######## design 1 ########
Fig. 1: design 1, routing congestion
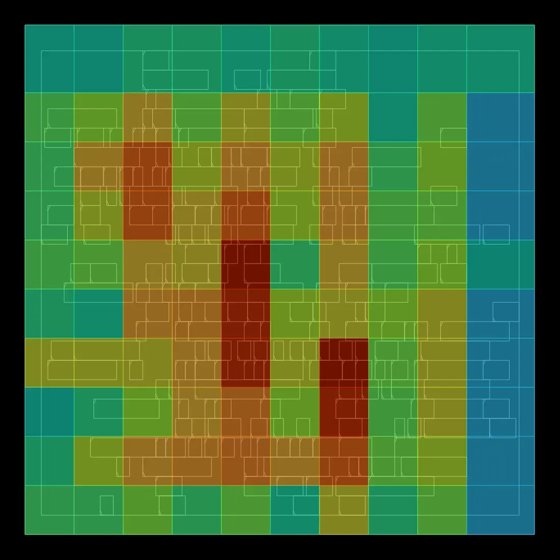

`src/rtl/vga_pkg.sv`:
```
// rtl/vga_pkg.sv - shared VGA timing defaults, derived totals and renderer colour codes
package vga_pkg;

    // 640x480@60 Hz timing, in pixels and lines
    localparam int VGA_H_ACTIVE = 640;
    localparam int VGA_H_FP     = 16;
    localparam int VGA_H_SYNC   = 96;
    localparam int VGA_H_BP     = 48;
    localparam int VGA_V_ACTIVE = 480;
    localparam int VGA_V_FP     = 10;
    localparam int VGA_V_SYNC   = 2;
    localparam int VGA_V_BP     = 33;

    // Counters are 10 bits wide, so a total above this cannot be represented
    localparam int VGA_MAX_TOTAL = 1024;

    function automatic int vga_total(input int active, input int fp, input int sync, input int bp);
        return active + fp + sync + bp;
    endfunction

    localparam int VGA_H_TOTAL = vga_total(VGA_H_ACTIVE, VGA_H_FP, VGA_H_SYNC, VGA_H_BP);
    localparam int VGA_V_TOTAL = vga_total(VGA_V_ACTIVE, VGA_V_FP, VGA_V_SYNC, VGA_V_BP);

    // 3-bit RGB colour codes shared with the pixel renderers
    localparam logic [2:0] COLOR_BLACK = 3'b000;
    localparam logic [2:0] COLOR_BLUE  = 3'b001;
    localparam logic [2:0] COLOR_GREEN = 3'b010;
    localparam logic [2:0] COLOR_WHITE = 3'b111;

endpackage

```
`src/rtl/vga_px_div.sv`:
```
// rtl/vga_px_div.sv - system-clock divider producing a registered pixel clock and a pixel-step strobe
module vga_px_div #(
    parameter int CLK_DIV = 2
) (
    input  logic clk,
    input  logic rstn,
    output logic px_clk,
    output logic px_tick
);

    localparam int DW = (CLK_DIV > 2) ? $clog2(CLK_DIV) : 1;
    localparam logic [DW-1:0] DIV_LAST = DW'(CLK_DIV - 1);
    localparam logic [DW-1:0] DIV_HALF = DW'(CLK_DIV / 2);

    generate
        if (CLK_DIV < 2 || (CLK_DIV % 2) != 0) begin : g_bad_div
            $error("vga_px_div: CLK_DIV must be an even integer >= 2");
        end
    endgenerate

    logic [DW-1:0] div_cnt;
    logic [DW-1:0] div_nxt;

    // Free-running phase counter 0..CLK_DIV-1
    always_comb begin
        div_nxt = (div_cnt == DIV_LAST) ? '0 : div_cnt + DW'(1);
    end

    // px_clk is derived from the next phase so it lines up with div_cnt and falls on the tick-ending edge
    always_ff @(posedge clk or negedge rstn) begin
        if (!rstn) begin
            div_cnt <= '0;
            px_clk  <= 1'b0;
        end else begin
            div_cnt <= div_nxt;
            px_clk  <= (div_nxt >= DIV_HALF);
        end
    end

    assign px_tick = (div_cnt == DIV_LAST);

endmodule

```
`src/rtl/vga_sync.sv`:
```
// rtl/vga_sync.sv - VGA timing generator (optional frame counter via VGA_SYNC_FRAME_CNT_EN)
module vga_sync
    import vga_pkg::*;
#(
    parameter int   CLK_DIV  = 2,
    parameter int   H_ACTIVE = VGA_H_ACTIVE,
    parameter int   H_FP     = VGA_H_FP,
    parameter int   H_SYNC   = VGA_H_SYNC,
    parameter int   H_BP     = VGA_H_BP,
    parameter int   V_ACTIVE = VGA_V_ACTIVE,
    parameter int   V_FP     = VGA_V_FP,
    parameter int   V_SYNC   = VGA_V_SYNC,
    parameter int   V_BP     = VGA_V_BP,
    parameter logic SYNC_POL = 1'b0
) (
    input  logic        clk,
    input  logic        rstn,
    output logic        px_clk,
    output logic        px_tick,
    output logic [9:0]  x_px,
    output logic [9:0]  y_px,
    output logic        activevideo,
    output logic        hsync,
    output logic        vsync,
    output logic        frame_start
`ifdef VGA_SYNC_FRAME_CNT_EN
    ,
    output logic [15:0] frame_cnt
`endif
);

    localparam int H_TOTAL = vga_total(H_ACTIVE, H_FP, H_SYNC, H_BP);
    localparam int V_TOTAL = vga_total(V_ACTIVE, V_FP, V_SYNC, V_BP);

    generate
        if (H_TOTAL > VGA_MAX_TOTAL || V_TOTAL > VGA_MAX_TOTAL) begin : g_bad_total
            $error("vga_sync: H_TOTAL and V_TOTAL must not exceed 1024");
        end
    endgenerate

    localparam logic [9:0]  H_LAST   = 10'(H_TOTAL - 1);
    localparam logic [9:0]  V_LAST   = 10'(V_TOTAL - 1);
    localparam logic [10:0] H_ACT    = 11'(H_ACTIVE);
    localparam logic [10:0] V_ACT    = 11'(V_ACTIVE);
    localparam logic [10:0] HS_START = 11'(H_ACTIVE + H_FP);
    localparam logic [10:0] HS_END   = 11'(H_ACTIVE + H_FP + H_SYNC);
    localparam logic [10:0] VS_START = 11'(V_ACTIVE + V_FP);
    localparam logic [10:0] VS_END   = 11'(V_ACTIVE + V_FP + V_SYNC);

    vga_px_div #(
        .CLK_DIV (CLK_DIV)
    ) u_px_div (
        .clk     (clk),
        .rstn    (rstn),
        .px_clk  (px_clk),
        .px_tick (px_tick)
    );

    logic [9:0] h_nxt;
    logic [9:0] v_nxt;
    logic       at_origin;
    logic       av_nxt;
    logic       hs_on;
    logic       vs_on;

    // Next raster position and the decoded flags for it, so every output updates on one edge with no skew
    always_comb begin
        h_nxt = x_px + 10'd1;
        v_nxt = y_px;
        if (x_px == H_LAST) begin
            h_nxt = '0;
            v_nxt = (y_px == V_LAST) ? '0 : y_px + 10'd1;
        end
        at_origin = (h_nxt == '0) && (v_nxt == '0);
        av_nxt    = ({1'b0, h_nxt} < H_ACT) && ({1'b0, v_nxt} < V_ACT);
        hs_on     = ({1'b0, h_nxt} >= HS_START) && ({1'b0, h_nxt} < HS_END);
        vs_on     = ({1'b0, v_nxt} >= VS_START) && ({1'b0, v_nxt} < VS_END);
    end

    // Raster counters and registered outputs; reset parks at the last pixel so the first tick lands on (0,0)
    always_ff @(posedge clk or negedge rstn) begin
        if (!rstn) begin
            x_px        <= H_LAST;
            y_px        <= V_LAST;
            activevideo <= 1'b0;
            hsync       <= ~SYNC_POL;
            vsync       <= ~SYNC_POL;
            frame_start <= 1'b0;
        end else if (px_tick) begin
            x_px        <= h_nxt;
            y_px        <= v_nxt;
            activevideo <= av_nxt;
            hsync       <= hs_on ? SYNC_POL : ~SYNC_POL;
            vsync       <= vs_on ? SYNC_POL : ~SYNC_POL;
            frame_start <= at_origin;
        end else begin
            frame_start <= 1'b0;
        end
    end

`ifdef VGA_SYNC_FRAME_CNT_EN
    logic first_frame;

    // Frame index: the frame entered straight out of reset is frame 0, each later frame start advances it
    always_ff @(posedge clk or negedge rstn) begin
        if (!rstn) begin
            first_frame <= 1'b1;
            frame_cnt   <= '0;
        end else if (px_tick && at_origin) begin
            first_frame <= 1'b0;
            if (!first_frame) begin
                frame_cnt <= frame_cnt + 16'd1;
            end
        end
    end
`endif

endmodule
```
`config.mk`:
```
export PLATFORM = sky130hd
export DESIGN_NAME = vga_sync
export DESIGN_NICKNAME = d
export VERILOG_FILES = /design/src/rtl/vga_pkg.sv /design/src/rtl/vga_px_div.sv /design/src/rtl/vga_sync.sv
export SDC_FILE = /design/constraint.sdc
export NUM_CORES = 1
export LEC_CHECK = 0
export CAP_MARGIN = 20
export CORE_MARGIN = 2
export CORE_UTILIZATION = 40
export CTS_BUF_LIST = sky130_fd_sc_hd__clkbuf_8
export DETAILED_ROUTE_END_ITERATION = 8
export PLACE_DENSITY = 0.67
export SLEW_MARGIN = 15
export SYNTH_ARGS = -nofsm -noshare
export SYNTH_HDL_FRONTEND = slang
export SYNTH_SLANG_ARGS = --single-unit
```
`constraint.sdc`:
```
create_clock -name clk -period 3.7 [get_ports clk]
set_input_delay 0.37 -clock clk [delete_from_list [all_inputs] [get_ports clk]]
set_output_delay 0.37 -clock clk [all_outputs]
set_load 0.02 [all_outputs]
```
######## design 2 ########
==> src/rtl/i2c_target_pkg.sv <==
`default_nettype none
// ============================================================================
// Module   : i2c_target_pkg
// Purpose  : Shared types and sizes for the I2C target register block.
//            Holds the FSM state enum and the register-file geometry.
// Revision : 1.0  initial release
// ============================================================================
package i2c_target_pkg;

  localparam int NREGS  = 16;
  localparam int PTR_W  = 4;
  localparam int BYTE_W = 8;

  typedef enum logic [3:0] {
    S_IDLE      = 4'd0,
    S_ADDR      = 4'd1,
    S_ADDR_ACK  = 4'd2,
    S_PTR       = 4'd3,
    S_PTR_ACK   = 4'd4,
    S_WDATA     = 4'd5,
    S_WDATA_ACK = 4'd6,
    S_RDATA     = 4'd7,
    S_RDATA_ACK = 4'd8
  } state_t;

endpackage
`default_nettype wire

==> src/rtl/i2c_bus_sync.sv <==
`default_nettype none
// ============================================================================
// Module   : i2c_bus_sync
// Purpose  : Synchronises raw SCL/SDA pins and detects bus events.
//            Two sync flops per pin plus one history flop for edge detection.
// Ports    : clk, reset_n        clock / async active-low reset
//            scl_in, sda_in      raw pin levels
//            scl, sda            synchronised levels
//            scl_rise, scl_fall  one-cycle SCL edge pulses
//            start_det, stop_det one-cycle START / STOP pulses
// Revision : 1.0  initial release
// ============================================================================
module i2c_bus_sync (
  input  logic clk,
  input  logic reset_n,
  input  logic scl_in,
  input  logic sda_in,
  output logic scl,
  output logic sda,
  output logic scl_rise,
  output logic scl_fall,
  output logic start_det,
  output logic stop_det
);

  logic       r_scl_s1, r_scl_s2, r_scl_d;
  logic       r_sda_s1, r_sda_s2, r_sda_d;
  logic [2:0] r_vld;
  logic       w_arm;

  // Pipeline resets to the idle-bus level (both lines high).
  always_ff @(posedge clk or negedge reset_n) begin
    if (!reset_n) begin
      r_scl_s1 <= 1'b1;
      r_scl_s2 <= 1'b1;
      r_scl_d  <= 1'b1;
      r_sda_s1 <= 1'b1;
      r_sda_s2 <= 1'b1;
      r_sda_d  <= 1'b1;
      r_vld    <= 3'b000;
    end else begin
      r_scl_s1 <= scl_in;
      r_scl_s2 <= r_scl_s1;
      r_scl_d  <= r_scl_s2;
      r_sda_s1 <= sda_in;
      r_sda_s2 <= r_sda_s1;
      r_sda_d  <= r_sda_s2;
      r_vld    <= {r_vld[1:0], 1'b1};
    end
  end

  // Events stay masked until the history stage holds a real pin sample,
  // otherwise a low SDA at reset release would look like a START.
  assign w_arm = r_vld[2];

  assign scl       = r_scl_s2;
  assign sda       = r_sda_s2;
  assign scl_rise  = w_arm &  r_scl_s2 & ~r_scl_d;
  assign scl_fall  = w_arm & ~r_scl_s2 &  r_scl_d;
  assign start_det = w_arm & r_scl_s2 & r_scl_d &  r_sda_d & ~r_sda_s2;
  assign stop_det  = w_arm & r_scl_s2 & r_scl_d & ~r_sda_d &  r_sda_s2;

endmodule
`default_nettype wire

==> src/rtl/i2c_target_regs.sv <==
`default_nettype none
// ============================================================================
// Module   : i2c_target_regs
// Purpose  : I2C target with a 16 x 8 register file shared with an
//            Avalon-MM host port. Never stretches SCL.
// Ports    : clk, reset_n                 clock / async active-low reset
//            address, chipselect, write_n,
//            writedata, readdata          Avalon-MM slave (registered read)
//            scl_in, sda_in               raw I2C pin levels
//            sda_oe                       1 pulls SDA low
//            busy                         addressed transaction in progress
//            i2c_wr                       pulse per I2C register write
// Revision : 1.0  initial release
// ============================================================================
module i2c_target_regs
  import i2c_target_pkg::*;
#(
  parameter logic [6:0] DEV_ADDR = 7'h1A
) (
  input  logic              clk,
  input  logic              reset_n,
  input  logic [PTR_W-1:0]  address,
  input  logic              chipselect,
  input  logic              write_n,
  input  logic [BYTE_W-1:0] writedata,
  output logic [BYTE_W-1:0] readdata,
  input  logic              scl_in,
  input  logic              sda_in,
  output logic              sda_oe,
  output logic              busy,
  output logic              i2c_wr
);

  logic w_unused_scl, w_sda, w_rise, w_fall, w_start, w_stop;

  // SCL level is not needed here: its edges carry all the timing.
  i2c_bus_sync u_sync (
    .clk       (clk),
    .reset_n   (reset_n),
    .scl_in    (scl_in),
    .sda_in    (sda_in),
    .scl       (w_unused_scl),
    .sda       (w_sda),
    .scl_rise  (w_rise),
    .scl_fall  (w_fall),
    .start_det (w_start),
    .stop_det  (w_stop)
  );

  state_t              r_state, w_state_nx;
  logic [3:0]          r_cnt, w_cnt_nx;
  logic [BYTE_W-1:0]   r_shift, w_shift_nx;
  logic [PTR_W-1:0]    r_ptr, w_ptr_nx;
  logic                r_sda_oe, w_oe_nx;
  logic                r_busy, w_busy_nx;
  logic                r_rw, w_rw_nx;
  logic                r_i2c_wr;
  logic                w_reg_we;
  logic [BYTE_W-1:0]   w_byte, w_rd_byte;
  logic [BYTE_W-1:0]   r_regs [NREGS];
  logic [BYTE_W-1:0]   r_readdata;

  always_comb begin
    w_state_nx = r_state;
    w_cnt_nx   = r_cnt;
    w_shift_nx = r_shift;
    w_ptr_nx   = r_ptr;
    w_oe_nx    = r_sda_oe;
    w_busy_nx  = r_busy;
    w_rw_nx    = r_rw;
    w_reg_we   = 1'b0;
    w_byte     = {r_shift[BYTE_W-2:0], w_sda};
    w_rd_byte  = r_regs[r_ptr];

    if (w_stop) begin
      w_state_nx = S_IDLE;
      w_cnt_nx   = 4'd0;
      w_oe_nx    = 1'b0;
      w_busy_nx  = 1'b0;
    end else if (w_start) begin
      w_state_nx = S_ADDR;
      w_cnt_nx   = 4'd0;
      w_oe_nx    = 1'b0;
    end else begin
      case (r_state)
        S_ADDR, S_PTR, S_WDATA: begin
          if (w_rise && r_cnt < 4'd8) begin
            w_shift_nx = w_byte;
            w_cnt_nx   = r_cnt + 4'd1;
            // Byte completes on this rise: commit pointer / register now.
            if (r_cnt == 4'd7) begin
              if (r_state == S_PTR) begin
                w_ptr_nx = w_byte[PTR_W-1:0];
              end else if (r_state == S_WDATA) begin
                w_reg_we = 1'b1;
                w_ptr_nx = r_ptr + 4'd1;
              end
            end
          end else if (w_fall && r_cnt == 4'd8) begin
            if (r_state == S_ADDR) begin
              if (r_shift[7:1] == DEV_ADDR) begin
                w_state_nx = S_ADDR_ACK;
                w_oe_nx    = 1'b1;
                w_busy_nx  = 1'b1;
                w_rw_nx    = r_shift[0];
              end else begin
                w_state_nx = S_IDLE;
                w_busy_nx  = 1'b0;
              end
            end else begin
              w_state_nx = (r_state == S_PTR) ? S_PTR_ACK : S_WDATA_ACK;
              w_oe_nx    = 1'b1;
            end
          end
        end

        S_ADDR_ACK, S_PTR_ACK, S_WDATA_ACK: begin
          if (w_fall) begin
            w_cnt_nx = 4'd0;
            w_oe_nx  = 1'b0;
            if (r_state == S_ADDR_ACK && r_rw) begin
              // Read byte is captured here, so later host writes can't alter it.
              w_state_nx = S_RDATA;
              w_shift_nx = w_rd_byte;
              w_oe_nx    = ~w_rd_byte[BYTE_W-1];
              w_ptr_nx   = r_ptr + 4'd1;
            end else if (r_state == S_ADDR_ACK) begin
              w_state_nx = S_PTR;
            end else begin
              w_state_nx = S_WDATA;
            end
          end
        end

        S_RDATA: begin
          if (w_rise && r_cnt < 4'd8) begin
            w_cnt_nx = r_cnt + 4'd1;
          end else if (w_fall && r_cnt == 4'd8) begin
            w_state_nx = S_RDATA_ACK;
            w_cnt_nx   = 4'd0;
            w_oe_nx    = 1'b0;
          end else if (w_fall && r_cnt != 4'd0) begin
            w_shift_nx = {r_shift[BYTE_W-2:0], 1'b0};
            w_oe_nx    = ~r_shift[BYTE_W-2];
          end
        end

        S_RDATA_ACK: begin
          // A NACK leaves the state on the rise; any fall seen here follows an ACK.
          if (w_rise && w_sda) begin
            w_state_nx = S_IDLE;
          end else if (w_fall) begin
            w_state_nx = S_RDATA;
            w_shift_nx = w_rd_byte;
            w_oe_nx    = ~w_rd_byte[BYTE_W-1];
            w_ptr_nx   = r_ptr + 4'd1;
          end
        end

        default: ;
      endcase
    end
  end

  always_ff @(posedge clk or negedge reset_n) begin
    if (!reset_n) begin
      r_state  <= S_IDLE;
      r_cnt    <= 4'd0;
      r_shift  <= '0;
      r_ptr    <= '0;
      r_sda_oe <= 1'b0;
      r_busy   <= 1'b0;
      r_rw     <= 1'b0;
      r_i2c_wr <= 1'b0;
    end else begin
      r_state  <= w_state_nx;
      r_cnt    <= w_cnt_nx;
      r_shift  <= w_shift_nx;
      r_ptr    <= w_ptr_nx;
      r_sda_oe <= w_oe_nx;
      r_busy   <= w_busy_nx;
      r_rw     <= w_rw_nx;
      r_i2c_wr <= w_reg_we;
    end
  end

  // The I2C write is issued last so it overrides a same-cycle host write.
  always_ff @(posedge clk or negedge reset_n) begin
    if (!reset_n) begin
      for (int i = 0; i < NREGS; i++) r_regs[i] <= '0;
      r_readdata <= '0;
    end else begin
      if (chipselect && !write_n) r_regs[address] <= writedata;
      if (w_reg_we)               r_regs[r_ptr]   <= w_byte;
      r_readdata <= r_regs[address];
    end
  end

  assign readdata = r_readdata;
  assign sda_oe   = r_sda_oe;
  assign busy     = r_busy;
  assign i2c_wr   = r_i2c_wr;

endmodule
`default_nettype wire

==> config.mk <==
export PLATFORM = sky130hd
export DESIGN_NAME = i2c_target_regs
export DESIGN_NICKNAME = d
export VERILOG_FILES = /design/src/rtl/i2c_target_pkg.sv /design/src/rtl/i2c_bus_sync.sv /design/src/rtl/i2c_target_regs.sv
export SDC_FILE = /design/constraint.sdc
export NUM_CORES = 1
export LEC_CHECK = 0
export CAP_MARGIN = 20
export CORE_ASPECT_RATIO = 0.9
export CORE_MARGIN = 4
export CORE_UTILIZATION = 60
export CTS_CLUSTER_DIAMETER = 30
export DETAILED_ROUTE_END_ITERATION = 6
export PLACE_DENSITY = 0.8
export SLEW_MARGIN = 20
export SYNTH_ARGS = -nofsm -noshare
export SYNTH_HDL_FRONTEND = slang
export SYNTH_SLANG_ARGS = --single-unit
export TNS_END_PERCENT = 20
==> constraint.sdc <==
create_clock -name clk -period 2.8 [get_ports clk]
set_clock_uncertainty 0.1 [all_clocks]
set_input_delay 0.56 -clock clk [delete_from_list [all_inputs] [get_ports clk]]
set_output_delay 0.56 -clock clk [all_outputs]
set_load 0.03 [all_outputs]
######## design 3 ########
File: src/rtl/imm_pkg.sv
// Shared constants for the pipelined immediate generator: format select codes and width.
// No logic, so there is no latency and no backpressure here.
// Codes 3'b110 and 3'b111 are reserved, and the decoder reports them as illegal.
package imm_pkg;
    localparam int         IMM_SEL_W = 3;
    localparam logic [2:0] IMM_I     = 3'b000;
    localparam logic [2:0] IMM_S     = 3'b001;
    localparam logic [2:0] IMM_B     = 3'b010;
    localparam logic [2:0] IMM_J     = 3'b011;
    localparam logic [2:0] IMM_U     = 3'b100;
    localparam logic [2:0] IMM_Z     = 3'b101;
endpackage

File: src/rtl/imm_decode.sv
// Combinational immediate extraction from instr[31:7] for the I/S/B/J/U/Z formats.
// Latency 0: this block is pure logic and holds no state.
// No backpressure: the result follows the inputs every cycle.
module imm_decode
    import imm_pkg::*;
#(
    parameter int XLEN = 32
) (
    input  logic [24:0]          instr,
    input  logic [IMM_SEL_W-1:0] sel,
    output logic [XLEN-1:0]      imm,
    output logic                 illegal
);
    logic        s;
    logic [31:0] imm32;

    assign s = instr[24];

    // Every format is built at 32 bits first. For XLEN=64, the extension below copies
    // bit 31 upward. Z keeps bit 31 clear, so Z is zero-extended.
    always_comb begin
        imm32   = '0;
        illegal = 1'b0;
        case (sel)
            IMM_I:   imm32 = {{20{s}}, instr[24:13]};
            IMM_S:   imm32 = {{20{s}}, instr[24:18], instr[4:0]};
            IMM_B:   imm32 = {{20{s}}, instr[0], instr[23:18], instr[4:1], 1'b0};
            IMM_J:   imm32 = {{12{s}}, instr[12:5], instr[13], instr[23:14], 1'b0};
            IMM_U:   imm32 = {instr[24:5], 12'b0};
            IMM_Z:   imm32 = {27'b0, instr[12:8]};
            default: illegal = 1'b1;
        endcase
    end

    assign imm = XLEN'($signed(imm32));
endmodule

File: src/rtl/imm_gen_pipe.sv
// Pipelined immediate generator: decodes and extends the immediate, then drives it through an output register and a skid register.
// Latency 1 cycle. Throughput is 1 item per cycle, with no bubble when the output drains.
// Backpressure: a stalled output sends the next item to the skid register. in_ready is the registered !skid_full.
module imm_gen_pipe
    import imm_pkg::*;
#(
    parameter int XLEN         = 32,
    parameter bit ILLEGAL_ZERO = 1'b1
) (
    input  logic                 clk,
    input  logic                 reset_n,
    input  logic                 in_valid,
    output logic                 in_ready,
    input  logic [24:0]          in_instr,
    input  logic [IMM_SEL_W-1:0] ImmSrc,
    output logic                 out_valid,
    input  logic                 out_ready,
    output logic [XLEN-1:0]      out_imm,
    output logic                 out_illegal
);
    logic [XLEN-1:0] dec_imm;
    logic [XLEN-1:0] new_imm;
    logic [XLEN-1:0] last_legal;
    logic [XLEN-1:0] skid_imm;
    logic            dec_ill;
    logic            skid_vld;
    logic            skid_ill;
    logic            accept;
    logic            main_free;

    imm_decode #(.XLEN(XLEN)) u_dec (
        .instr   (in_instr),
        .sel     (ImmSrc),
        .imm     (dec_imm),
        .illegal (dec_ill)
    );

    assign new_imm   = dec_ill ? (ILLEGAL_ZERO ? '0 : last_legal) : dec_imm;
    assign in_ready  = !skid_vld;
    assign accept    = in_valid && in_ready;
    assign main_free = !out_valid || out_ready;

    // While the skid holds an item, in_ready is low, so accept can't be high at the same time as skid-to-main.
    always_ff @(posedge clk or negedge reset_n) begin
        if (!reset_n) begin
            out_valid   <= 1'b0;
            out_imm     <= '0;
            out_illegal <= 1'b0;
            skid_vld    <= 1'b0;
            skid_imm    <= '0;
            skid_ill    <= 1'b0;
            last_legal  <= '0;
        end else begin
            if (accept && !dec_ill) begin
                last_legal <= dec_imm;
            end
            if (main_free) begin
                if (skid_vld) begin
                    out_valid   <= 1'b1;
                    out_imm     <= skid_imm;
                    out_illegal <= skid_ill;
                    skid_vld    <= 1'b0;
                end else if (accept) begin
                    out_valid   <= 1'b1;
                    out_imm     <= new_imm;
                    out_illegal <= dec_ill;
                end else begin
                    out_valid   <= 1'b0;
                end
            end else if (accept) begin
                skid_vld <= 1'b1;
                skid_imm <= new_imm;
                skid_ill <= dec_ill;
            end
        end
    end
endmodule

File: config.mk
export PLATFORM = sky130hd
export DESIGN_NAME = imm_gen_pipe
export DESIGN_NICKNAME = d
export VERILOG_FILES = /design/src/rtl/imm_pkg.sv /design/src/rtl/imm_decode.sv /design/src/rtl/imm_gen_pipe.sv
export SDC_FILE = /design/constraint.sdc
export NUM_CORES = 1
export LEC_CHECK = 0
export ABC_AREA = 1
export CORE_ASPECT_RATIO = 0.6
export CORE_MARGIN = 4
export CORE_UTILIZATION = 55
export CTS_BUF_LIST = sky130_fd_sc_hd__clkbuf_8 sky130_fd_sc_hd__clkbuf_16
export DETAILED_ROUTE_END_ITERATION = 7
export PLACE_DENSITY = 0.93
export SETUP_SLACK_MARGIN = 0.4
export SYNTH_ARGS = -nofsm -noshare
export SYNTH_HDL_FRONTEND = slang
export SYNTH_SLANG_ARGS = --single-unit
File: constraint.sdc
create_clock -name clk -period 3.7 [get_ports clk]
set_input_delay 0.74 -clock clk [delete_from_list [all_inputs] [get_ports clk]]
set_output_delay 0.74 -clock clk [all_outputs]
set_load 0.1 [all_outputs]
######## design 4 ########
==> src/rtl/rst_seq_ctrl_pkg.sv <==
// ----------------------------------------------------------------------------
// rst_seq_ctrl_pkg
// Shared definitions for the reset/enable sequencer:
//   - seq_state_e : controller state encoding (IDLE / RELEASE / UP / ASSERT)
//   - MAX_STAGES  : upper bound on the number of sequenced stages
// ----------------------------------------------------------------------------
package rst_seq_ctrl_pkg;

  localparam int MAX_STAGES = 16;

  typedef enum logic [1:0] {
    ST_IDLE    = 2'd0,
    ST_RELEASE = 2'd1,
    ST_UP      = 2'd2,
    ST_ASSERT  = 2'd3
  } seq_state_e;

endpackage : rst_seq_ctrl_pkg

==> src/rtl/rst_seq_ctrl_cnt.sv <==
// ----------------------------------------------------------------------------
// rst_seq_cnt
// Loadable down-counter with an expire flag, shared by the release and
// re-assert phases of the sequencer.
//   clk_i      : clock
//   rst_i      : synchronous active-high reset (clears the count)
//   load_i     : load load_val_i (a value of 0 is loaded as 1)
//   load_val_i : delay to load, in cycles
//   en_i       : count enable
//   expire_o   : high while enabled with a count of 1; the controller acts
//                on it at the coming edge, which is exactly load_val cycles
//                after the load edge
// ----------------------------------------------------------------------------
module rst_seq_cnt
  import rst_seq_ctrl_pkg::*;
#(
  parameter int CNT_W = 16
) (
  input  logic             clk_i,
  input  logic             rst_i,
  input  logic             load_i,
  input  logic [CNT_W-1:0] load_val_i,
  input  logic             en_i,
  output logic             expire_o
);

  logic [CNT_W-1:0] cnt_reg;

  always_ff @(posedge clk_i) begin
    if (rst_i) begin
      cnt_reg <= '0;
    end else if (load_i) begin
      // A zero delay would never reach the expire value, so run it as one cycle.
      cnt_reg <= (load_val_i == '0) ? CNT_W'(1) : load_val_i;
    end else if (en_i && (cnt_reg != '0)) begin
      // Saturate at zero instead of wrapping.
      cnt_reg <= cnt_reg - 1'b1;
    end
  end

  assign expire_o = en_i && (cnt_reg == CNT_W'(1));

endmodule : rst_seq_cnt

==> src/rtl/rst_seq_ctrl.sv <==
// ----------------------------------------------------------------------------
// rst_seq_ctrl
// Sequences NUM_STAGES reset/enable outputs: releases them in order 0..N-1
// with a per-stage delay, and re-asserts them in reverse order on request.
//   clk_i      : clock
//   rst_i      : synchronous active-high reset, overrides all requests
//   start_i    : start the release sequence (only looked at in IDLE)
//   down_req_i : start the re-assert sequence (UP), or abort a release
//   delay_i    : per-stage delays, stage k at [k*CNT_W +: CNT_W]
//   stage_o    : per-stage released flag XOR INV_MASK (registered)
//   busy_o     : high while releasing or re-asserting
//   up_o       : high while all stages are released
//   done_o     : one-cycle pulse when a release or assert sequence finishes
// ----------------------------------------------------------------------------
module rst_seq_ctrl
  import rst_seq_ctrl_pkg::*;
#(
  parameter int                    NUM_STAGES = 5,
  parameter int                    CNT_W      = 16,
  parameter logic [NUM_STAGES-1:0] INV_MASK   = '0
) (
  input  logic                        clk_i,
  input  logic                        rst_i,
  input  logic                        start_i,
  input  logic                        down_req_i,
  input  logic [NUM_STAGES*CNT_W-1:0] delay_i,
  output logic [NUM_STAGES-1:0]       stage_o,
  output logic                        busy_o,
  output logic                        up_o,
  output logic                        done_o
);

  localparam int IDX_W = (NUM_STAGES > 1) ? $clog2(NUM_STAGES) : 1;
  localparam logic [IDX_W-1:0] LAST_IDX = IDX_W'(NUM_STAGES - 1);

  if ((NUM_STAGES < 1) || (NUM_STAGES > MAX_STAGES)) begin : g_bad_num_stages
    $error("rst_seq_ctrl: NUM_STAGES out of range");
  end

  seq_state_e                  state_reg;
  logic [IDX_W-1:0]            idx_reg;
  logic [NUM_STAGES*CNT_W-1:0] dly_reg;

  logic [IDX_W-1:0] idx_inc;
  logic [IDX_W-1:0] idx_dec;

  logic             cnt_load;
  logic [CNT_W-1:0] cnt_load_val;
  logic             cnt_en;
  logic             cnt_expire;

  // Per-stage views of the captured delays and of the live delay input.
  logic [CNT_W-1:0] dly_cap [NUM_STAGES];
  logic [CNT_W-1:0] dly_in  [NUM_STAGES];

  for (genvar gi = 0; gi < NUM_STAGES; gi++) begin : g_dly_view
    assign dly_cap[gi] = dly_reg[gi*CNT_W +: CNT_W];
    assign dly_in[gi]  = delay_i[gi*CNT_W +: CNT_W];
  end

  assign idx_inc = idx_reg + 1'b1;
  assign idx_dec = idx_reg - 1'b1;
  assign cnt_en  = (state_reg == ST_RELEASE) || (state_reg == ST_ASSERT);

  // Counter reload decisions. The edge that enters RELEASE/ASSERT from
  // IDLE/UP loads straight from delay_i, because the capture register only
  // takes the new value at that same edge. Later stages chain back-to-back:
  // the next delay is loaded on the expiring edge so there is no gap cycle.
  always_comb begin
    cnt_load     = 1'b0;
    cnt_load_val = dly_cap[idx_reg];
    unique case (state_reg)
      ST_IDLE: begin
        if (start_i) begin
          cnt_load     = 1'b1;
          cnt_load_val = dly_in[0];
        end
      end
      ST_RELEASE: begin
        if (down_req_i) begin
          // Abort: unwind from the highest already-released stage.
          if (idx_reg != '0) begin
            cnt_load     = 1'b1;
            cnt_load_val = dly_cap[idx_dec];
          end
        end else if (cnt_expire && (idx_reg != LAST_IDX)) begin
          cnt_load     = 1'b1;
          cnt_load_val = dly_cap[idx_inc];
        end
      end
      ST_UP: begin
        if (down_req_i) begin
          cnt_load     = 1'b1;
          cnt_load_val = dly_in[LAST_IDX];
        end
      end
      ST_ASSERT: begin
        if (cnt_expire && (idx_reg != '0)) begin
          cnt_load     = 1'b1;
          cnt_load_val = dly_cap[idx_dec];
        end
      end
      default: ;
    endcase
  end

  rst_seq_cnt #(
    .CNT_W (CNT_W)
  ) u_cnt (
    .clk_i      (clk_i),
    .rst_i      (rst_i),
    .load_i     (cnt_load),
    .load_val_i (cnt_load_val),
    .en_i       (cnt_en),
    .expire_o   (cnt_expire)
  );

  // Controller FSM. stage_o holds the polarity-adjusted value directly, so
  // a released stage is driven to ~INV_MASK[k] and a held stage to INV_MASK[k].
  always_ff @(posedge clk_i) begin
    if (rst_i) begin
      state_reg <= ST_IDLE;
      idx_reg   <= '0;
      dly_reg   <= '0;
      stage_o   <= INV_MASK;
      busy_o    <= 1'b0;
      up_o      <= 1'b0;
      done_o    <= 1'b0;
    end else begin
      done_o <= 1'b0;
      unique case (state_reg)
        ST_IDLE: begin
          if (start_i) begin
            state_reg <= ST_RELEASE;
            idx_reg   <= '0;
            dly_reg   <= delay_i;
            busy_o    <= 1'b1;
          end
        end
        ST_RELEASE: begin
          if (down_req_i) begin
            if (idx_reg == '0) begin
              // Nothing released yet: quietly fall back to IDLE.
              state_reg <= ST_IDLE;
              busy_o    <= 1'b0;
            end else begin
              state_reg <= ST_ASSERT;
              idx_reg   <= idx_dec;
            end
          end else if (cnt_expire) begin
            stage_o[idx_reg] <= ~INV_MASK[idx_reg];
            if (idx_reg == LAST_IDX) begin
              state_reg <= ST_UP;
              busy_o    <= 1'b0;
              up_o      <= 1'b1;
              done_o    <= 1'b1;
            end else begin
              idx_reg <= idx_inc;
            end
          end
        end
        ST_UP: begin
          if (down_req_i) begin
            state_reg <= ST_ASSERT;
            idx_reg   <= LAST_IDX;
            dly_reg   <= delay_i;
            busy_o    <= 1'b1;
            up_o      <= 1'b0;
          end
        end
        ST_ASSERT: begin
          if (cnt_expire) begin
            stage_o[idx_reg] <= INV_MASK[idx_reg];
            if (idx_reg == '0) begin
              state_reg <= ST_IDLE;
              busy_o    <= 1'b0;
              done_o    <= 1'b1;
            end else begin
              idx_reg <= idx_dec;
            end
          end
        end
        default: state_reg <= ST_IDLE;
      endcase
    end
  end

endmodule : rst_seq_ctrl

==> config.mk <==
export PLATFORM = sky130hd
export DESIGN_NAME = rst_seq_ctrl
export DESIGN_NICKNAME = d
export VERILOG_FILES = /design/src/rtl/rst_seq_ctrl_pkg.sv /design/src/rtl/rst_seq_ctrl_cnt.sv /design/src/rtl/rst_seq_ctrl.sv
export SDC_FILE = /design/constraint.sdc
export NUM_CORES = 1
export LEC_CHECK = 0
export CORE_ASPECT_RATIO = 1.75
export CORE_MARGIN = 8
export CORE_UTILIZATION = 40
export CTS_BUF_LIST = sky130_fd_sc_hd__clkbuf_4
export CTS_CLUSTER_SIZE = 30
export DETAILED_ROUTE_END_ITERATION = 10
export SLEW_MARGIN = 5
export SYNTH_ARGS = -nofsm -noshare
export SYNTH_HDL_FRONTEND = slang
export SYNTH_HIERARCHICAL = 1
export SYNTH_SLANG_ARGS = --single-unit
==> constraint.sdc <==
create_clock -name clk_i -period 6.4 [get_ports clk_i]
set_clock_uncertainty 0.05 [all_clocks]
set_input_delay 1.92 -clock clk_i [delete_from_list [all_inputs] [get_ports clk_i]]
set_output_delay 1.92 -clock clk_i [all_outputs]
set_load 0.02 [all_outputs]
Fig. 2: design 2, routing congestion
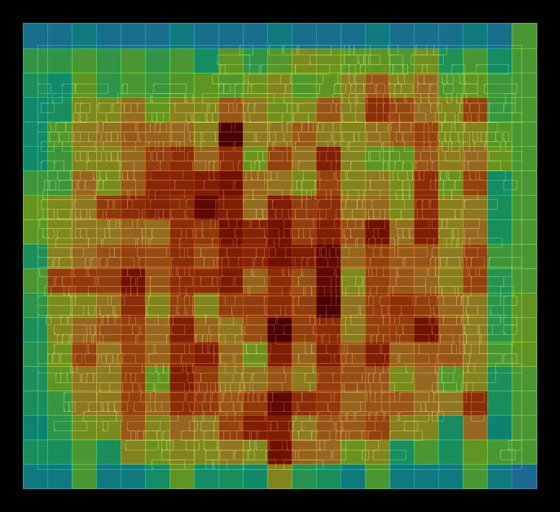
utilization after layout: 69.6%
met3 routing resource usage after global routing: 11.7%

Fig. 3: design 2, a small window of the routed layout
Bar = 5 um. Window x 99 to 119, y 89 to 109 um. Cells in gray, sequential cells in the stronger gray; small squares are vias.
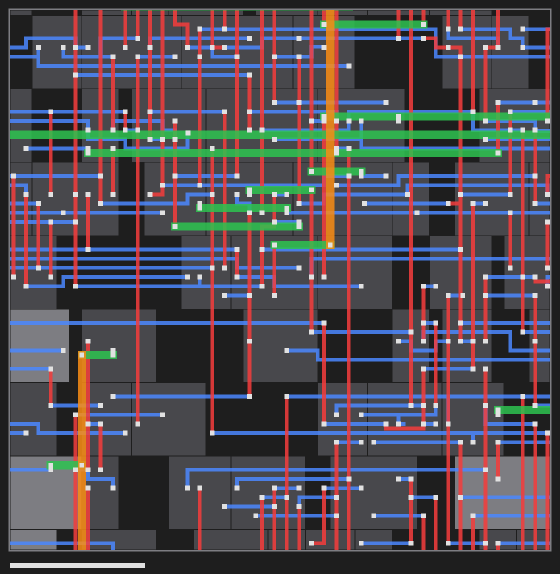
[M4] orange
[M3] green
[M2] red
[M1] blue
sequential cells in the window: 0
most frequent: buf_4 (6), nand2_1 (4), o21ai_0 (3)
cells with their middle in the window: 36

==> flow_summary.ini, design 2 <==
; synthesis and place-and-route metrics
[worst_setup_path]
crit_path_top_delay_cell = sky130_fd_sc_hd__nand3_1
crit_path_cell_trace = buf_4, nand4bb_1, nor3_2, buf_4, nand3_1, nor2_1, a21oi_1
startpoint = r_state[1]$_DFFE_PN0P_
reg2reg_slack_ps = 400

[worst_hold_path]
min_path_type = reg -> reg
hold_path_startpoint = u_sync.r_vld[1]$_DFF_PN0_
whs_endpoint = u_sync.r_vld[2]$_DFF_PN0_

[power_and_ir_drop]
vdd_drop_max_uv = 742
internal_power_mw = 6.31
switching_share_pct = 38.6

[floorplanning]
core.rowCount = 44

[synthesis]
async_set_reset_flop_share_out_of_synthesis_pct = 100
yosys.area.top_type = sky130_fd_sc_hd__dfrtp_1
yosys.stat.chipArea_um2 = 10100
synth_cell_types = 64
postSynthRegisterBits = 169
netlist.area_leader.share_pct = 40.2
average_cell_area_after_synthesis_um2 = 10.9
synth-main-ff-cell = sky130_fd_sc_hd__dfrtp_1

[finish]
area_used_by_sequential_logic_in_the_layout_um2 = 4240
synthToLayoutAreaGrowth_pct = 12.2
finalNonFillerCells = 1167

[timing]
timing_hold_violations_final = 0
worst_slew_margin_rel_pct = 41.6
worst_pin_slew_ps = 877

[placement]
preCtsSetupSlack_ps = 187
place_area_um2 = 10800

[status]
run_status = complete, no violations

[clock_network]
ctsHtreeMaxLevel = 4
cts_hold_buffers = 1
cts_tree = done
clock_latency_ps = 450

[detailed_routing]
total_length_of_routed_met3_wires_mm = 3.74
routed-via-count = 8097
detailroute.wirelength.met2_mm = 12.5
route.detailed.wl_per_inst_um = 24.6
design 2: layer usage:
layer	GRT usage (%)	vias up
met2	44.3	570
met5	0	-
li1	-	3479
met4	15.0	0
met3	11.7	86
met1	42.3	3962
design 2: flip-flops by register name, summed over array words and instances, names as in the netlist, 3 cells and up:
name,cells
r_shift,8
u_sync.r_vld,3
readdata,8
r_ptr,4
r_state,4
r_cnt,4
r_regs,128
design 2: final cells by class:
cell class,count,area share (%)
multi-input combinational,677,48.7
tap,207,2.28
clock buffer,18,3.77
sequential,169,37.2
inverter,7,0.231
timing repair buffer,75,6.21
clock inverter,14,1.58
Fig. 4: design 4, a small window of the routed layout
Bar = 5 um. Window x 77 to 97, y 133 to 153 um. Cells in gray, sequential cells in the stronger gray; small squares are vias.
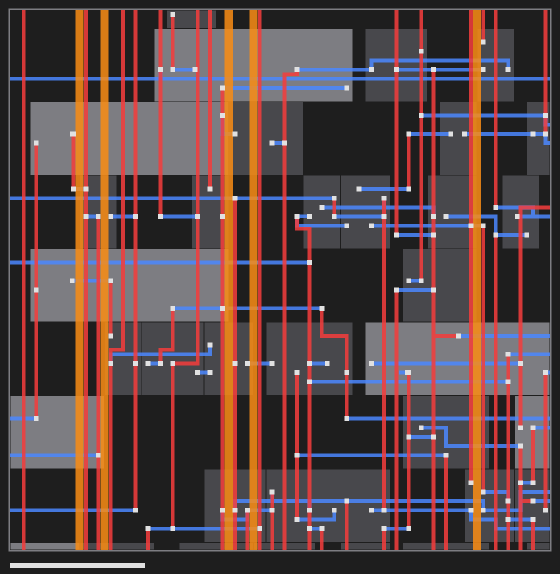
[M1] blue
[M4] orange
[M2] red
cells with their middle in the window: 23
most frequent: dfxtp_1 (4), nor2_1 (3)
sequential cells in the window: 4

Fig. 5: design 4, met1 routing
Bar = 20 um.
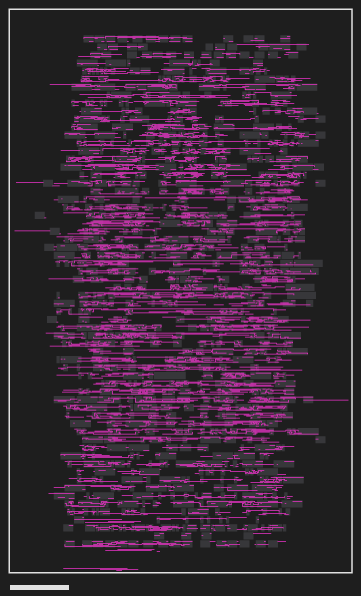
nets with wire on the layer: 906
main direction: horizontal
share of all routed wire: 34%

==> flow_summary.ini, design 4 <==
; synthesis and place-and-route metrics
[finish]
largest_class = combinational gates
layout.buffer.nonclock.area_share_pct = 12.5
num-multi-input-gates = 666

[power_and_ir_drop]
cellPowerDensity_nw_per_um2 = 221
switching_power_summed_over_all_nets_uw = 684
power.group.top = registers
vdd_drop_max_uv = 86.0

[worst_setup_path]
worst-setup-path-type = in -> reg
critPathMaxFanout = 19
timing.critical_path.depth = 10

[synthesis]
ys_seq_share_pct = 31.3
synthesis.area_um2 = 6980
cell_total_in_the_yosys_stat_output = 872
xor_area_share_pct = 1.40
average_cell_area_after_synthesis_um2 = 8.00

[global_routing]
groute.usage.overall_pct = 23.8
grt_pass1_wl_mm = 39.8
grt_pass1_vias = 7018

[floorplanning]
die_width_um = 116

[status]
run_status = complete, no violations

[timing]
worst_slew_margin_rel_pct = 22.6
setup_tns_ps = 0

[placement]
io_buffers = 91

[detailed_routing]
drt_iter0_markers = 427
## design 4: through the flow
step	power [mW]	utilization (%)	std cells
floorplan	1.22	-	872
global placement	1.41	45.6	1126
detailed placement	1.41	45.6	1126
CTS	1.78	46.4	1142
global route	1.86	46.4	1143
finish	1.78	46.4	1143
## design 4: layer usage
metal | global-route usage (%) | wire length, um | vias up | share of wire, %
met3 | 3.39 | 1050 | 106 | 4.0
li1 | - | - | 3289 | -
met4 | 21.5 | 2480 | 0 | 9.4
met5 | 0 | 0 | - | 0
met1 | 22.7 | 8910 | 3344 | 34
met2 | 42.9 | 14000 | 224 | 53
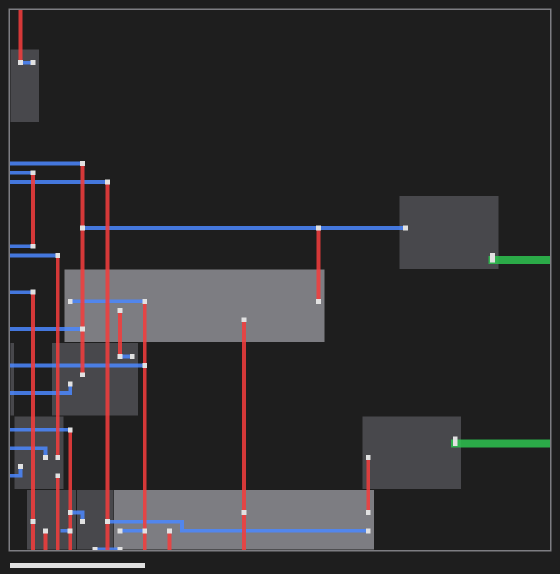
Fig. 6. A small window of the routed layout (design 1).
Bar = 5 um. Window x 44 to 64, y 44 to 64 um. Cells in gray, sequential cells in the stronger gray; small squares are vias.
[M2] red
[M1] blue
[M3] green
sequential cells in the window: 2
netlist names of flops here include: x_px (2)
cells with their middle in the window: 8
most frequent: clkdlybuf4s50_1 (2), dfstp_2 (2)

Fig. 7: design 1, metal layers overlaid
Bar = 20 um. Only two layers are drawn.
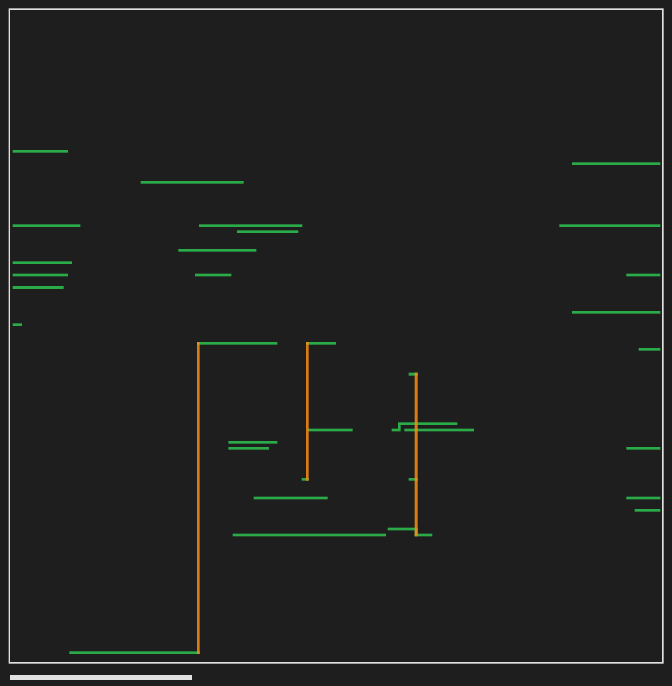
[M4] orange | wire length: 66.6 um
[M3] green | wire length: 202 um

About Fig. 1:
wire length per cell: 15.5 um
global-route track usage on met2: 25.2%
met1 track demand over resource in global routing: 26.5%
met3 routing resource usage after global routing: 2.81%

==> flow_summary.ini, design 1 <==
; synthesis and place-and-route metrics
[worst_setup_path]
crit_path_cell_trace = ha_1, nand4_1, nor4_4, xnor2_1, nand3_1, or4b_1, nor4_2
reg2reg_to = frame_start$_DFF_PN0_
reg2reg_slack_ps = 1230
worst_ep_arrival_time_ps = 2650
startpoint = x_px[0]$_DFFE_PN1P_
worst_r2r_path_depth = 7

[finish]
layout.filler_cells = 430
final_cell_area_um2 = 2110
finalNonFillerCells = 273
synthToLayoutAreaGrowth_pct = 15.3
final-comb-area_um2 = 1060

[synthesis]
enable_flop_cells = 0
synth_compound_gate_area_share_pct = 15.7
yosys.area.top_type = sky130_fd_sc_hd__dfrtp_1
cell_total_in_the_yosys_stat_output = 205
synthSimpleGateAreaFrac_pct = 29.7
synth_cell_types = 55
synth_cells = 205
yosys.stat.chipArea_um2 = 1830

[power_and_ir_drop]
clock_power_share_pct = 37.2
p_seq_uw = 274
design_power_total_uw = 446
cellPowerDensity_nw_per_um2 = 211

[timing]
timing.hold.ws_ps = 55.8
post-route-period-util_pct = 66.8
max_clock_freq_mhz = 405
setup_tns_ps = 0

[placement]
place_area_um2 = 2070

[floorplanning]
die_height_um = 71.6
die_area_um2 = 5130

[global_routing]
grt_pass1_vias = 1469
grt_most_used_layer = met1
grt_remaining_overflow = 0

[clock_network]
clkSlewWorstSetupHoldPaths_ps = 90

[status]
run_status = complete, no violations

[detailed_routing]
detailroute.wirelength.met2_mm = 1.85
drtPass1Iterations = 4
drt_iter0_markers = 146
drc_errors = 0
total_length_of_routed_met3_wires_um = 201

[flow_run]
log.warning_count = 28
==> design 1: state kept, by name (all words and copies together), names as in the netlist <==
| register | count |
|---|---|
| vsync | 1 |
| frame_start | 1 |
| y_px | 10 |
| u_px_div.px_tick | 1 |
| hsync | 1 |
| activevideo | 1 |
| x_px | 10 |
==> design 1: cell type report <==
cell class                      count  share of cell area, %
Clock buffer                        3                   1.96
Clock inverter                      1                  0.237
Inverter                            6                   1.07
Multi-Input combinational cell    158                   50.4
Sequential cell                    25                   30.4
Tap cell                           52                   3.08
Timing Repair Buffer               28                   12.9
Fig. 8: design 3, metal layers overlaid
Bar = 20 um. Only two layers are drawn.
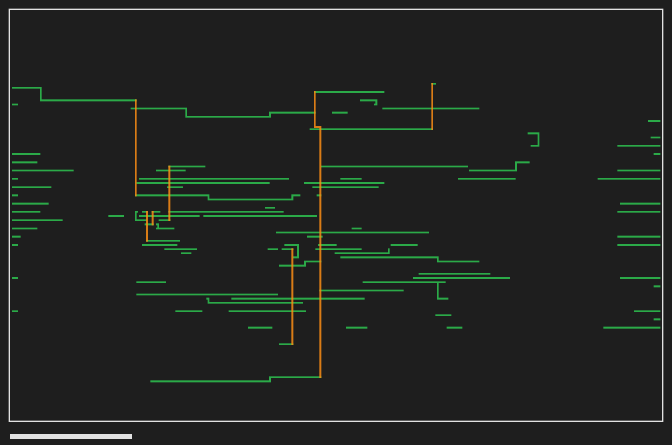
[M3] green | wire length: 750 um
[M4] orange | wire length: 102 um

==> flow_summary.ini, design 3 <==
; synthesis and place-and-route metrics
[status]
run_status = complete, no violations

[synthesis]
xor_area_share_pct = 0
cell_total_in_the_yosys_stat_output = 413
yosys.stat.chipArea_um2 = 3250
enable_flop_cells = 0

[floorplanning]
die_area_um2 = 7250
die_width_um = 107

[detailed_routing]
via_per_inst = 5.61
drtAntennaViolNets = 0

[worst_setup_path]
crit_path_top_delay_cell = sky130_fd_sc_hd__nand2_1
type_of_element_capturing_the_critical_path = flop

[finish]
seq-cell-share_pct = 41.7

[global_routing]
grt_pass1_wl_mm = 13.8

[timing]
fin_skew_ps = 5.53
setup-violations-final = 0
unrepaired_setup_endpoints_after_global_routing = no

[placement]
routabilityCongestion = 0.812
-- design 3: report_power, final --
group	total (mW)	switching [mW]	internal (mW)	leakage, nW
sequential	0.970	0.0814	0.888	0.848
combinational	1.05	0.802	0.250	1.01
clock	0.531	0.262	0.269	0.0976
-- design 3: cells by family (layout without fill, tap and decap cells) --
family                 Yosys count  count (layout)
AND/OR/NAND/NOR                216             216
flip-flops                      68              68
buffers and inverters           43             104
AND-OR/OR-AND                   86              86

==> gallery <==
Routed metal per tile.
(a)
The die is cut into 21 by 14 equal tiles; white is low, dark blue is high, scaled to the fullest tile. Values are wire area over tile area, all layers added.
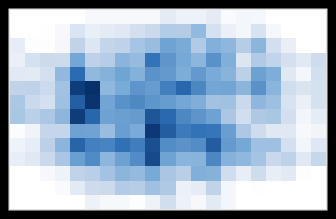
(b)
The die is cut into 29 by 26 equal tiles; white is low, dark blue is high, scaled to the fullest tile. Values are wire area over tile area, all layers added.
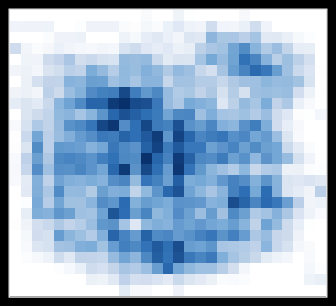
(c)
The die is cut into 23 by 38 equal tiles; white is low, dark blue is high, scaled to the fullest tile. Values are wire area over tile area, all layers added.
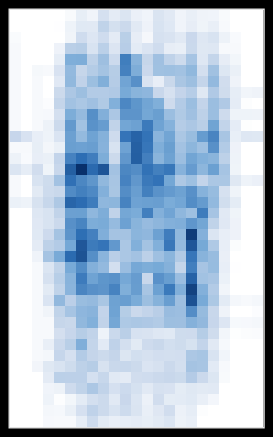
(d)
The die is cut into 14 by 14 equal tiles; white is low, dark blue is high, scaled to the fullest tile. Values are wire area over tile area, all layers added.
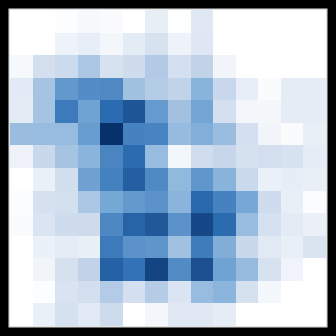
design 3: (a)
design 4: (c)
design 2: (b)
design 1: (d)


######## design 5 ########
Fig. 9: design 5, met1 routing
Bar = 20 um.
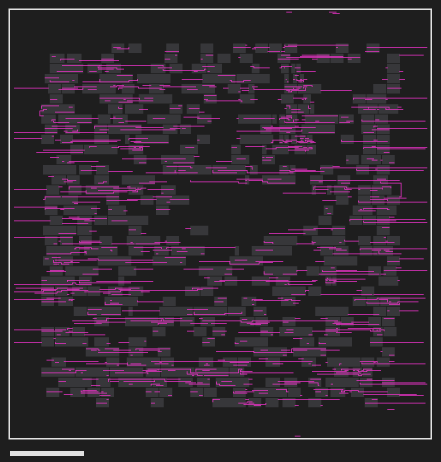

`config.mk`:
```
export PLATFORM = sky130hd
export DESIGN_NAME = memory_arbiter
export DESIGN_NICKNAME = d
export VERILOG_FILES = /design/src/rtl/memory_arbiter.sv
export SDC_FILE = /design/constraint.sdc
export NUM_CORES = 1
export LEC_CHECK = 0
export ABC_CLOCK_PERIOD_IN_PS = 7000
export CORE_AREA = 8 8 105 107
export DETAILED_ROUTE_END_ITERATION = 8
export DIE_AREA = 0 0 113 115
export HOLD_SLACK_MARGIN = 0.1
export PLACE_DENSITY_LB_ADDON = 0.08
export RECOVER_POWER = 25
export SLEW_MARGIN = 5
export SYNTH_ARGS = -nofsm -noshare
export SYNTH_HDL_FRONTEND = slang
export SYNTH_SLANG_ARGS = --single-unit
```
`constraint.sdc`:
```
create_clock -name clk -period 7 [get_ports clk]
set_clock_uncertainty 0.1 [all_clocks]
set_input_delay 1.4 -clock clk [delete_from_list [all_inputs] [get_ports clk]]
set_output_delay 1.4 -clock clk [all_outputs]
set_load 0.01 [all_outputs]
```
`src/rtl/memory_arbiter.sv`:
```
//------------------------------------------------------------------------------
// memory_arbiter
//
// Shares one single-port SRAM (registered read, 1-cycle latency) between the
// fetch-stage instruction read port (i_*) and the memory-stage data read/write
// port (d_*). Handles grant selection, starvation prevention, a one-entry
// response buffer per requester and discarding of fetch responses on a branch
// flush.
//
// Optional feature macro: ARB_ROUND_ROBIN_EN
//   defined     : conflicts go to the requester that did not win last time
//                 (last-grant flop resets to "fetch", so data wins the first
//                 conflict); the starvation counter is not built.
//   not defined : data wins conflicts, except that fetch wins once data has
//                 been granted STARVE_LIMIT times in a row while fetch waited.
//
// Ports
//   clk, rst                 clock, asynchronous active-high reset
//   i_req_valid/ready/addr   fetch read request (byte address)
//   i_rsp_valid/ready/data   fetch read response
//   i_flush                  branch taken: drop buffered/in-flight fetch data
//   d_req_valid/ready        data request handshake
//   d_req_write/addr/wdata/be data request payload (write when d_req_write)
//   d_rsp_valid/ready/data   data read response (writes give no response)
//   mem_en, mem_we           SRAM enable / write enable
//   mem_addr                 SRAM word address (byte address bits [MAW+1:2])
//   mem_wdata, mem_be        SRAM write data / byte enables
//   mem_rdata                SRAM read data, valid the cycle after a read
//------------------------------------------------------------------------------
module memory_arbiter #(
   parameter int ADDR_WIDTH     = 32,
   parameter int DATA_WIDTH     = 32,
   parameter int MEM_ADDR_WIDTH = 14,
   parameter int STARVE_LIMIT   = 4
) (
   input  logic                      clk,
   input  logic                      rst,
   // fetch port
   input  logic                      i_req_valid,
   output logic                      i_req_ready,
   input  logic [ADDR_WIDTH-1:0]     i_req_addr,
   output logic                      i_rsp_valid,
   input  logic                      i_rsp_ready,
   output logic [DATA_WIDTH-1:0]     i_rsp_data,
   input  logic                      i_flush,
   // data port
   input  logic                      d_req_valid,
   output logic                      d_req_ready,
   input  logic                      d_req_write,
   input  logic [ADDR_WIDTH-1:0]     d_req_addr,
   input  logic [DATA_WIDTH-1:0]     d_req_wdata,
   input  logic [DATA_WIDTH/8-1:0]   d_req_be,
   output logic                      d_rsp_valid,
   input  logic                      d_rsp_ready,
   output logic [DATA_WIDTH-1:0]     d_rsp_data,
   // SRAM port
   output logic                      mem_en,
   output logic                      mem_we,
   output logic [MEM_ADDR_WIDTH-1:0] mem_addr,
   output logic [DATA_WIDTH-1:0]     mem_wdata,
   output logic [DATA_WIDTH/8-1:0]   mem_be,
   input  logic [DATA_WIDTH-1:0]     mem_rdata
);

   // Requester indices for the per-requester buffer arrays.
   localparam int NUM_REQ   = 2;
   localparam int REQ_FETCH = 0;
   localparam int REQ_DATA  = 1;

   //---------------------------------------------------------------------------
   // State
   //---------------------------------------------------------------------------
   logic [NUM_REQ-1:0]    buf_full_reg;
   logic [NUM_REQ-1:0]    buf_full_next;
   logic [DATA_WIDTH-1:0] buf_data_reg  [NUM_REQ];
   logic [DATA_WIDTH-1:0] buf_data_next [NUM_REQ];

   // Outstanding SRAM read: owner 0 = fetch, 1 = data.
   logic tag_valid_reg, tag_valid_next;
   logic tag_owner_reg, tag_owner_next;

   //---------------------------------------------------------------------------
   // Per-requester views of the response handshake
   //---------------------------------------------------------------------------
   logic [NUM_REQ-1:0] rsp_ready_vec;
   logic [NUM_REQ-1:0] flush_vec;
   logic [NUM_REQ-1:0] drain_vec;
   logic [NUM_REQ-1:0] capture_vec;

   assign rsp_ready_vec = {d_rsp_ready, i_rsp_ready};
   // Only the fetch side is ever flushed.
   assign flush_vec     = {1'b0, i_flush};

   //---------------------------------------------------------------------------
   // Eligibility and grant
   //---------------------------------------------------------------------------
   logic fetch_eligible;
   logic data_eligible;
   logic fetch_priority;
   logic grant_fetch;
   logic grant_data;

   // A read may issue only if its buffer will have room; a buffer that is
   // handing its entry over this cycle counts as having room. Writes never
   // produce a response so they are always eligible.
   assign fetch_eligible = i_req_valid &
                           (~buf_full_reg[REQ_FETCH] | rsp_ready_vec[REQ_FETCH]);
   assign data_eligible  = d_req_valid &
                           (d_req_write | ~buf_full_reg[REQ_DATA] | rsp_ready_vec[REQ_DATA]);

   always_comb begin
      grant_fetch = 1'b0;
      grant_data  = 1'b0;
      // Grants are suppressed while reset is held so the SRAM is left idle.
      if (!rst) begin
         if (fetch_eligible && (!data_eligible || fetch_priority)) begin
            grant_fetch = 1'b1;
         end else if (data_eligible) begin
            grant_data = 1'b1;
         end
      end
   end

   assign i_req_ready = grant_fetch;
   assign d_req_ready = grant_data;

   //---------------------------------------------------------------------------
   // Conflict policy
   //---------------------------------------------------------------------------
`ifdef ARB_ROUND_ROBIN_EN
   logic last_grant_data_reg;
   logic last_grant_data_next;

   // The starvation limit has no meaning under round robin.
   localparam logic [3:0] UNUSED_STARVE_LIMIT = 4'(STARVE_LIMIT);

   assign fetch_priority = last_grant_data_reg;

   always_comb begin
      last_grant_data_next = last_grant_data_reg;
      if (grant_data) begin
         last_grant_data_next = 1'b1;
      end else if (grant_fetch) begin
         last_grant_data_next = 1'b0;
      end
   end

   always_ff @(posedge clk or posedge rst) begin
      if (rst) begin
         last_grant_data_reg <= 1'b0;
      end else begin
         last_grant_data_reg <= last_grant_data_next;
      end
   end
`else
   localparam logic [3:0] STARVE_MAX = 4'(STARVE_LIMIT);

   logic [3:0] starve_cnt_reg;
   logic [3:0] starve_cnt_next;

   // Fetch takes over once data has won STARVE_MAX consecutive grants while
   // fetch was asking.
   assign fetch_priority = (starve_cnt_reg == STARVE_MAX);

   always_comb begin
      starve_cnt_next = starve_cnt_reg;
      if (!i_req_valid || grant_fetch) begin
         starve_cnt_next = 4'd0;
      end else if (grant_data && (starve_cnt_reg != STARVE_MAX)) begin
         starve_cnt_next = starve_cnt_reg + 4'd1;
      end
   end

   always_ff @(posedge clk or posedge rst) begin
      if (rst) begin
         starve_cnt_reg <= 4'd0;
      end else begin
         starve_cnt_reg <= starve_cnt_next;
      end
   end
`endif

   //---------------------------------------------------------------------------
   // SRAM drive: straight from the winner in the grant cycle
   //---------------------------------------------------------------------------
   assign mem_en    = grant_fetch | grant_data;
   assign mem_we    = grant_data & d_req_write;
   assign mem_addr  = grant_data ? d_req_addr[MEM_ADDR_WIDTH+1:2]
                                 : i_req_addr[MEM_ADDR_WIDTH+1:2];
   assign mem_wdata = d_req_wdata;
   assign mem_be    = mem_we ? d_req_be : '0;

   // Byte offset and bits above the SRAM range do not select anything.
   logic unused_addr_bits;
   assign unused_addr_bits = ^{i_req_addr[ADDR_WIDTH-1:MEM_ADDR_WIDTH+2], i_req_addr[1:0],
                               d_req_addr[ADDR_WIDTH-1:MEM_ADDR_WIDTH+2], d_req_addr[1:0]};

   //---------------------------------------------------------------------------
   // In-flight tag: recorded for reads only
   //---------------------------------------------------------------------------
   assign tag_valid_next = grant_fetch | (grant_data & ~d_req_write);
   assign tag_owner_next = grant_data;

   always_ff @(posedge clk or posedge rst) begin
      if (rst) begin
         tag_valid_reg <= 1'b0;
         tag_owner_reg <= 1'b0;
      end else begin
         tag_valid_reg <= tag_valid_next;
         tag_owner_reg <= tag_owner_next;
      end
   end

   //---------------------------------------------------------------------------
   // Response buffers, one entry per requester
   //---------------------------------------------------------------------------
   generate
      for (genvar gi = 0; gi < NUM_REQ; gi++) begin : g_rsp_buf
         assign drain_vec[gi]   = buf_full_reg[gi] & rsp_ready_vec[gi];
         // A flush kills the returning fetch read in the same cycle, so it is
         // never captured. A fetch issued during the flush cycle is only in
         // tag_*_next, and therefore survives.
         assign capture_vec[gi] = tag_valid_reg & (tag_owner_reg == 1'(gi)) & ~flush_vec[gi];

         // Capture beats drain: when both happen the buffer stays full with
         // the new word.
         assign buf_full_next[gi] = capture_vec[gi] |
                                    (buf_full_reg[gi] & ~drain_vec[gi] & ~flush_vec[gi]);
         assign buf_data_next[gi] = capture_vec[gi] ? mem_rdata : buf_data_reg[gi];

         always_ff @(posedge clk or posedge rst) begin
            if (rst) begin
               buf_full_reg[gi] <= 1'b0;
               buf_data_reg[gi] <= '0;
            end else begin
               buf_full_reg[gi] <= buf_full_next[gi];
               buf_data_reg[gi] <= buf_data_next[gi];
            end
         end
      end
   endgenerate

   assign i_rsp_valid = buf_full_reg[REQ_FETCH];
   assign i_rsp_data  = buf_data_reg[REQ_FETCH];
   assign d_rsp_valid = buf_full_reg[REQ_DATA];
   assign d_rsp_data  = buf_data_reg[REQ_DATA];

endmodule

```
######## design 6 ########
--- src/rtl/pc_inc_reg_if.sv ---
// Request/response bundle between the sequencer and the program-counter block.
// Inputs come from the sequencer. Outputs go to the memory address bus.
interface pc_inc_reg_if;
    logic       addressLow_EN;
    logic       addressHigh_EN;
    logic [7:0] addressLowBus_IN;
    logic [7:0] addressHighBus_IN;
    logic       inc_EN;
    logic       branch_EN;
    logic [7:0] branchOffset_IN;
    logic [7:0] dataBus_IN;
    logic [7:0] addressLow_OUT;
    logic [7:0] addressHigh_OUT;
    logic [7:0] pcLow_OUT;
    logic [7:0] pcHigh_OUT;
    logic       ready_OUT;
    logic       vectorActive_OUT;

    modport master (
        output addressLow_EN, addressHigh_EN, addressLowBus_IN, addressHighBus_IN,
               inc_EN, branch_EN, branchOffset_IN, dataBus_IN,
        input  addressLow_OUT, addressHigh_OUT, pcLow_OUT, pcHigh_OUT,
               ready_OUT, vectorActive_OUT
    );

    modport slave (
        input  addressLow_EN, addressHigh_EN, addressLowBus_IN, addressHighBus_IN,
               inc_EN, branch_EN, branchOffset_IN, dataBus_IN,
        output addressLow_OUT, addressHigh_OUT, pcLow_OUT, pcHigh_OUT,
               ready_OUT, vectorActive_OUT
    );
endinterface

--- src/rtl/pc_inc_reg.sv ---
// 16-bit program counter. It fetches its reset vector from FFFC/FFFD and supports
// load, increment and relative branch. A page-crossing branch costs one extra fix-up cycle.
module pc_inc_reg (
    input  logic          clk,
    input  logic          rst,
    pc_inc_reg_if.slave   bus
);
    localparam int unsigned BYTE_W = 8;
    localparam int unsigned PC_W   = 16;

    typedef enum logic [1:0] {VEC_LO, VEC_HI, RUN, FIXUP} state_t;

    state_t              state, state_nx;
    logic [BYTE_W-1:0]   pcl, pcl_nx;
    logic [BYTE_W-1:0]   pch, pch_nx;
    logic                dir_neg, dir_neg_nx;

    logic [BYTE_W-1:0]   addr_lo_c, addr_hi_c;
    logic [BYTE_W-1:0]   sel_lo, sel_hi;
    logic [BYTE_W:0]     br_sum;
    logic [PC_W-1:0]     pc_sum;
    logic                any_load, inc_eff, br_cross;

    always_ff @(posedge clk or posedge rst) begin
        if (rst) begin
            state   <= VEC_LO;
            pcl     <= '0;
            pch     <= '0;
            dir_neg <= 1'b0;
        end else begin
            state   <= state_nx;
            pcl     <= pcl_nx;
            pch     <= pch_nx;
            dir_neg <= dir_neg_nx;
        end
    end

    // Datapath terms for RUN; a load on either byte overrides a branch.
    always_comb begin
        any_load = bus.addressLow_EN | bus.addressHigh_EN;
        sel_lo   = bus.addressLow_EN  ? bus.addressLowBus_IN  : pcl;
        sel_hi   = bus.addressHigh_EN ? bus.addressHighBus_IN : pch;
        inc_eff  = bus.inc_EN & ~bus.branch_EN;
        pc_sum   = {sel_hi, sel_lo} + PC_W'(inc_eff);
        br_sum   = {1'b0, pcl} + {1'b0, bus.branchOffset_IN};
        br_cross = bus.branchOffset_IN[BYTE_W-1] ? ~br_sum[BYTE_W] : br_sum[BYTE_W];
    end

    always_comb begin
        state_nx   = state;
        pcl_nx     = pcl;
        pch_nx     = pch;
        dir_neg_nx = dir_neg;
        addr_lo_c  = pcl;
        addr_hi_c  = pch;
        case (state)
            VEC_LO: begin
                addr_hi_c = 8'hFF;
                addr_lo_c = 8'hFC;
                pcl_nx    = bus.dataBus_IN;
                state_nx  = VEC_HI;
            end
            VEC_HI: begin
                addr_hi_c = 8'hFF;
                addr_lo_c = 8'hFD;
                pch_nx    = bus.dataBus_IN;
                state_nx  = RUN;
            end
            RUN: begin
                if (bus.branch_EN && !any_load) begin
                    pcl_nx = br_sum[BYTE_W-1:0];
                    if (br_cross) begin
                        dir_neg_nx = bus.branchOffset_IN[BYTE_W-1];
                        state_nx   = FIXUP;
                    end
                end else begin
                    pch_nx = pc_sum[PC_W-1:BYTE_W];
                    pcl_nx = pc_sum[BYTE_W-1:0];
                end
            end
            FIXUP: begin
                pch_nx   = dir_neg ? pch - 8'd1 : pch + 8'd1;
                state_nx = RUN;
            end
            default: state_nx = VEC_LO;
        endcase
    end

    assign bus.addressLow_OUT   = addr_lo_c;
    assign bus.addressHigh_OUT  = addr_hi_c;
    assign bus.pcLow_OUT        = pcl;
    assign bus.pcHigh_OUT       = pch;
    assign bus.ready_OUT        = (state == RUN);
    assign bus.vectorActive_OUT = (state == VEC_LO) || (state == VEC_HI);
endmodule

--- src/flat_wrapper.sv ---
// flat-port wrapper written by rule: the top's interface ports become plain ports
module pc_inc_reg_flat 
  (clk, rst, bus_addressLow_EN, bus_addressHigh_EN, bus_addressLowBus_IN, bus_addressHighBus_IN, bus_inc_EN, bus_branch_EN, bus_branchOffset_IN, bus_dataBus_IN, bus_addressLow_OUT, bus_addressHigh_OUT, bus_pcLow_OUT, bus_pcHigh_OUT, bus_ready_OUT, bus_vectorActive_OUT);
  pc_inc_reg_if bus_i ();
  input  logic clk;
  input  logic rst;
  input wire logic [$bits(bus_i.addressLow_EN)-1:0] bus_addressLow_EN;
  input wire logic [$bits(bus_i.addressHigh_EN)-1:0] bus_addressHigh_EN;
  input wire logic [$bits(bus_i.addressLowBus_IN)-1:0] bus_addressLowBus_IN;
  input wire logic [$bits(bus_i.addressHighBus_IN)-1:0] bus_addressHighBus_IN;
  input wire logic [$bits(bus_i.inc_EN)-1:0] bus_inc_EN;
  input wire logic [$bits(bus_i.branch_EN)-1:0] bus_branch_EN;
  input wire logic [$bits(bus_i.branchOffset_IN)-1:0] bus_branchOffset_IN;
  input wire logic [$bits(bus_i.dataBus_IN)-1:0] bus_dataBus_IN;
  output wire logic [$bits(bus_i.addressLow_OUT)-1:0] bus_addressLow_OUT;
  output wire logic [$bits(bus_i.addressHigh_OUT)-1:0] bus_addressHigh_OUT;
  output wire logic [$bits(bus_i.pcLow_OUT)-1:0] bus_pcLow_OUT;
  output wire logic [$bits(bus_i.pcHigh_OUT)-1:0] bus_pcHigh_OUT;
  output wire logic [$bits(bus_i.ready_OUT)-1:0] bus_ready_OUT;
  output wire logic [$bits(bus_i.vectorActive_OUT)-1:0] bus_vectorActive_OUT;
  assign bus_i.addressLow_EN = bus_addressLow_EN;
  assign bus_i.addressHigh_EN = bus_addressHigh_EN;
  assign bus_i.addressLowBus_IN = bus_addressLowBus_IN;
  assign bus_i.addressHighBus_IN = bus_addressHighBus_IN;
  assign bus_i.inc_EN = bus_inc_EN;
  assign bus_i.branch_EN = bus_branch_EN;
  assign bus_i.branchOffset_IN = bus_branchOffset_IN;
  assign bus_i.dataBus_IN = bus_dataBus_IN;
  assign bus_addressLow_OUT = bus_i.addressLow_OUT;
  assign bus_addressHigh_OUT = bus_i.addressHigh_OUT;
  assign bus_pcLow_OUT = bus_i.pcLow_OUT;
  assign bus_pcHigh_OUT = bus_i.pcHigh_OUT;
  assign bus_ready_OUT = bus_i.ready_OUT;
  assign bus_vectorActive_OUT = bus_i.vectorActive_OUT;
  pc_inc_reg u_core (.clk(clk), .rst(rst), .bus(bus_i));
endmodule
--- config.mk ---
export PLATFORM = sky130hd
export DESIGN_NAME = pc_inc_reg_flat
export DESIGN_NICKNAME = d
export VERILOG_FILES = /design/src/rtl/pc_inc_reg_if.sv /design/src/rtl/pc_inc_reg.sv /design/src/flat_wrapper.sv
export SDC_FILE = /design/constraint.sdc
export NUM_CORES = 1
export LEC_CHECK = 0
export CELL_PAD_IN_SITES_DETAIL_PLACEMENT = 1
export CELL_PAD_IN_SITES_GLOBAL_PLACEMENT = 1
export CORE_UTILIZATION = 37
export DETAILED_ROUTE_END_ITERATION = 16
export HOLD_SLACK_MARGIN = 0.02
export PLACE_DENSITY = 0.93
export SETUP_SLACK_MARGIN = 0.1
export SYNTH_ARGS = -nofsm -noshare
export SYNTH_HDL_FRONTEND = slang
export SYNTH_SLANG_ARGS = --single-unit
--- constraint.sdc ---
create_clock -name clk -period 3.8 [get_ports clk]
set_clock_uncertainty 0.2 [all_clocks]
set_input_delay 0.57 -clock clk [delete_from_list [all_inputs] [get_ports clk]]
set_output_delay 0.57 -clock clk [all_outputs]
set_load 0.005 [all_outputs]
Fig. 10: design 6, met1 routing
Bar = 20 um.
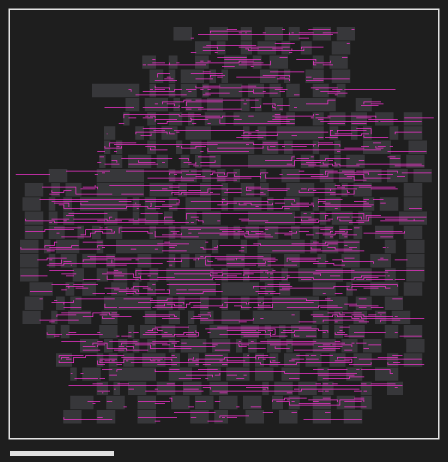
longest straight run: 63.9 um
share of all routed wire: 42%
main direction: horizontal
wire length on this layer: 3,580 um
nets with wire on the layer: 368

==> flow_summary.ini, design 6 <==
; synthesis and place-and-route metrics
[status]
run_status = complete, no violations

[synthesis]
ys_warn_count = 0
synth_compound_gate_area_share_pct = 23.5
synthesis.area_um2 = 2370
postSynthNetCount = 357

[timing]
timing_hold_violations_final = 0

[worst_setup_path]
worst_r2r_startpoint = u_core.bus.pcLow_OUT[2]$_DFFE_PP0P_
startpoint = bus_addressHigh_EN
worst_ep_arrival_time_ps = 3030
reg2reg_to = u_core.state[0]$_DFFE_PP0P_

[finish]
post_route_cells_drive_above_1_share_pct = 6.87
final_cell_area_um2 = 3180
utilization_pct = 52.4
final_net_count = 421
final_cell_mix = sky130_fd_sc_hd__clkdlybuf4s50_1 (71), sky130_fd_sc_hd__nand2_1 (32), sky130_fd_sc_hd__nor2_1 (24)

[detailed_routing]
route.detailed.wl_per_inst_um = 19.2
via_per_inst = 5.87

[power_and_ir_drop]
seqPwrFrac_pct = 26.6
powerClk_uw = 153

[worst_hold_path]
hold_path_startpoint = u_core.bus.pcLow_OUT[0]$_DFFE_PP0P_

[floorplanning]
floorplan.initialDensity_pct = 39.1

[clock_network]
cts_tree = done
==> design 6: registers in the layout, summed over array words and instances, names as in the netlist <==
signal	count
u_core.dir_neg	1
u_core.bus.pcHigh_OUT	8
u_core.bus.pcLow_OUT	8
u_core.state	2
==> design 6: metal layers <==
| metal | part of all wire, % | vias up | track usage, % |
|---|---|---|---|
| met2 | 49 | 93 | 44.3 |
| met1 | 42 | 1256 | 32.9 |
| met5 | 0 | - | 0 |
| met3 | 5.7 | 19 | 2.56 |
| met4 | 2.6 | 0 | 11.8 |
| li1 | - | 1208 | - |
Fig. 11: design 5, routed metal per tile
The die is cut into 23 by 23 equal tiles; white is low, dark blue is high, scaled to the fullest tile. Values are wire area over tile area, all layers added.
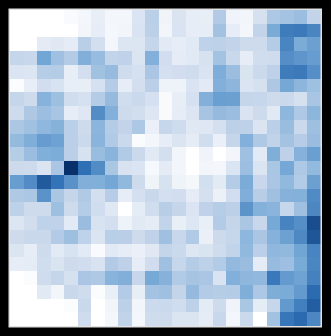
mean over tiles: 0.14
densest ninth of the die: bottom right
emptiest ninth of the die: bottom left

## Picture notes: Fig. 9
nets with wire on the layer: 382
share of all routed wire: 34%
main direction: horizontal

==> flow_summary.ini, design 5 <==
; synthesis and place-and-route metrics
[power_and_ir_drop]
combinationalPowerShare_pct = 34.0
cellPowerDensity_nw_per_um2 = 283

[synthesis]
ys_seq_share_pct = 54.9
synth.comb.largest_family = multiplexers
synthesis.area_um2 = 3280
cell_total_in_the_yosys_stat_output = 231
postSynthNetCount = 373
synth-main-ff-cell = sky130_fd_sc_hd__dfrtp_1

[detailed_routing]
via_per_inst = 4.71
drtAntennaViolNets = 0
highest_layer_used_for_signal_routing = met5

[clock_network]
cts_hold_buffers = 0

[floorplanning]
coreArea_um2 = 9460
die_width_um = 113
io_pins = 260

[worst_setup_path]
critPathMaxFanout = 15
required_ps = 5500
worst_r2r_startpoint = tag_owner_reg$_DFF_PP0_
worst_ep_arrival_time_ps = 3860
worst_r2r_path_depth = 3

[finish]
sequential_cell_total = 72
final_cell_area_um2 = 4960
final.signal_buffer_count = 161
layout.buffer.nonclock.area_share_pct = 32.3
post_route_cells_drive_above_1_share_pct = 27.4

[global_routing]
antenna_violations_before_repair = 1
grt_remaining_overflow = 0

[worst_hold_path]
hold_path_startpoint = i_rsp_data[4]$_DFFE_PP0P_

[timing]
finalMaxSlewViolations = 73
worst_slew_margin_rel_pct = -156

[flow_run]
drv_cap = 1

[status]
run_status = complete, but fails checks
failing_checks = max-capacitance violations, max-slew violations
[design 5: path summary, 6_finish.rpt]
kind | end | slack (ps)
max in group asynchronous | tag_owner_reg$_DFF_PP0_ | 1710
min in group asynchronous | starve_cnt_reg[2]$_DFFE_PP0P_ | 2930
worst max-delay path | mem_be[3] | 1640
worst min-delay path | i_rsp_data[4]$_DFFE_PP0P_ | 410
worst max register to register | d_rsp_data[13]$_DFFE_PP0P_ | 4530
worst min register to register | i_rsp_data[4]$_DFFE_PP0P_ | 410

######## design 7 ########
`config.mk`:
```
export PLATFORM = sky130hd
export DESIGN_NAME = alu_sequencer
export DESIGN_NICKNAME = d
export VERILOG_FILES = /design/src/rtl/alu_sequencer.sv
export SDC_FILE = /design/constraint.sdc
export NUM_CORES = 1
export LEC_CHECK = 0
export CORE_ASPECT_RATIO = 1.75
export CORE_MARGIN = 4
export CORE_UTILIZATION = 54
export DETAILED_ROUTE_END_ITERATION = 12
export PLACE_DENSITY = 0.9
export RECOVER_POWER = 100
export SETUP_SLACK_MARGIN = 0.2
export SLEW_MARGIN = 25
export SYNTH_ARGS = -nofsm -noshare
export SYNTH_HDL_FRONTEND = slang
export SYNTH_SLANG_ARGS = --single-unit
```
`constraint.sdc`:
```
create_clock -name CLK -period 2.9 [get_ports CLK]
set_clock_uncertainty 0.05 [all_clocks]
set_input_delay 0.58 -clock CLK [delete_from_list [all_inputs] [get_ports CLK]]
set_output_delay 0.58 -clock CLK [all_outputs]
set_load 0.01 [all_outputs]
```
`src/rtl/alu_sequencer.sv`:
```
// alu_sequencer: queues ALU requests, issues them one at a time and registers each result for a valid/ready consumer.
// Ports: CLK/CLR clock and async reset; in_* request handshake and operands;
// alu_A/alu_B/alu_S drive the ALU, alu_Y/C/V/Z are its result; out_* result
// handshake and captured flags; busy = not idle; fifo_count = queued requests.
module alu_sequencer #(
    parameter int DWIDTH     = 16,
    parameter int OPWIDTH    = 4,
    parameter int LATENCY    = 3,
    parameter int FIFO_DEPTH = 4
) (
    input  logic                          CLK,
    input  logic                          CLR,
    input  logic                          in_valid,
    output logic                          in_ready,
    input  logic [DWIDTH-1:0]             in_a,
    input  logic [DWIDTH-1:0]             in_b,
    input  logic [OPWIDTH-1:0]            in_op,
    output logic [DWIDTH-1:0]             alu_A,
    output logic [DWIDTH-1:0]             alu_B,
    output logic [OPWIDTH-1:0]            alu_S,
    input  logic [DWIDTH-1:0]             alu_Y,
    input  logic                          alu_C,
    input  logic                          alu_V,
    input  logic                          alu_Z,
    output logic                          out_valid,
    input  logic                          out_ready,
    output logic [DWIDTH-1:0]             out_y,
    output logic                          out_c,
    output logic                          out_v,
    output logic                          out_z,
    output logic                          busy,
    output logic [$clog2(FIFO_DEPTH):0]   fifo_count
);
    localparam int AW = $clog2(FIFO_DEPTH);
    localparam int EW = 2 * DWIDTH + OPWIDTH;
    localparam logic [AW:0] FULL = (AW + 1)'(FIFO_DEPTH);

    typedef enum logic [1:0] {IDLE, WAIT, HOLD} state_t;

    state_t        state, next_state;
    logic [EW-1:0] mem [FIFO_DEPTH];
    logic [AW-1:0] wr_ptr, rd_ptr;
    logic [3:0]    cnt;
    logic          push, pop;

    // Pointers are exactly AW bits wide, so they wrap modulo the power-of-two depth.
    always_ff @(posedge CLK) begin
        if (push)
            mem[wr_ptr] <= {in_a, in_b, in_op};
    end

    always_ff @(posedge CLK or posedge CLR) begin
        if (CLR) begin
            wr_ptr     <= '0;
            rd_ptr     <= '0;
            fifo_count <= '0;
        end else begin
            if (push)
                wr_ptr <= wr_ptr + 1'b1;
            if (pop)
                rd_ptr <= rd_ptr + 1'b1;
            if (push && !pop)
                fifo_count <= fifo_count + 1'b1;
            else if (pop && !push)
                fifo_count <= fifo_count - 1'b1;
        end
    end

    always_ff @(posedge CLK or posedge CLR) begin
        if (CLR)
            state <= IDLE;
        else
            state <= next_state;
    end

    always_comb begin
        next_state = state;
        case (state)
            IDLE:    next_state = (fifo_count != '0) ? WAIT : IDLE;
            WAIT:    next_state = (cnt == '0) ? HOLD : WAIT;
            HOLD:    next_state = out_ready ? IDLE : HOLD;
            default: next_state = IDLE;
        endcase
    end

    // in_ready uses only the registered count, so a full FIFO refuses a push
    // even in a cycle that also pops.
    always_comb begin
        busy     = state != IDLE;
        in_ready = !CLR && (fifo_count < FULL);
        pop      = (state == IDLE) && (fifo_count != '0);
        push     = in_valid && in_ready;
    end

    // cnt is loaded with LATENCY-1 at issue so the capture lands exactly
    // LATENCY edges after the operands change.
    always_ff @(posedge CLK or posedge CLR) begin
        if (CLR) begin
            alu_A     <= '0;
            alu_B     <= '0;
            alu_S     <= '0;
            cnt       <= '0;
            out_valid <= 1'b0;
            out_y     <= '0;
            out_c     <= 1'b0;
            out_v     <= 1'b0;
            out_z     <= 1'b0;
        end else begin
            if (pop) begin
                {alu_A, alu_B, alu_S} <= mem[rd_ptr];
                cnt                   <= 4'(LATENCY - 1);
            end
            if (state == WAIT) begin
                if (cnt != '0)
                    cnt <= cnt - 1'b1;
                else begin
                    {out_y, out_c, out_v, out_z} <= {alu_Y, alu_C, alu_V, alu_Z};
                    out_valid                    <= 1'b1;
                end
            end
            if (state == HOLD && out_ready)
                out_valid <= 1'b0;
        end
    end
endmodule

```
######## design 8 ########
<file path="src/rtl/transformation_fsm.sv">
// Sequencer for the FM x W transformation stage: walks weight columns and feature rows
// column-major, issuing read, scratch-pad capture and FM_WM write strobes.
module transformation_fsm #(
  parameter int FEATURE_ROWS          = 6,
  parameter int WEIGHT_COLS           = 3,
  parameter int COUNTER_FEATURE_WIDTH = $clog2(FEATURE_ROWS),
  parameter int COUNTER_WEIGHT_WIDTH  = $clog2(WEIGHT_COLS)
) (
  input  logic                             clk,
  input  logic                             rst,
  input  logic                             start,
  input  logic [COUNTER_WEIGHT_WIDTH-1:0]  weight_count,
  output logic                             enable_weight_cnt,
  output logic                             enable_read,
  output logic [COUNTER_WEIGHT_WIDTH-1:0]  read_weight_address,
  output logic [COUNTER_FEATURE_WIDTH-1:0] read_feature_address,
  output logic                             enable_scratch_pad,
  output logic                             enable_write_fm_wm,
  output logic [COUNTER_FEATURE_WIDTH-1:0] fm_wm_row_out,
  output logic [COUNTER_WEIGHT_WIDTH-1:0]  fm_wm_col_out,
  output logic                             done
);

  localparam logic [COUNTER_FEATURE_WIDTH-1:0] ROW_LAST = COUNTER_FEATURE_WIDTH'(FEATURE_ROWS-1);
  localparam logic [COUNTER_WEIGHT_WIDTH-1:0]  COL_LAST = COUNTER_WEIGHT_WIDTH'(WEIGHT_COLS-1);

  typedef enum logic [2:0] {IDLE, READ_W, READ_F, WRITE, DONE} state_t;

  state_t                             state, state_n;
  logic [COUNTER_FEATURE_WIDTH-1:0]   row, row_n;
  logic                               start_q;
  logic                               en_rd_n, sp_n, wr_n, ewc_n, done_n;
  logic [COUNTER_WEIGHT_WIDTH-1:0]    raddr_w_n, col_out_n, wc_adv, wc_eff;
  logic [COUNTER_FEATURE_WIDTH-1:0]   raddr_f_n, row_out_n;

  // Outputs are registered from the next state, so the address presented in READ_W
  // must anticipate the counter step taken on the same edge.
  assign wc_adv = (weight_count == COL_LAST) ? '0 : weight_count + COUNTER_WEIGHT_WIDTH'(1);
  assign wc_eff = enable_weight_cnt ? wc_adv : weight_count;

  always_comb begin
    state_n   = state;
    row_n     = row;
    en_rd_n   = 1'b0;
    sp_n      = 1'b0;
    wr_n      = 1'b0;
    ewc_n     = 1'b0;
    done_n    = 1'b0;
    raddr_w_n = read_weight_address;
    raddr_f_n = read_feature_address;
    row_out_n = fm_wm_row_out;
    col_out_n = fm_wm_col_out;

    case (state)
      IDLE:   if (start_q) state_n = READ_W;
      READ_W: state_n = READ_F;
      READ_F: state_n = WRITE;
      WRITE: begin
        if (row == ROW_LAST) begin
          row_n   = '0;
          state_n = (weight_count == COL_LAST) ? DONE : READ_W;
        end else begin
          row_n   = row + COUNTER_FEATURE_WIDTH'(1);
          state_n = READ_F;
        end
      end
      DONE:   if (!start_q) state_n = IDLE;
      default: state_n = IDLE;
    endcase

    case (state_n)
      READ_W: begin
        en_rd_n   = 1'b1;
        sp_n      = 1'b1;
        raddr_w_n = wc_eff;
      end
      READ_F: begin
        en_rd_n   = 1'b1;
        raddr_f_n = row_n;
      end
      WRITE: begin
        wr_n      = 1'b1;
        row_out_n = row_n;
        col_out_n = weight_count;
        ewc_n     = (row_n == ROW_LAST);
      end
      DONE:    done_n = 1'b1;
      default: ;
    endcase
  end

  always_ff @(posedge clk or posedge rst) begin
    if (rst) begin
      state                <= IDLE;
      row                  <= '0;
      start_q              <= 1'b0;
      enable_weight_cnt    <= 1'b0;
      enable_read          <= 1'b0;
      read_weight_address  <= '0;
      read_feature_address <= '0;
      enable_scratch_pad   <= 1'b0;
      enable_write_fm_wm   <= 1'b0;
      fm_wm_row_out        <= '0;
      fm_wm_col_out        <= '0;
      done                 <= 1'b0;
    end else begin
      state                <= state_n;
      row                  <= row_n;
      start_q              <= start;
      enable_weight_cnt    <= ewc_n;
      enable_read          <= en_rd_n;
      read_weight_address  <= raddr_w_n;
      read_feature_address <= raddr_f_n;
      enable_scratch_pad   <= sp_n;
      enable_write_fm_wm   <= wr_n;
      fm_wm_row_out        <= row_out_n;
      fm_wm_col_out        <= col_out_n;
      done                 <= done_n;
    end
  end

endmodule

</file>
<file path="config.mk">
export PLATFORM = sky130hd
export DESIGN_NAME = transformation_fsm
export DESIGN_NICKNAME = d
export VERILOG_FILES = /design/src/rtl/transformation_fsm.sv
export SDC_FILE = /design/constraint.sdc
export NUM_CORES = 1
export LEC_CHECK = 0
export CAP_MARGIN = 20
export CORE_MARGIN = 2
export CORE_UTILIZATION = 42
export CTS_CLUSTER_SIZE = 30
export DETAILED_ROUTE_END_ITERATION = 6
export PLACE_DENSITY = 0.75
export SETUP_SLACK_MARGIN = 0.02
export SLEW_MARGIN = 30
export SYNTH_ARGS = -nofsm -noshare
export SYNTH_HDL_FRONTEND = slang
export SYNTH_SLANG_ARGS = --single-unit
</file>
<file path="constraint.sdc">
create_clock -name clk -period 2 [get_ports clk]
set_clock_uncertainty 0.15 [all_clocks]
set_input_delay 0.6 -clock clk [delete_from_list [all_inputs] [get_ports clk]]
set_output_delay 0.6 -clock clk [all_outputs]
set_load 0.05 [all_outputs]
</file>
######## design 9 ########
[config.mk]
export PLATFORM = sky130hd
export DESIGN_NAME = reference_pipe_register
export DESIGN_NICKNAME = d
export VERILOG_FILES = /design/src/rtl/reference_pipe_register.sv
export SDC_FILE = /design/constraint.sdc
export NUM_CORES = 1
export LEC_CHECK = 0
export ABC_AREA = 0
export CAP_MARGIN = 5
export CORE_MARGIN = 1.5
export CORE_UTILIZATION = 25
export CTS_CLUSTER_SIZE = 25
export DETAILED_ROUTE_END_ITERATION = 8
export MAX_ROUTING_LAYER = met4
export PLACE_DENSITY_LB_ADDON = 0.2
export SKIP_CTS_REPAIR_TIMING = 1
export SLEW_MARGIN = 20
export SYNTH_ARGS = -nofsm -noshare
export SYNTH_HDL_FRONTEND = slang
export SYNTH_SLANG_ARGS = --single-unit
export TNS_END_PERCENT = 5
[constraint.sdc]
create_clock -name clock -period 2.45 [get_ports clock]
set_clock_uncertainty 0.15 [all_clocks]
set_input_delay 0.245 -clock clock [delete_from_list [all_inputs] [get_ports clock]]
set_output_delay 0.245 -clock clock [all_outputs]
set_load 0.01 [all_outputs]
[src/rtl/reference_pipe_register.sv]
// Bank of CHANNELS independent DEPTH-stage clock-enabled delay lines with a
// configurable init value, selectable active edge and per-channel fill tracking.
module reference_pipe_register #(
    parameter int DATA_WIDTH = 8,
    parameter int DEPTH      = 2,
    parameter int CHANNELS   = 1,
    parameter     EDGE_SENSE = "POSEDGE",
    parameter     INIT_VALUE = 0
) (
    input  logic                           clock,
    input  logic                           reset,
    input  logic [CHANNELS-1:0]            en,
    input  logic [CHANNELS*DATA_WIDTH-1:0] d,
    output logic [CHANNELS*DATA_WIDTH-1:0] q,
    output logic [CHANNELS-1:0]            q_valid
);

    localparam int                    CW     = $clog2(DEPTH + 1);
    localparam logic [DATA_WIDTH-1:0] INIT_W = DATA_WIDTH'(INIT_VALUE);
    localparam logic [CW-1:0]         FULL   = CW'(DEPTH);

    if (DEPTH < 1) begin : g_bad_depth
        $error("reference_pipe_register: DEPTH must be >= 1");
    end
    if (CHANNELS < 1) begin : g_bad_channels
        $error("reference_pipe_register: CHANNELS must be >= 1");
    end

    // Stages hold data XOR INIT_W in two-state storage: the power-up zero then
    // reads back as INIT_VALUE, so q is defined before the first edge.
    bit [CHANNELS-1:0][DEPTH-1:0][DATA_WIDTH-1:0] stage_q, stage_d;
    bit [CHANNELS-1:0][CW-1:0]                    fill_q, fill_d;

    always_comb begin
        stage_d = stage_q;
        fill_d  = fill_q;
        for (int c = 0; c < CHANNELS; c++) begin
            if (en[c]) begin
                stage_d[c][0] = d[c*DATA_WIDTH +: DATA_WIDTH] ^ INIT_W;
                for (int k = 1; k < DEPTH; k++) begin
                    stage_d[c][k] = stage_q[c][k-1];
                end
                if (fill_q[c] != FULL) begin
                    fill_d[c] = fill_q[c] + CW'(1);
                end
            end
        end
    end

    if (EDGE_SENSE == "POSEDGE") begin : g_posedge
        always_ff @(posedge clock) begin
            if (reset) begin
                stage_q <= '0;
                fill_q  <= '0;
            end else begin
                stage_q <= stage_d;
                fill_q  <= fill_d;
            end
        end
    end else if (EDGE_SENSE == "NEGEDGE") begin : g_negedge
        always_ff @(negedge clock) begin
            if (reset) begin
                stage_q <= '0;
                fill_q  <= '0;
            end else begin
                stage_q <= stage_d;
                fill_q  <= fill_d;
            end
        end
    end else begin : g_bad_edge
        $error("reference_pipe_register: EDGE_SENSE must be POSEDGE or NEGEDGE");
    end

    always_comb begin
        q       = '0;
        q_valid = '0;
        for (int c = 0; c < CHANNELS; c++) begin
            q[c*DATA_WIDTH +: DATA_WIDTH] = stage_q[c][DEPTH-1] ^ INIT_W;
            q_valid[c]                    = (fill_q[c] == FULL);
        end
    end

endmodule

######## design 10 ########
**src/rtl/psr_pkg.sv**
```systemverilog
// Shared definitions for the parametrised shift register: operation codes,
// burst controller states and a small mode classification helper.
package psr_pkg;

  localparam logic [2:0] MODE_HOLD = 3'b000;
  localparam logic [2:0] MODE_SHL  = 3'b001;
  localparam logic [2:0] MODE_SHR  = 3'b010;
  localparam logic [2:0] MODE_LOAD = 3'b011;
  localparam logic [2:0] MODE_ROL  = 3'b100;
  localparam logic [2:0] MODE_ROR  = 3'b101;

  typedef enum logic [1:0] {
    IDLE = 2'b00,
    RUN  = 2'b01,
    DONE = 2'b10
  } psr_state_t;

  // True for the operations a burst is allowed to repeat (shifts and rotates).
  function automatic logic is_shift_op(input logic [2:0] m);
    logic r;
    case (m)
      MODE_SHL, MODE_SHR, MODE_ROL, MODE_ROR: r = 1'b1;
      default:                                r = 1'b0;
    endcase
    return r;
  endfunction

endpackage

```
**src/rtl/psr_burst_ctrl.sv**
```systemverilog
// Burst sequencer: IDLE/RUN/DONE FSM, burst length counter and the latched
// burst operation. Produces the operation select applied to the data register.
import psr_pkg::*;

module psr_burst_ctrl #(
  parameter int WIDTH = 8,
  parameter int CNT_W = $clog2(WIDTH + 1)
) (
  input  logic             clk,
  input  logic             rst,
  input  logic             en,
  input  logic             start,
  input  logic [2:0]       mode,
  input  logic [CNT_W-1:0] burst_len,
  output logic             busy,
  output logic             done,
  output logic [2:0]       op_sel
);

  psr_state_t       state_r, state_s;
  logic [CNT_W-1:0] cnt_r, cnt_s;
  logic [CNT_W-1:0] len_s;
  logic [2:0]       burst_mode_r, burst_mode_s;
  logic             busy_r, done_r;

  // Clamp requested burst length to the register width.
  always_comb begin
    len_s = burst_len;
    if (burst_len > CNT_W'(WIDTH)) begin
      len_s = CNT_W'(WIDTH);
    end else begin
      len_s = burst_len;
    end
  end

  // Next-state, counter, burst latch and effective operation select.
  always_comb begin
    state_s      = state_r;
    cnt_s        = cnt_r;
    burst_mode_s = burst_mode_r;
    op_sel       = MODE_HOLD;
    case (state_r)
      IDLE: begin
        if (start) begin
          // start beats en: the direct op is dropped this cycle
          burst_mode_s = mode;
          if (len_s == {CNT_W{1'b0}}) begin
            state_s = DONE;
            cnt_s   = {CNT_W{1'b0}};
          end else begin
            state_s = RUN;
            cnt_s   = len_s;
          end
        end else if (en) begin
          op_sel = mode;
        end else begin
          op_sel = MODE_HOLD;
        end
      end
      RUN: begin
        // non-shift burst modes (HOLD, LOAD, reserved) just run out the count
        if (is_shift_op(burst_mode_r)) begin
          op_sel = burst_mode_r;
        end else begin
          op_sel = MODE_HOLD;
        end
        if (cnt_r > CNT_W'(1)) begin
          cnt_s = cnt_r - CNT_W'(1);
        end else begin
          cnt_s   = {CNT_W{1'b0}};
          state_s = DONE;
        end
      end
      DONE: begin
        state_s = IDLE;
      end
      default: begin
        state_s = IDLE;
        cnt_s   = {CNT_W{1'b0}};
      end
    endcase
  end

  // State, counter, burst latch and registered busy/done flags.
  always_ff @(posedge clk or negedge rst) begin
    if (!rst) begin
      state_r      <= IDLE;
      cnt_r        <= {CNT_W{1'b0}};
      burst_mode_r <= MODE_HOLD;
      busy_r       <= 1'b0;
      done_r       <= 1'b0;
    end else begin
      state_r      <= state_s;
      cnt_r        <= cnt_s;
      burst_mode_r <= burst_mode_s;
      busy_r       <= (state_s == RUN);
      done_r       <= (state_s == DONE);
    end
  end

  assign busy = busy_r;
  assign done = done_r;

endmodule

```
**src/rtl/param_shift_register.sv**
```systemverilog
// WIDTH-stage shift register with shift/rotate/load, parallel readout and a
// counted burst-shift engine. Serialiser/deserialiser between parallel datapaths
// and single-wire links.
import psr_pkg::*;

module param_shift_register #(
  parameter int WIDTH = 8,
  parameter int CNT_W = $clog2(WIDTH + 1)
) (
  input  logic             clk,
  input  logic             rst,
  input  logic             en,
  input  logic [2:0]       mode,
  input  logic             sin,
  input  logic [WIDTH-1:0] pdata_in,
  input  logic             start,
  input  logic [CNT_W-1:0] burst_len,
  output logic [WIDTH-1:0] q_par,
  output logic             sout_msb,
  output logic             sout_lsb,
  output logic             busy,
  output logic             done
);

  logic [2:0]       op_sel_s;
  logic [WIDTH-1:0] q_r, q_s;

  psr_burst_ctrl #(
    .WIDTH(WIDTH),
    .CNT_W(CNT_W)
  ) u_ctrl (
    .clk      (clk),
    .rst      (rst),
    .en       (en),
    .start    (start),
    .mode     (mode),
    .burst_len(burst_len),
    .busy     (busy),
    .done     (done),
    .op_sel   (op_sel_s)
  );

  // Operation mux selecting the next register contents.
  always_comb begin
    q_s = q_r;
    case (op_sel_s)
      MODE_SHL:  q_s = {q_r[WIDTH-2:0], sin};
      MODE_SHR:  q_s = {sin, q_r[WIDTH-1:1]};
      MODE_LOAD: q_s = pdata_in;
      MODE_ROL:  q_s = {q_r[WIDTH-2:0], q_r[WIDTH-1]};
      MODE_ROR:  q_s = {q_r[0], q_r[WIDTH-1:1]};
      default:   q_s = q_r;
    endcase
  end

  // Data register.
  always_ff @(posedge clk or negedge rst) begin
    if (!rst) begin
      q_r <= {WIDTH{1'b0}};
    end else begin
      q_r <= q_s;
    end
  end

  assign q_par    = q_r;
  assign sout_msb = q_r[WIDTH-1];
  assign sout_lsb = q_r[0];

endmodule

```
**config.mk**
```make
export PLATFORM = sky130hd
export DESIGN_NAME = param_shift_register
export DESIGN_NICKNAME = d
export VERILOG_FILES = /design/src/rtl/psr_pkg.sv /design/src/rtl/psr_burst_ctrl.sv /design/src/rtl/param_shift_register.sv
export SDC_FILE = /design/constraint.sdc
export NUM_CORES = 1
export LEC_CHECK = 0
export CORE_MARGIN = 4
export CORE_UTILIZATION = 48
export CTS_CLUSTER_DIAMETER = 50
export DETAILED_ROUTE_END_ITERATION = 8
export PLACE_DENSITY = 0.84
export SETUP_SLACK_MARGIN = 0.15
export SYNTH_ARGS = -nofsm -noshare
export SYNTH_HDL_FRONTEND = slang
export SYNTH_SLANG_ARGS = --single-unit
export TNS_END_PERCENT = 5
```
**constraint.sdc**
```tcl
create_clock -name clk -period 2.5 [get_ports clk]
set_clock_uncertainty 0.2 [all_clocks]
set_input_delay 0.5 -clock clk [delete_from_list [all_inputs] [get_ports clk]]
set_output_delay 0.5 -clock clk [all_outputs]
set_load 0.01 [all_outputs]
```
Fig. 12: design 10, a small window of the routed layout
Bar = 5 um. Window x 34 to 54, y 34 to 54 um. Cells in gray, sequential cells in the stronger gray; small squares are vias.
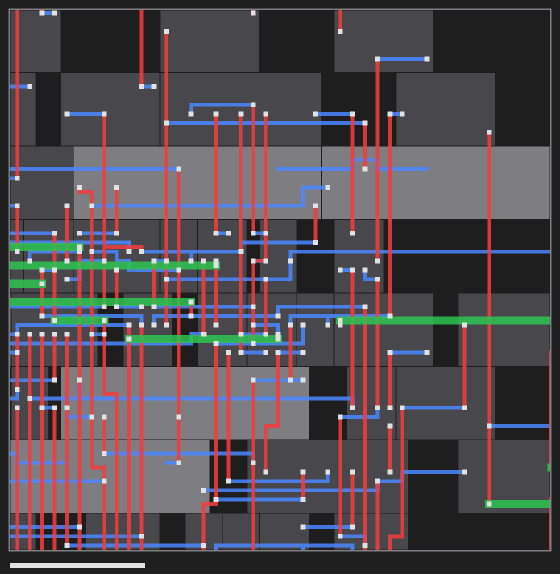
[M1] blue
[M3] green
[M2] red
sequential cells in the window: 4
netlist names of flops here include: q_par (4)
cells with their middle in the window: 34
most frequent: clkdlybuf4s50_1 (10), nand3_1 (6)

==> flow_summary.ini, design 10 <==
; synthesis and place-and-route metrics
[global_routing]
grt_max_degree = 20

[timing]
worst_pin_slew_ps = 483
finalWorstSetupSlack_ps = 214
unrepaired_setup_endpoints_after_global_routing = yes
post-route-period-util_pct = 91.4

[worst_setup_path]
critical_path.endpoint = q_par[4]$_DFFE_PN0P_
required_ps = 2530
critPathMaxFanout = 7

[floorplanning]
die_width_um = 59.1
floorplan.initialDensity_pct = 50.6
die_height_um = 59.1

[synthesis]
yosysMostFrequentCell = sky130_fd_sc_hd__dfrtp_1
synth-main-ff-cell = sky130_fd_sc_hd__dfrtp_1
cell_total_in_the_yosys_stat_output = 138
postSynthRegisterBits = 19
ranking_of_synthesized_cells_by_area = sky130_fd_sc_hd__dfrtp_1 (38%), sky130_fd_sc_hd__nand3_1 (5.6%), sky130_fd_sc_hd__nor2_1 (5.4%)

[clock_network]
cts_tree = done
cts_hold_buffers = 0
cts.repair.resized = 0
clkSlewWorstSetupHoldPaths_ps = 120

[finish]
layout.filler_cells = 210
final_cell_mix = sky130_fd_sc_hd__clkdlybuf4s50_1 (31), sky130_fd_sc_hd__nor2_1 (18), sky130_fd_sc_hd__dfrtp_1 (17)
layout.buffer.nonclock.area_share_pct = 22.8
area_used_by_sequential_logic_in_the_layout_um2 = 478
finalNonFillerCells = 205
post_route_cells_drive_above_1_share_pct = 17.1

[flow_run]
log.warning_count = 28

[placement]
io_buffers = 31
routabilityCongestion = 0.824
dp_hpwl_mm = 2.40

[worst_hold_path]
min_path_type = in -> async

[status]
run_status = complete, no violations

[detailed_routing]
drtAntennaViolNets = 0
routed_wire_length_mm = 3.18
==> design 10: cells by family (layout without fill, tap and decap cells) <==
logic type | count (synthesis) | count (layout)
muxes | 6 | 6
and+or+nand+nor | 58 | 58
buffers and inverters | 13 | 50
AOI/OAI and AO/OA | 40 | 40
adders and majority gates | 2 | 2
DFF | 19 | 19
==> design 10: routing by layer <==
| layer | vias to the layer above | wire length (um) | track usage, % |
|---|---|---|---|
| li1 | 589 | - | - |
| met1 | 579 | 1260 | 22.6 |
| met2 | 57 | 1650 | 34.9 |
| met3 | 6 | 227 | 3.92 |
| met4 | 0 | 51 | 9.06 |
| met5 | - | 0 | 0 |
Fig. 13: design 7, routing congestion
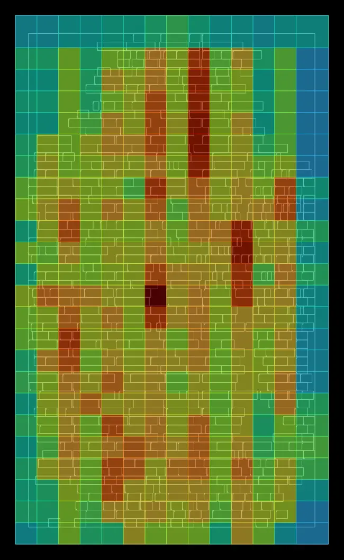
global-route track usage on met2: 34.8%
utilization after layout: 69.0%

==> flow_summary.ini, design 7 <==
; synthesis and place-and-route metrics
[worst_hold_path]
hold_path_startpoint = alu_B[0]$_DFFE_PP0P_
hold_path_depth = 1
whs_endpoint = alu_B[0]$_DFFE_PP0P_

[finish]
clockBufferCount = 26
final_cell_mix = sky130_fd_sc_hd__edfxtp_1 (144), sky130_fd_sc_hd__dlygate4sd3_1 (97), sky130_fd_sc_hd__dfrtp_1 (68)
comb_area_share_pct = 18.1
clk_share_pct = 5.66
largest_class = flip-flops and latches
sequential_cell_total = 213

[worst_setup_path]
critical_path.top_delay_family = buffers and inverters
startpoint = CLR
worst_ep_arrival_time_ps = 1950
worst-setup-path-type = in -> out
reg2reg_to = out_y[9]$_DFFE_PP0P_
crit_path_top_delay_cell = sky130_fd_sc_hd__dlygate4sd3_1

[timing]
setup-violations-final = 0
timing.final.crit_period_ps = 2580
finalMaxSlewViolations = 1

[global_routing]
globalRouteMet1Util_pct = 23.0
grt_pass1_vias = 4392
grt_most_used_layer = met2

[synthesis]
netlist_top_cells_count = sky130_fd_sc_hd__edfxtp_1 (144), sky130_fd_sc_hd__dfrtp_1 (69), sky130_fd_sc_hd__mux2_2 (54), sky130_fd_sc_hd__mux4_2 (35), sky130_fd_sc_hd__buf_2 (9)
async_set_reset_flop_share_out_of_synthesis_pct = 32.4
enable_flop_cells = 144
postSynthNetCount = 440
yosys.stat.chipArea_um2 = 8000
ys_seq_share_pct = 75.6

[detailed_routing]
detail_route.wirelength.met1_mm = 5.54
highest_layer_used_for_signal_routing = met4

[status]
failing_checks = max-capacitance violations, max-slew violations
run_status = complete, but fails checks

[floorplanning]
io_pins = 120

[clock_network]
cts.repair.resized = 0

[flow_run]
drv_cap = 1
design 7: cell families after synthesis:
group           synth area share [%]
xor+xnor                       0.657
simple gates                    1.56
buf+inv                         1.72
compound gates                 0.719
mux                             18.5
fa+ha+maj                       1.19
flops                           75.6
design 7: through the flow:
step	std cells	cell area, um2	util, %
2_1_floorplan	374	8000	-
3_3_place_gp	666	9460	65.5
3_5_place_dp	666	9460	65.5
4_1_cts	700	10000	69.4
5_1_grt	700	9970	69.0
6_report	700	9970	69.0
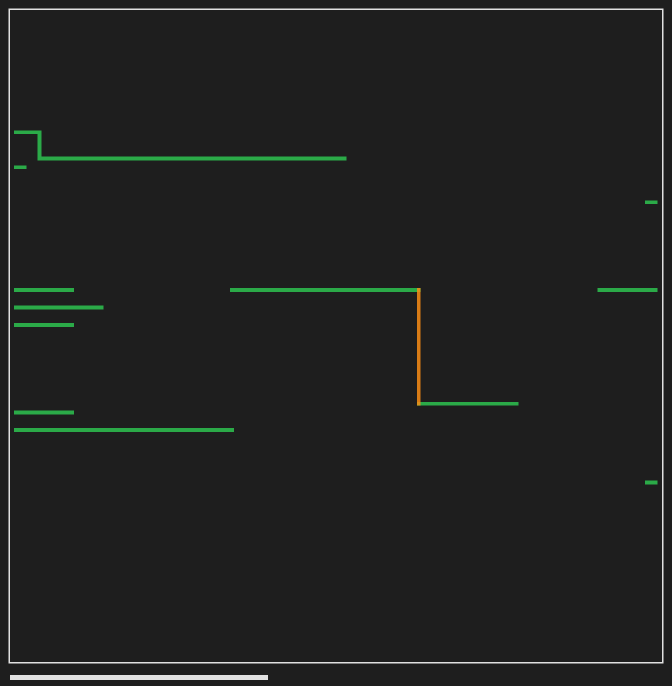
Fig. 14. Metal layers overlaid (design 8).
Bar = 20 um. Only two layers are drawn.
[M4] orange | wire length: 8.80 um
[M3] green | wire length: 92.7 um

Fig. 15: design 8, routing congestion
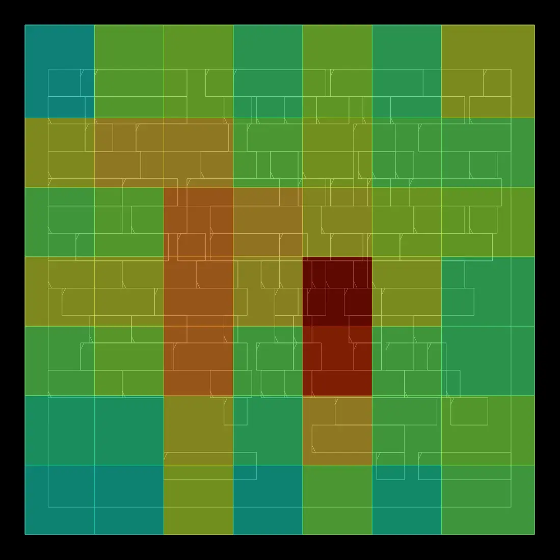
wire length per cell: 14.9 um
met1 track demand over resource in global routing: 21.4%
aggregate global-route resource usage: 16.6%
global-route track usage on met2: 26.1%

==> flow_summary.ini, design 8 <==
; synthesis and place-and-route metrics
[detailed_routing]
detail_route.wirelength.met1_um = 781
routed-via-count = 615
highest_layer_used_for_signal_routing = met4
drc_errors = 0
drtPass1Iterations = 4
via_per_inst = 5.17

[worst_setup_path]
worst_r2r_path_depth = 4
reg2reg_slack_ps = 80
critical_path.endpoint = fm_wm_row_out[0]$_DFFE_PP0N_

[synthesis]
ys_warn_count = 0
average_cell_area_after_synthesis_um2 = 14.1
synthesis.area_um2 = 913
ys_seq_share_pct = 60.3

[clock_network]
cts_buffer_depth = 2
clock_latency_ps = 310
cts.repair.resized = 9

[timing]
worst_pin_slew_ps = 354
post-route-period-util_pct = 95.9
timing.final.crit_period_ps = 1920

[finish]
layout.filler_cells = 163
sequential_cell_total = 22
final_cell_area_um2 = 1270
antennaDiodeCount = 0

[status]
run_status = complete, no violations
==> design 8: kinds of logic (layout without fill, tap and decap cells) <==
family          after synthesis  after routing  share of synthesized area, %
compound gates                9              9                          9.73
buf+inv                       2             29                         0.822
simple gates                 17             17                          11.4
flops                        22             22                          60.3
xor+xnor                      2              2                          1.92
mux                          13             13                          15.9
==> design 8: state kept, by name (all words and copies together) (netlist names) <==
name                  flops
done                      1
enable_read               1
enable_scratch_pad        1
enable_weight_cnt         1
enable_write_fm_wm        1
fm_wm_col_out             2
fm_wm_row_out             3
read_feature_address      3
read_weight_address       2
row                       3
start_q                   1
state                     3
Fig. 16: design 9, routing congestion
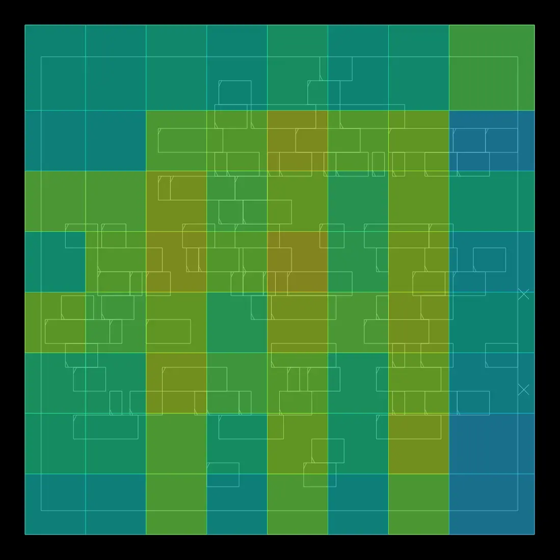
global-route track usage on met2: 10.7%
met3 routing resource usage after global routing: 4.24%
wire length per cell: 9.90 um

==> flow_summary.ini, design 9 <==
; synthesis and place-and-route metrics
[finish]
post_route_cells_drive_above_1_share_pct = 10.7
final-comb-area_um2 = 297
final_net_count = 97
clockBufferCount = 4
final.signal_buffer_count = 21
comb_area_share_pct = 31.5
layout.buffer.nonclock.area_share_pct = 21.8

[clock_network]
cts_sink_cnt = 18
cts_inserted_buffers = 3
cts_buffer_depth = 2
cts_tree = done

[placement]
routabilityCongestion = 0.620
io_buffers = 19

[detailed_routing]
routed_wire_length_mm = 1.14
detailroute.wirelength.met2_um = 486
via_per_inst = 4.14
drt_iter0_markers = 22
drc_errors = 2

[synthesis]
synthSimpleGateAreaFrac_pct = 12.4
netlist_top_cells_count = sky130_fd_sc_hd__dfxtp_1 (18), sky130_fd_sc_hd__nor2_1 (18), sky130_fd_sc_hd__mux2i_1 (16), sky130_fd_sc_hd__buf_4 (8)
yosys.area.top_type = sky130_fd_sc_hd__dfxtp_1
xor_area_share_pct = 0
synth-main-ff-cell = sky130_fd_sc_hd__dfxtp_1
ranking_of_synthesized_cells_by_area = sky130_fd_sc_hd__dfxtp_1 (48%), sky130_fd_sc_hd__mux2i_1 (21%), sky130_fd_sc_hd__nor2_1 (8.9%)

[global_routing]
groute.usage.overall_pct = 7.61
grt_max_degree = 21

[worst_setup_path]
crit_path_top_delay_cell = sky130_fd_sc_hd__clkdlybuf4s50_1
worst_r2r_path_depth = 4
critical_path.top_delay_family = buffers and inverters
worst_ep_arrival_time_ps = 1440
reg2reg_slack_ps = 1120
worst_r2r_startpoint = fill_q[0]$_SDFFE_PP0P_

[timing]
timing_hold_violations_final = 0

[floorplanning]
die_area_um2 = 3370
floorplan.initialDensity_pct = 27.0
well_tap_cells = 31

[status]
run_status = complete, but fails checks
failing_checks = design-rule violations
[design 9: stage by stage]
step	instances	utilization, %	instance area [um2]	hold slack, ps	worst slack [ps]
after detailed placement	111	32.2	905	332	645
after floorplan	71	-	757	242	1130
final	115	33.5	941	349	612
after CTS	115	33.5	941	359	586
after global routing	115	33.5	941	385	528
after global placement	111	32.2	905	323	653
[design 9: cells in the final DEF (no fill, tap or decap), drive strengths merged]
cell type,instances
buf,2
clkbuf,4
clkdlybuf4s50,19
dfxtp,18
ha,1
inv,1
mux2,2
mux2i,16
nor2,18
nor2b,3

==> notes/layouts.md <==
Pictures saved along the way, in no particular order.

Met1 routing.
Bar = 20 um.
shot_01.png
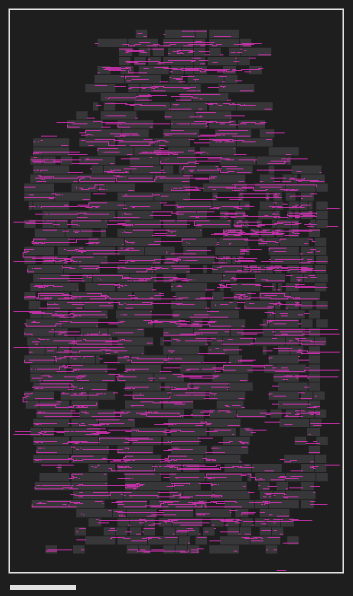
shot_02.png
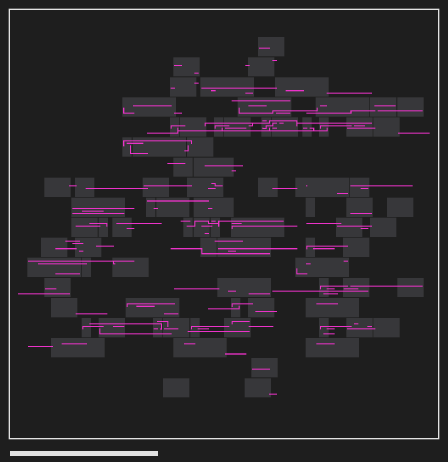
shot_03.png
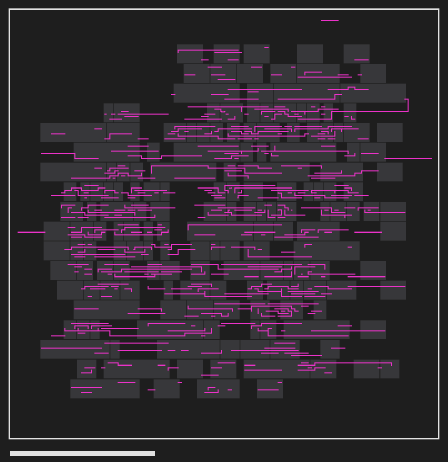
shot_04.png
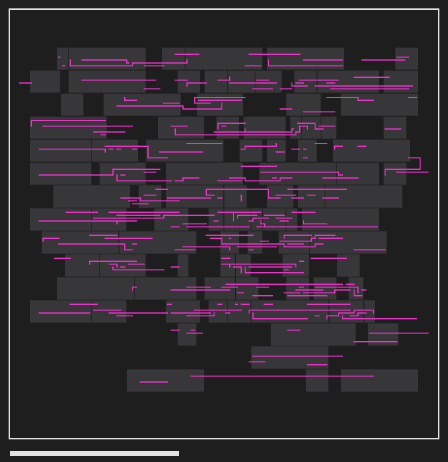
- shot_03.png = design 10
- shot_01.png = design 7
- shot_04.png = design 8
- shot_02.png = design 9
- smallest die: shot_04.png


######## design 11 ########
Fig. 17: design 11, met1 routing
Bar = 20 um.
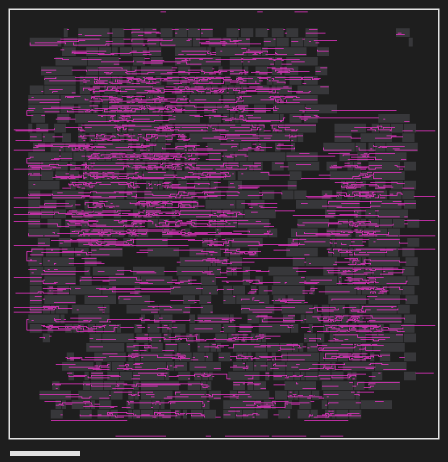
Fig. 18: design 11, a small window of the routed layout
Bar = 5 um. Window x 82 to 102, y 82 to 102 um. Cells in gray, sequential cells in the stronger gray; small squares are vias.
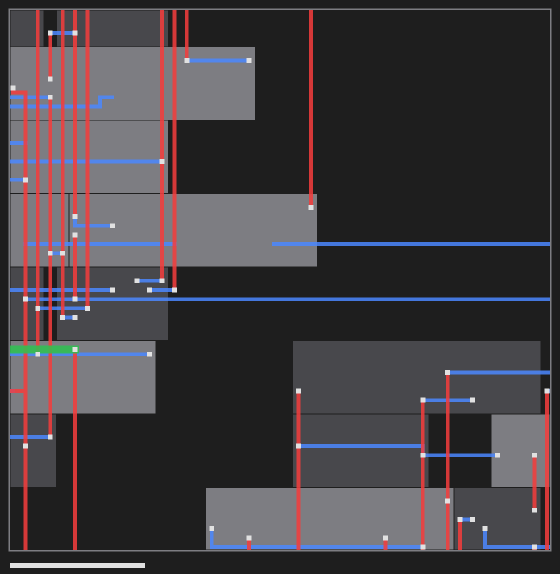
### src/rtl/ifu.sv
// ---------------------------------------------------------------------------
// ifu -- instruction fetch unit
//
// Producer side of the decode interface. Holds the fetch PC and issues one
// word read at a time to instruction memory over a valid/ready request
// channel. Each response is captured into an output register. That register
// presents a single {pc, inst} pair to decode under a valid/ready handshake.
// PC redirects (jal/jalr/branch resolution) re-steer the fetch stream and
// flush or kill whatever fetch is in flight.
//
// Ports
//   clk               in   single clock, rising edge
//   rst               in   asynchronous, active-low reset
//   o_imem_req_valid  out  fetch request valid (state == REQ)
//   i_imem_req_ready  in   imem accepts the request this cycle
//   o_imem_addr       out  word-aligned fetch address (= fetch PC)
//   i_imem_rsp_valid  in   one-cycle response strobe
//   i_imem_rsp_data   in   fetched instruction word
//   o_ifu_valid       out  {pc, inst} valid toward decode
//   i_ifu_ready       in   decode consumes the pair this cycle
//   o_ifu_pc          out  PC of the presented instruction
//   o_ifu_inst        out  presented instruction (NOP_INST when none held)
//   i_redirect_valid  in   one-cycle redirect pulse
//   i_redirect_pc     in   redirect target, bits [1:0] ignored
//   o_ifu_fetch_cnt   out  instructions delivered to decode (wraps at 2^32)
// ---------------------------------------------------------------------------
module ifu #(
   parameter int                   CPU_WIDTH = 32,
   parameter logic [CPU_WIDTH-1:0] RESET_PC  = CPU_WIDTH'(32'h8000_0000),
   parameter logic [31:0]          NOP_INST  = 32'h0000_0013
) (
   input  logic                 clk,
   input  logic                 rst,
   output logic                 o_imem_req_valid,
   input  logic                 i_imem_req_ready,
   output logic [CPU_WIDTH-1:0] o_imem_addr,
   input  logic                 i_imem_rsp_valid,
   input  logic [31:0]          i_imem_rsp_data,
   output logic                 o_ifu_valid,
   input  logic                 i_ifu_ready,
   output logic [CPU_WIDTH-1:0] o_ifu_pc,
   output logic [31:0]          o_ifu_inst,
   input  logic                 i_redirect_valid,
   input  logic [CPU_WIDTH-1:0] i_redirect_pc,
   output logic [31:0]          o_ifu_fetch_cnt
);

   typedef enum logic [1:0] {
      ST_IDLE = 2'd0,
      ST_REQ  = 2'd1,
      ST_WAIT = 2'd2,
      ST_HOLD = 2'd3
   } state_t;

   state_t               state_q,     state_d;
   logic [CPU_WIDTH-1:0] fetch_pc_q,  fetch_pc_d;
   logic [CPU_WIDTH-1:0] out_pc_q,    out_pc_d;
   logic [31:0]          out_inst_q,  out_inst_d;
   logic                 out_valid_q, out_valid_d;
   logic                 kill_q,      kill_d;
   logic [31:0]          fetch_cnt_q, fetch_cnt_d;

   logic [CPU_WIDTH-1:0] redirect_target;
   logic                 req_fire;

   // Redirect targets are always forced word aligned.
   assign redirect_target = {i_redirect_pc[CPU_WIDTH-1:2], 2'b00};
   assign req_fire        = (state_q == ST_REQ) && i_imem_req_ready;

   always_comb begin
      state_d     = state_q;
      fetch_pc_d  = fetch_pc_q;
      out_pc_d    = out_pc_q;
      out_inst_d  = out_inst_q;
      out_valid_d = out_valid_q;
      kill_d      = kill_q;
      fetch_cnt_d = fetch_cnt_q;

      case (state_q)
         ST_IDLE: begin
            // Redirects are not honoured until the first request is up.
            state_d = ST_REQ;
         end

         ST_REQ: begin
            if (i_redirect_valid) begin
               fetch_pc_d = redirect_target;
               // If imem took the old address this same cycle, its response
               // is stale and must be dropped when it returns.
               if (req_fire) begin
                  state_d = ST_WAIT;
                  kill_d  = 1'b1;
               end
            end else if (req_fire) begin
               state_d = ST_WAIT;
            end
         end

         ST_WAIT: begin
            if (i_redirect_valid) begin
               fetch_pc_d = redirect_target;
               if (i_imem_rsp_valid) begin
                  // Response lands with the redirect: drop it right here,
                  // nothing remains outstanding so no kill is needed.
                  state_d = ST_REQ;
                  kill_d  = 1'b0;
               end else begin
                  kill_d  = 1'b1;
               end
            end else if (i_imem_rsp_valid) begin
               if (kill_q) begin
                  kill_d  = 1'b0;
                  state_d = ST_REQ;
               end else begin
                  out_pc_d    = fetch_pc_q;
                  out_inst_d  = i_imem_rsp_data;
                  out_valid_d = 1'b1;
                  fetch_pc_d  = fetch_pc_q + CPU_WIDTH'(4);
                  state_d     = ST_HOLD;
               end
            end
         end

         ST_HOLD: begin
            // Redirect wins over a same-cycle consume: the held instruction
            // is on the wrong path and must not be counted.
            if (i_redirect_valid) begin
               fetch_pc_d  = redirect_target;
               out_valid_d = 1'b0;
               out_inst_d  = NOP_INST;
               state_d     = ST_REQ;
            end else if (out_valid_q && i_ifu_ready) begin
               out_valid_d = 1'b0;
               out_inst_d  = NOP_INST;
               fetch_cnt_d = fetch_cnt_q + 32'd1;
               state_d     = ST_REQ;
            end
         end

         default: begin
            state_d = ST_IDLE;
         end
      endcase
   end

   always_ff @(posedge clk or negedge rst) begin
      if (!rst) begin
         state_q     <= ST_IDLE;
         fetch_pc_q  <= RESET_PC;
         out_pc_q    <= RESET_PC;
         out_inst_q  <= NOP_INST;
         out_valid_q <= 1'b0;
         kill_q      <= 1'b0;
         fetch_cnt_q <= 32'd0;
      end else begin
         state_q     <= state_d;
         fetch_pc_q  <= fetch_pc_d;
         out_pc_q    <= out_pc_d;
         out_inst_q  <= out_inst_d;
         out_valid_q <= out_valid_d;
         kill_q      <= kill_d;
         fetch_cnt_q <= fetch_cnt_d;
      end
   end

   assign o_imem_req_valid = (state_q == ST_REQ);
   assign o_imem_addr      = fetch_pc_q;
   assign o_ifu_valid      = out_valid_q;
   assign o_ifu_pc         = out_pc_q;
   assign o_ifu_inst       = out_inst_q;
   assign o_ifu_fetch_cnt  = fetch_cnt_q;

endmodule

### config.mk
export PLATFORM = sky130hd
export DESIGN_NAME = ifu
export DESIGN_NICKNAME = d
export VERILOG_FILES = /design/src/rtl/ifu.sv
export SDC_FILE = /design/constraint.sdc
export NUM_CORES = 1
export LEC_CHECK = 0
export CORE_MARGIN = 5
export CORE_UTILIZATION = 51
export DETAILED_ROUTE_END_ITERATION = 8
export PLACE_DENSITY = 0.95
export SLEW_MARGIN = 20
export SYNTH_ARGS = -nofsm -noshare
export SYNTH_HDL_FRONTEND = slang
export SYNTH_SLANG_ARGS = --single-unit
export TNS_END_PERCENT = 50
### constraint.sdc
create_clock -name clk -period 5.36 [get_ports clk]
set_clock_uncertainty 0.05 [all_clocks]
set_input_delay 0.804 -clock clk [delete_from_list [all_inputs] [get_ports clk]]
set_output_delay 0.804 -clock clk [all_outputs]
set_load 0.005 [all_outputs]
==> flow_summary.ini <==
; synthesis and place-and-route metrics
[finish]
sequential_cell_total = 128
largest_class = flip-flops and latches
layout.filler_cells = 868
synthToLayoutAreaGrowth_pct = 41.4
clk_share_pct = 7.13
num-multi-input-gates = 445
final_cell_mix = sky130_fd_sc_hd__clkdlybuf4s50_1 (192), sky130_fd_sc_hd__dfrtp_1 (123), sky130_fd_sc_hd__nand2_1 (65)
post_route_cells_drive_above_1_share_pct = 10.9
clockBufferCount = 21

[clock_network]
ctsHtreeMaxLevel = 4
cts_inserted_buffers = 17
cts_tree = done
cts.repair.resized = 0

[power_and_ir_drop]
internal_power_mw = 3.15
power.group.top = combinational cells
vdd_drop_max_uv = 308
switching_power_summed_over_all_nets_mw = 1.63

[synthesis]
cell_total_in_the_yosys_stat_output = 627
synth_cells = 627
async_set_reset_flop_share_out_of_synthesis_pct = 100
average_cell_area_after_synthesis_um2 = 10.2
ys_seq_share_pct = 50.1
yosys.stat.chipArea_um2 = 6400

[timing]
timing.hold.ws_ps = 418
unrepaired_setup_endpoints_after_global_routing = no
finalWorstSetupSlack_ps = 2450

[detailed_routing]
routed_wire_length_mm = 18.4
routed-via-count = 5738
highest_layer_used_for_signal_routing = met4
drtPass1Iterations = 5

[placement]
preCtsSetupSlack_ps = 2080
io_buffers = 193

[global_routing]
met3_usage_pct = 5.71
grt_pass1_wl_mm = 29.3

[worst_setup_path]
timing.critical_path.depth = 3
critPathMaxStageDelay_ps = 650
reg2reg_slack_ps = 2660
critical_path.top_delay_family = buffers and inverters
worst_ep_arrival_time_ps = 2060

[floorplanning]
die_area_um2 = 14900

[status]
run_status = complete, no violations
About Fig. 17:
longest straight run: 29.9 um
main direction: horizontal
share of all routed wire: 39%
wire length on this layer: 7,140 um

About Fig. 18:
[M1] blue
[M3] green
[M2] red
most frequent: dfrtp_1 (5)
netlist names of flops here include: o_ifu_pc (2), o_imem_addr (2)
sequential cells in the window: 5
cells with their middle in the window: 10

[logic make-up after synthesis]
kind of cell,count (synthesis),share of synthesized area [%]
AND-OR/OR-AND,127,12.9
XOR/XNOR,31,4.24
adder cells (fa/ha/maj),6,1.17
buffers and inverters,57,4.08
flip-flops,128,50.1
multiplexers,34,5.90
other,1,0.0586
AND/OR/NAND/NOR,243,21.5
[registers in the layout, indices dropped and copies added (netlist names)]
name and flops:
o_imem_addr 30, o_ifu_pc 30, state_q 2, o_ifu_valid 1, o_ifu_inst 32, kill_q 1
o_ifu_fetch_cnt 32


==> gallery <==
Met1 routing.
picture 1
Bar = 20 um.
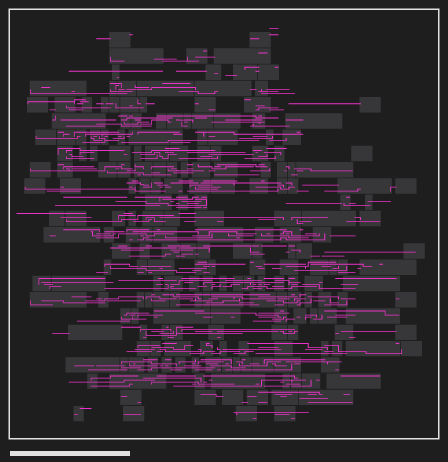
picture 2
Bar = 20 um.
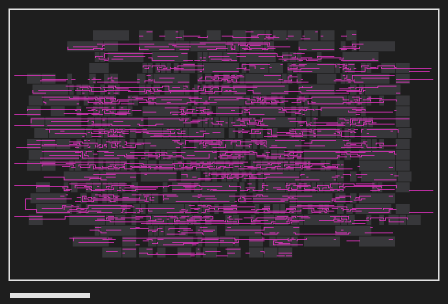
picture 3
Bar = 50 um.
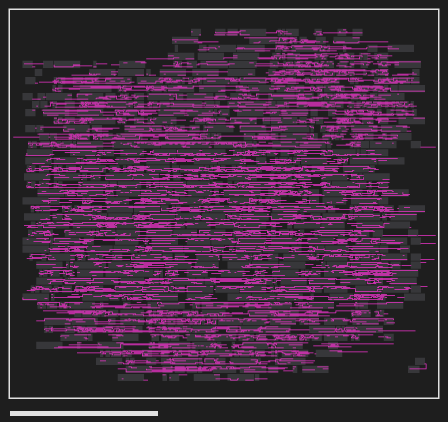
picture 1 -> design 1
picture 3 -> design 2
picture 2 -> design 3


==> screenshots <==
Routed metal per tile.
Plate I
The die is cut into 16 by 16 equal tiles; white is low, dark blue is high, scaled to the fullest tile. Values are wire area over tile area, all layers added.
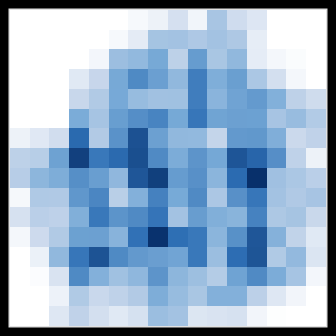
Plate II
The die is cut into 20 by 34 equal tiles; white is low, dark blue is high, scaled to the fullest tile. Values are wire area over tile area, all layers added.
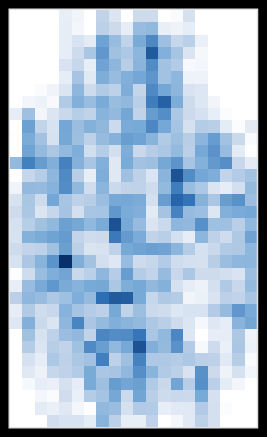
Plate III
The die is cut into 12 by 12 equal tiles; white is low, dark blue is high, scaled to the fullest tile. Values are wire area over tile area, all layers added.
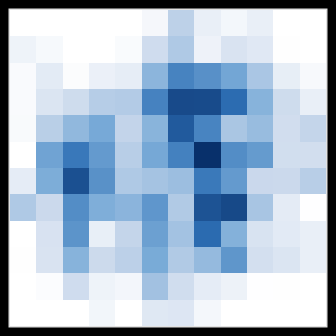
Plate IV
The die is cut into 12 by 12 equal tiles; white is low, dark blue is high, scaled to the fullest tile. Values are wire area over tile area, all layers added.
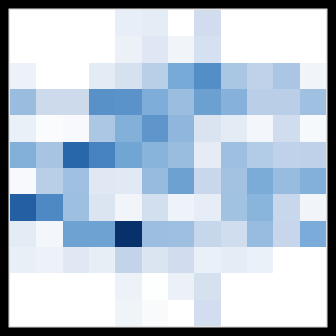
Plate V
The die is cut into 24 by 24 equal tiles; white is low, dark blue is high, scaled to the fullest tile. Values are wire area over tile area, all layers added.
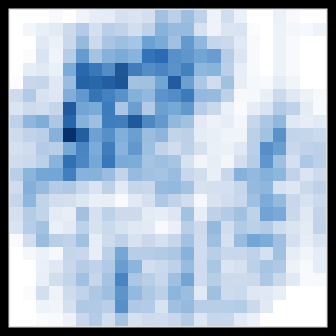
Plate VI
The die is cut into 10 by 10 equal tiles; white is low, dark blue is high, scaled to the fullest tile. Values are wire area over tile area, all layers added.
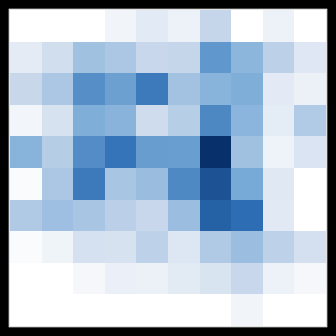
design 6: Plate I
design 11: Plate V
design 8: Plate VI
design 9: Plate IV
design 10: Plate III
design 7: Plate II

Power is estimated from default activity; no workload was simulated.
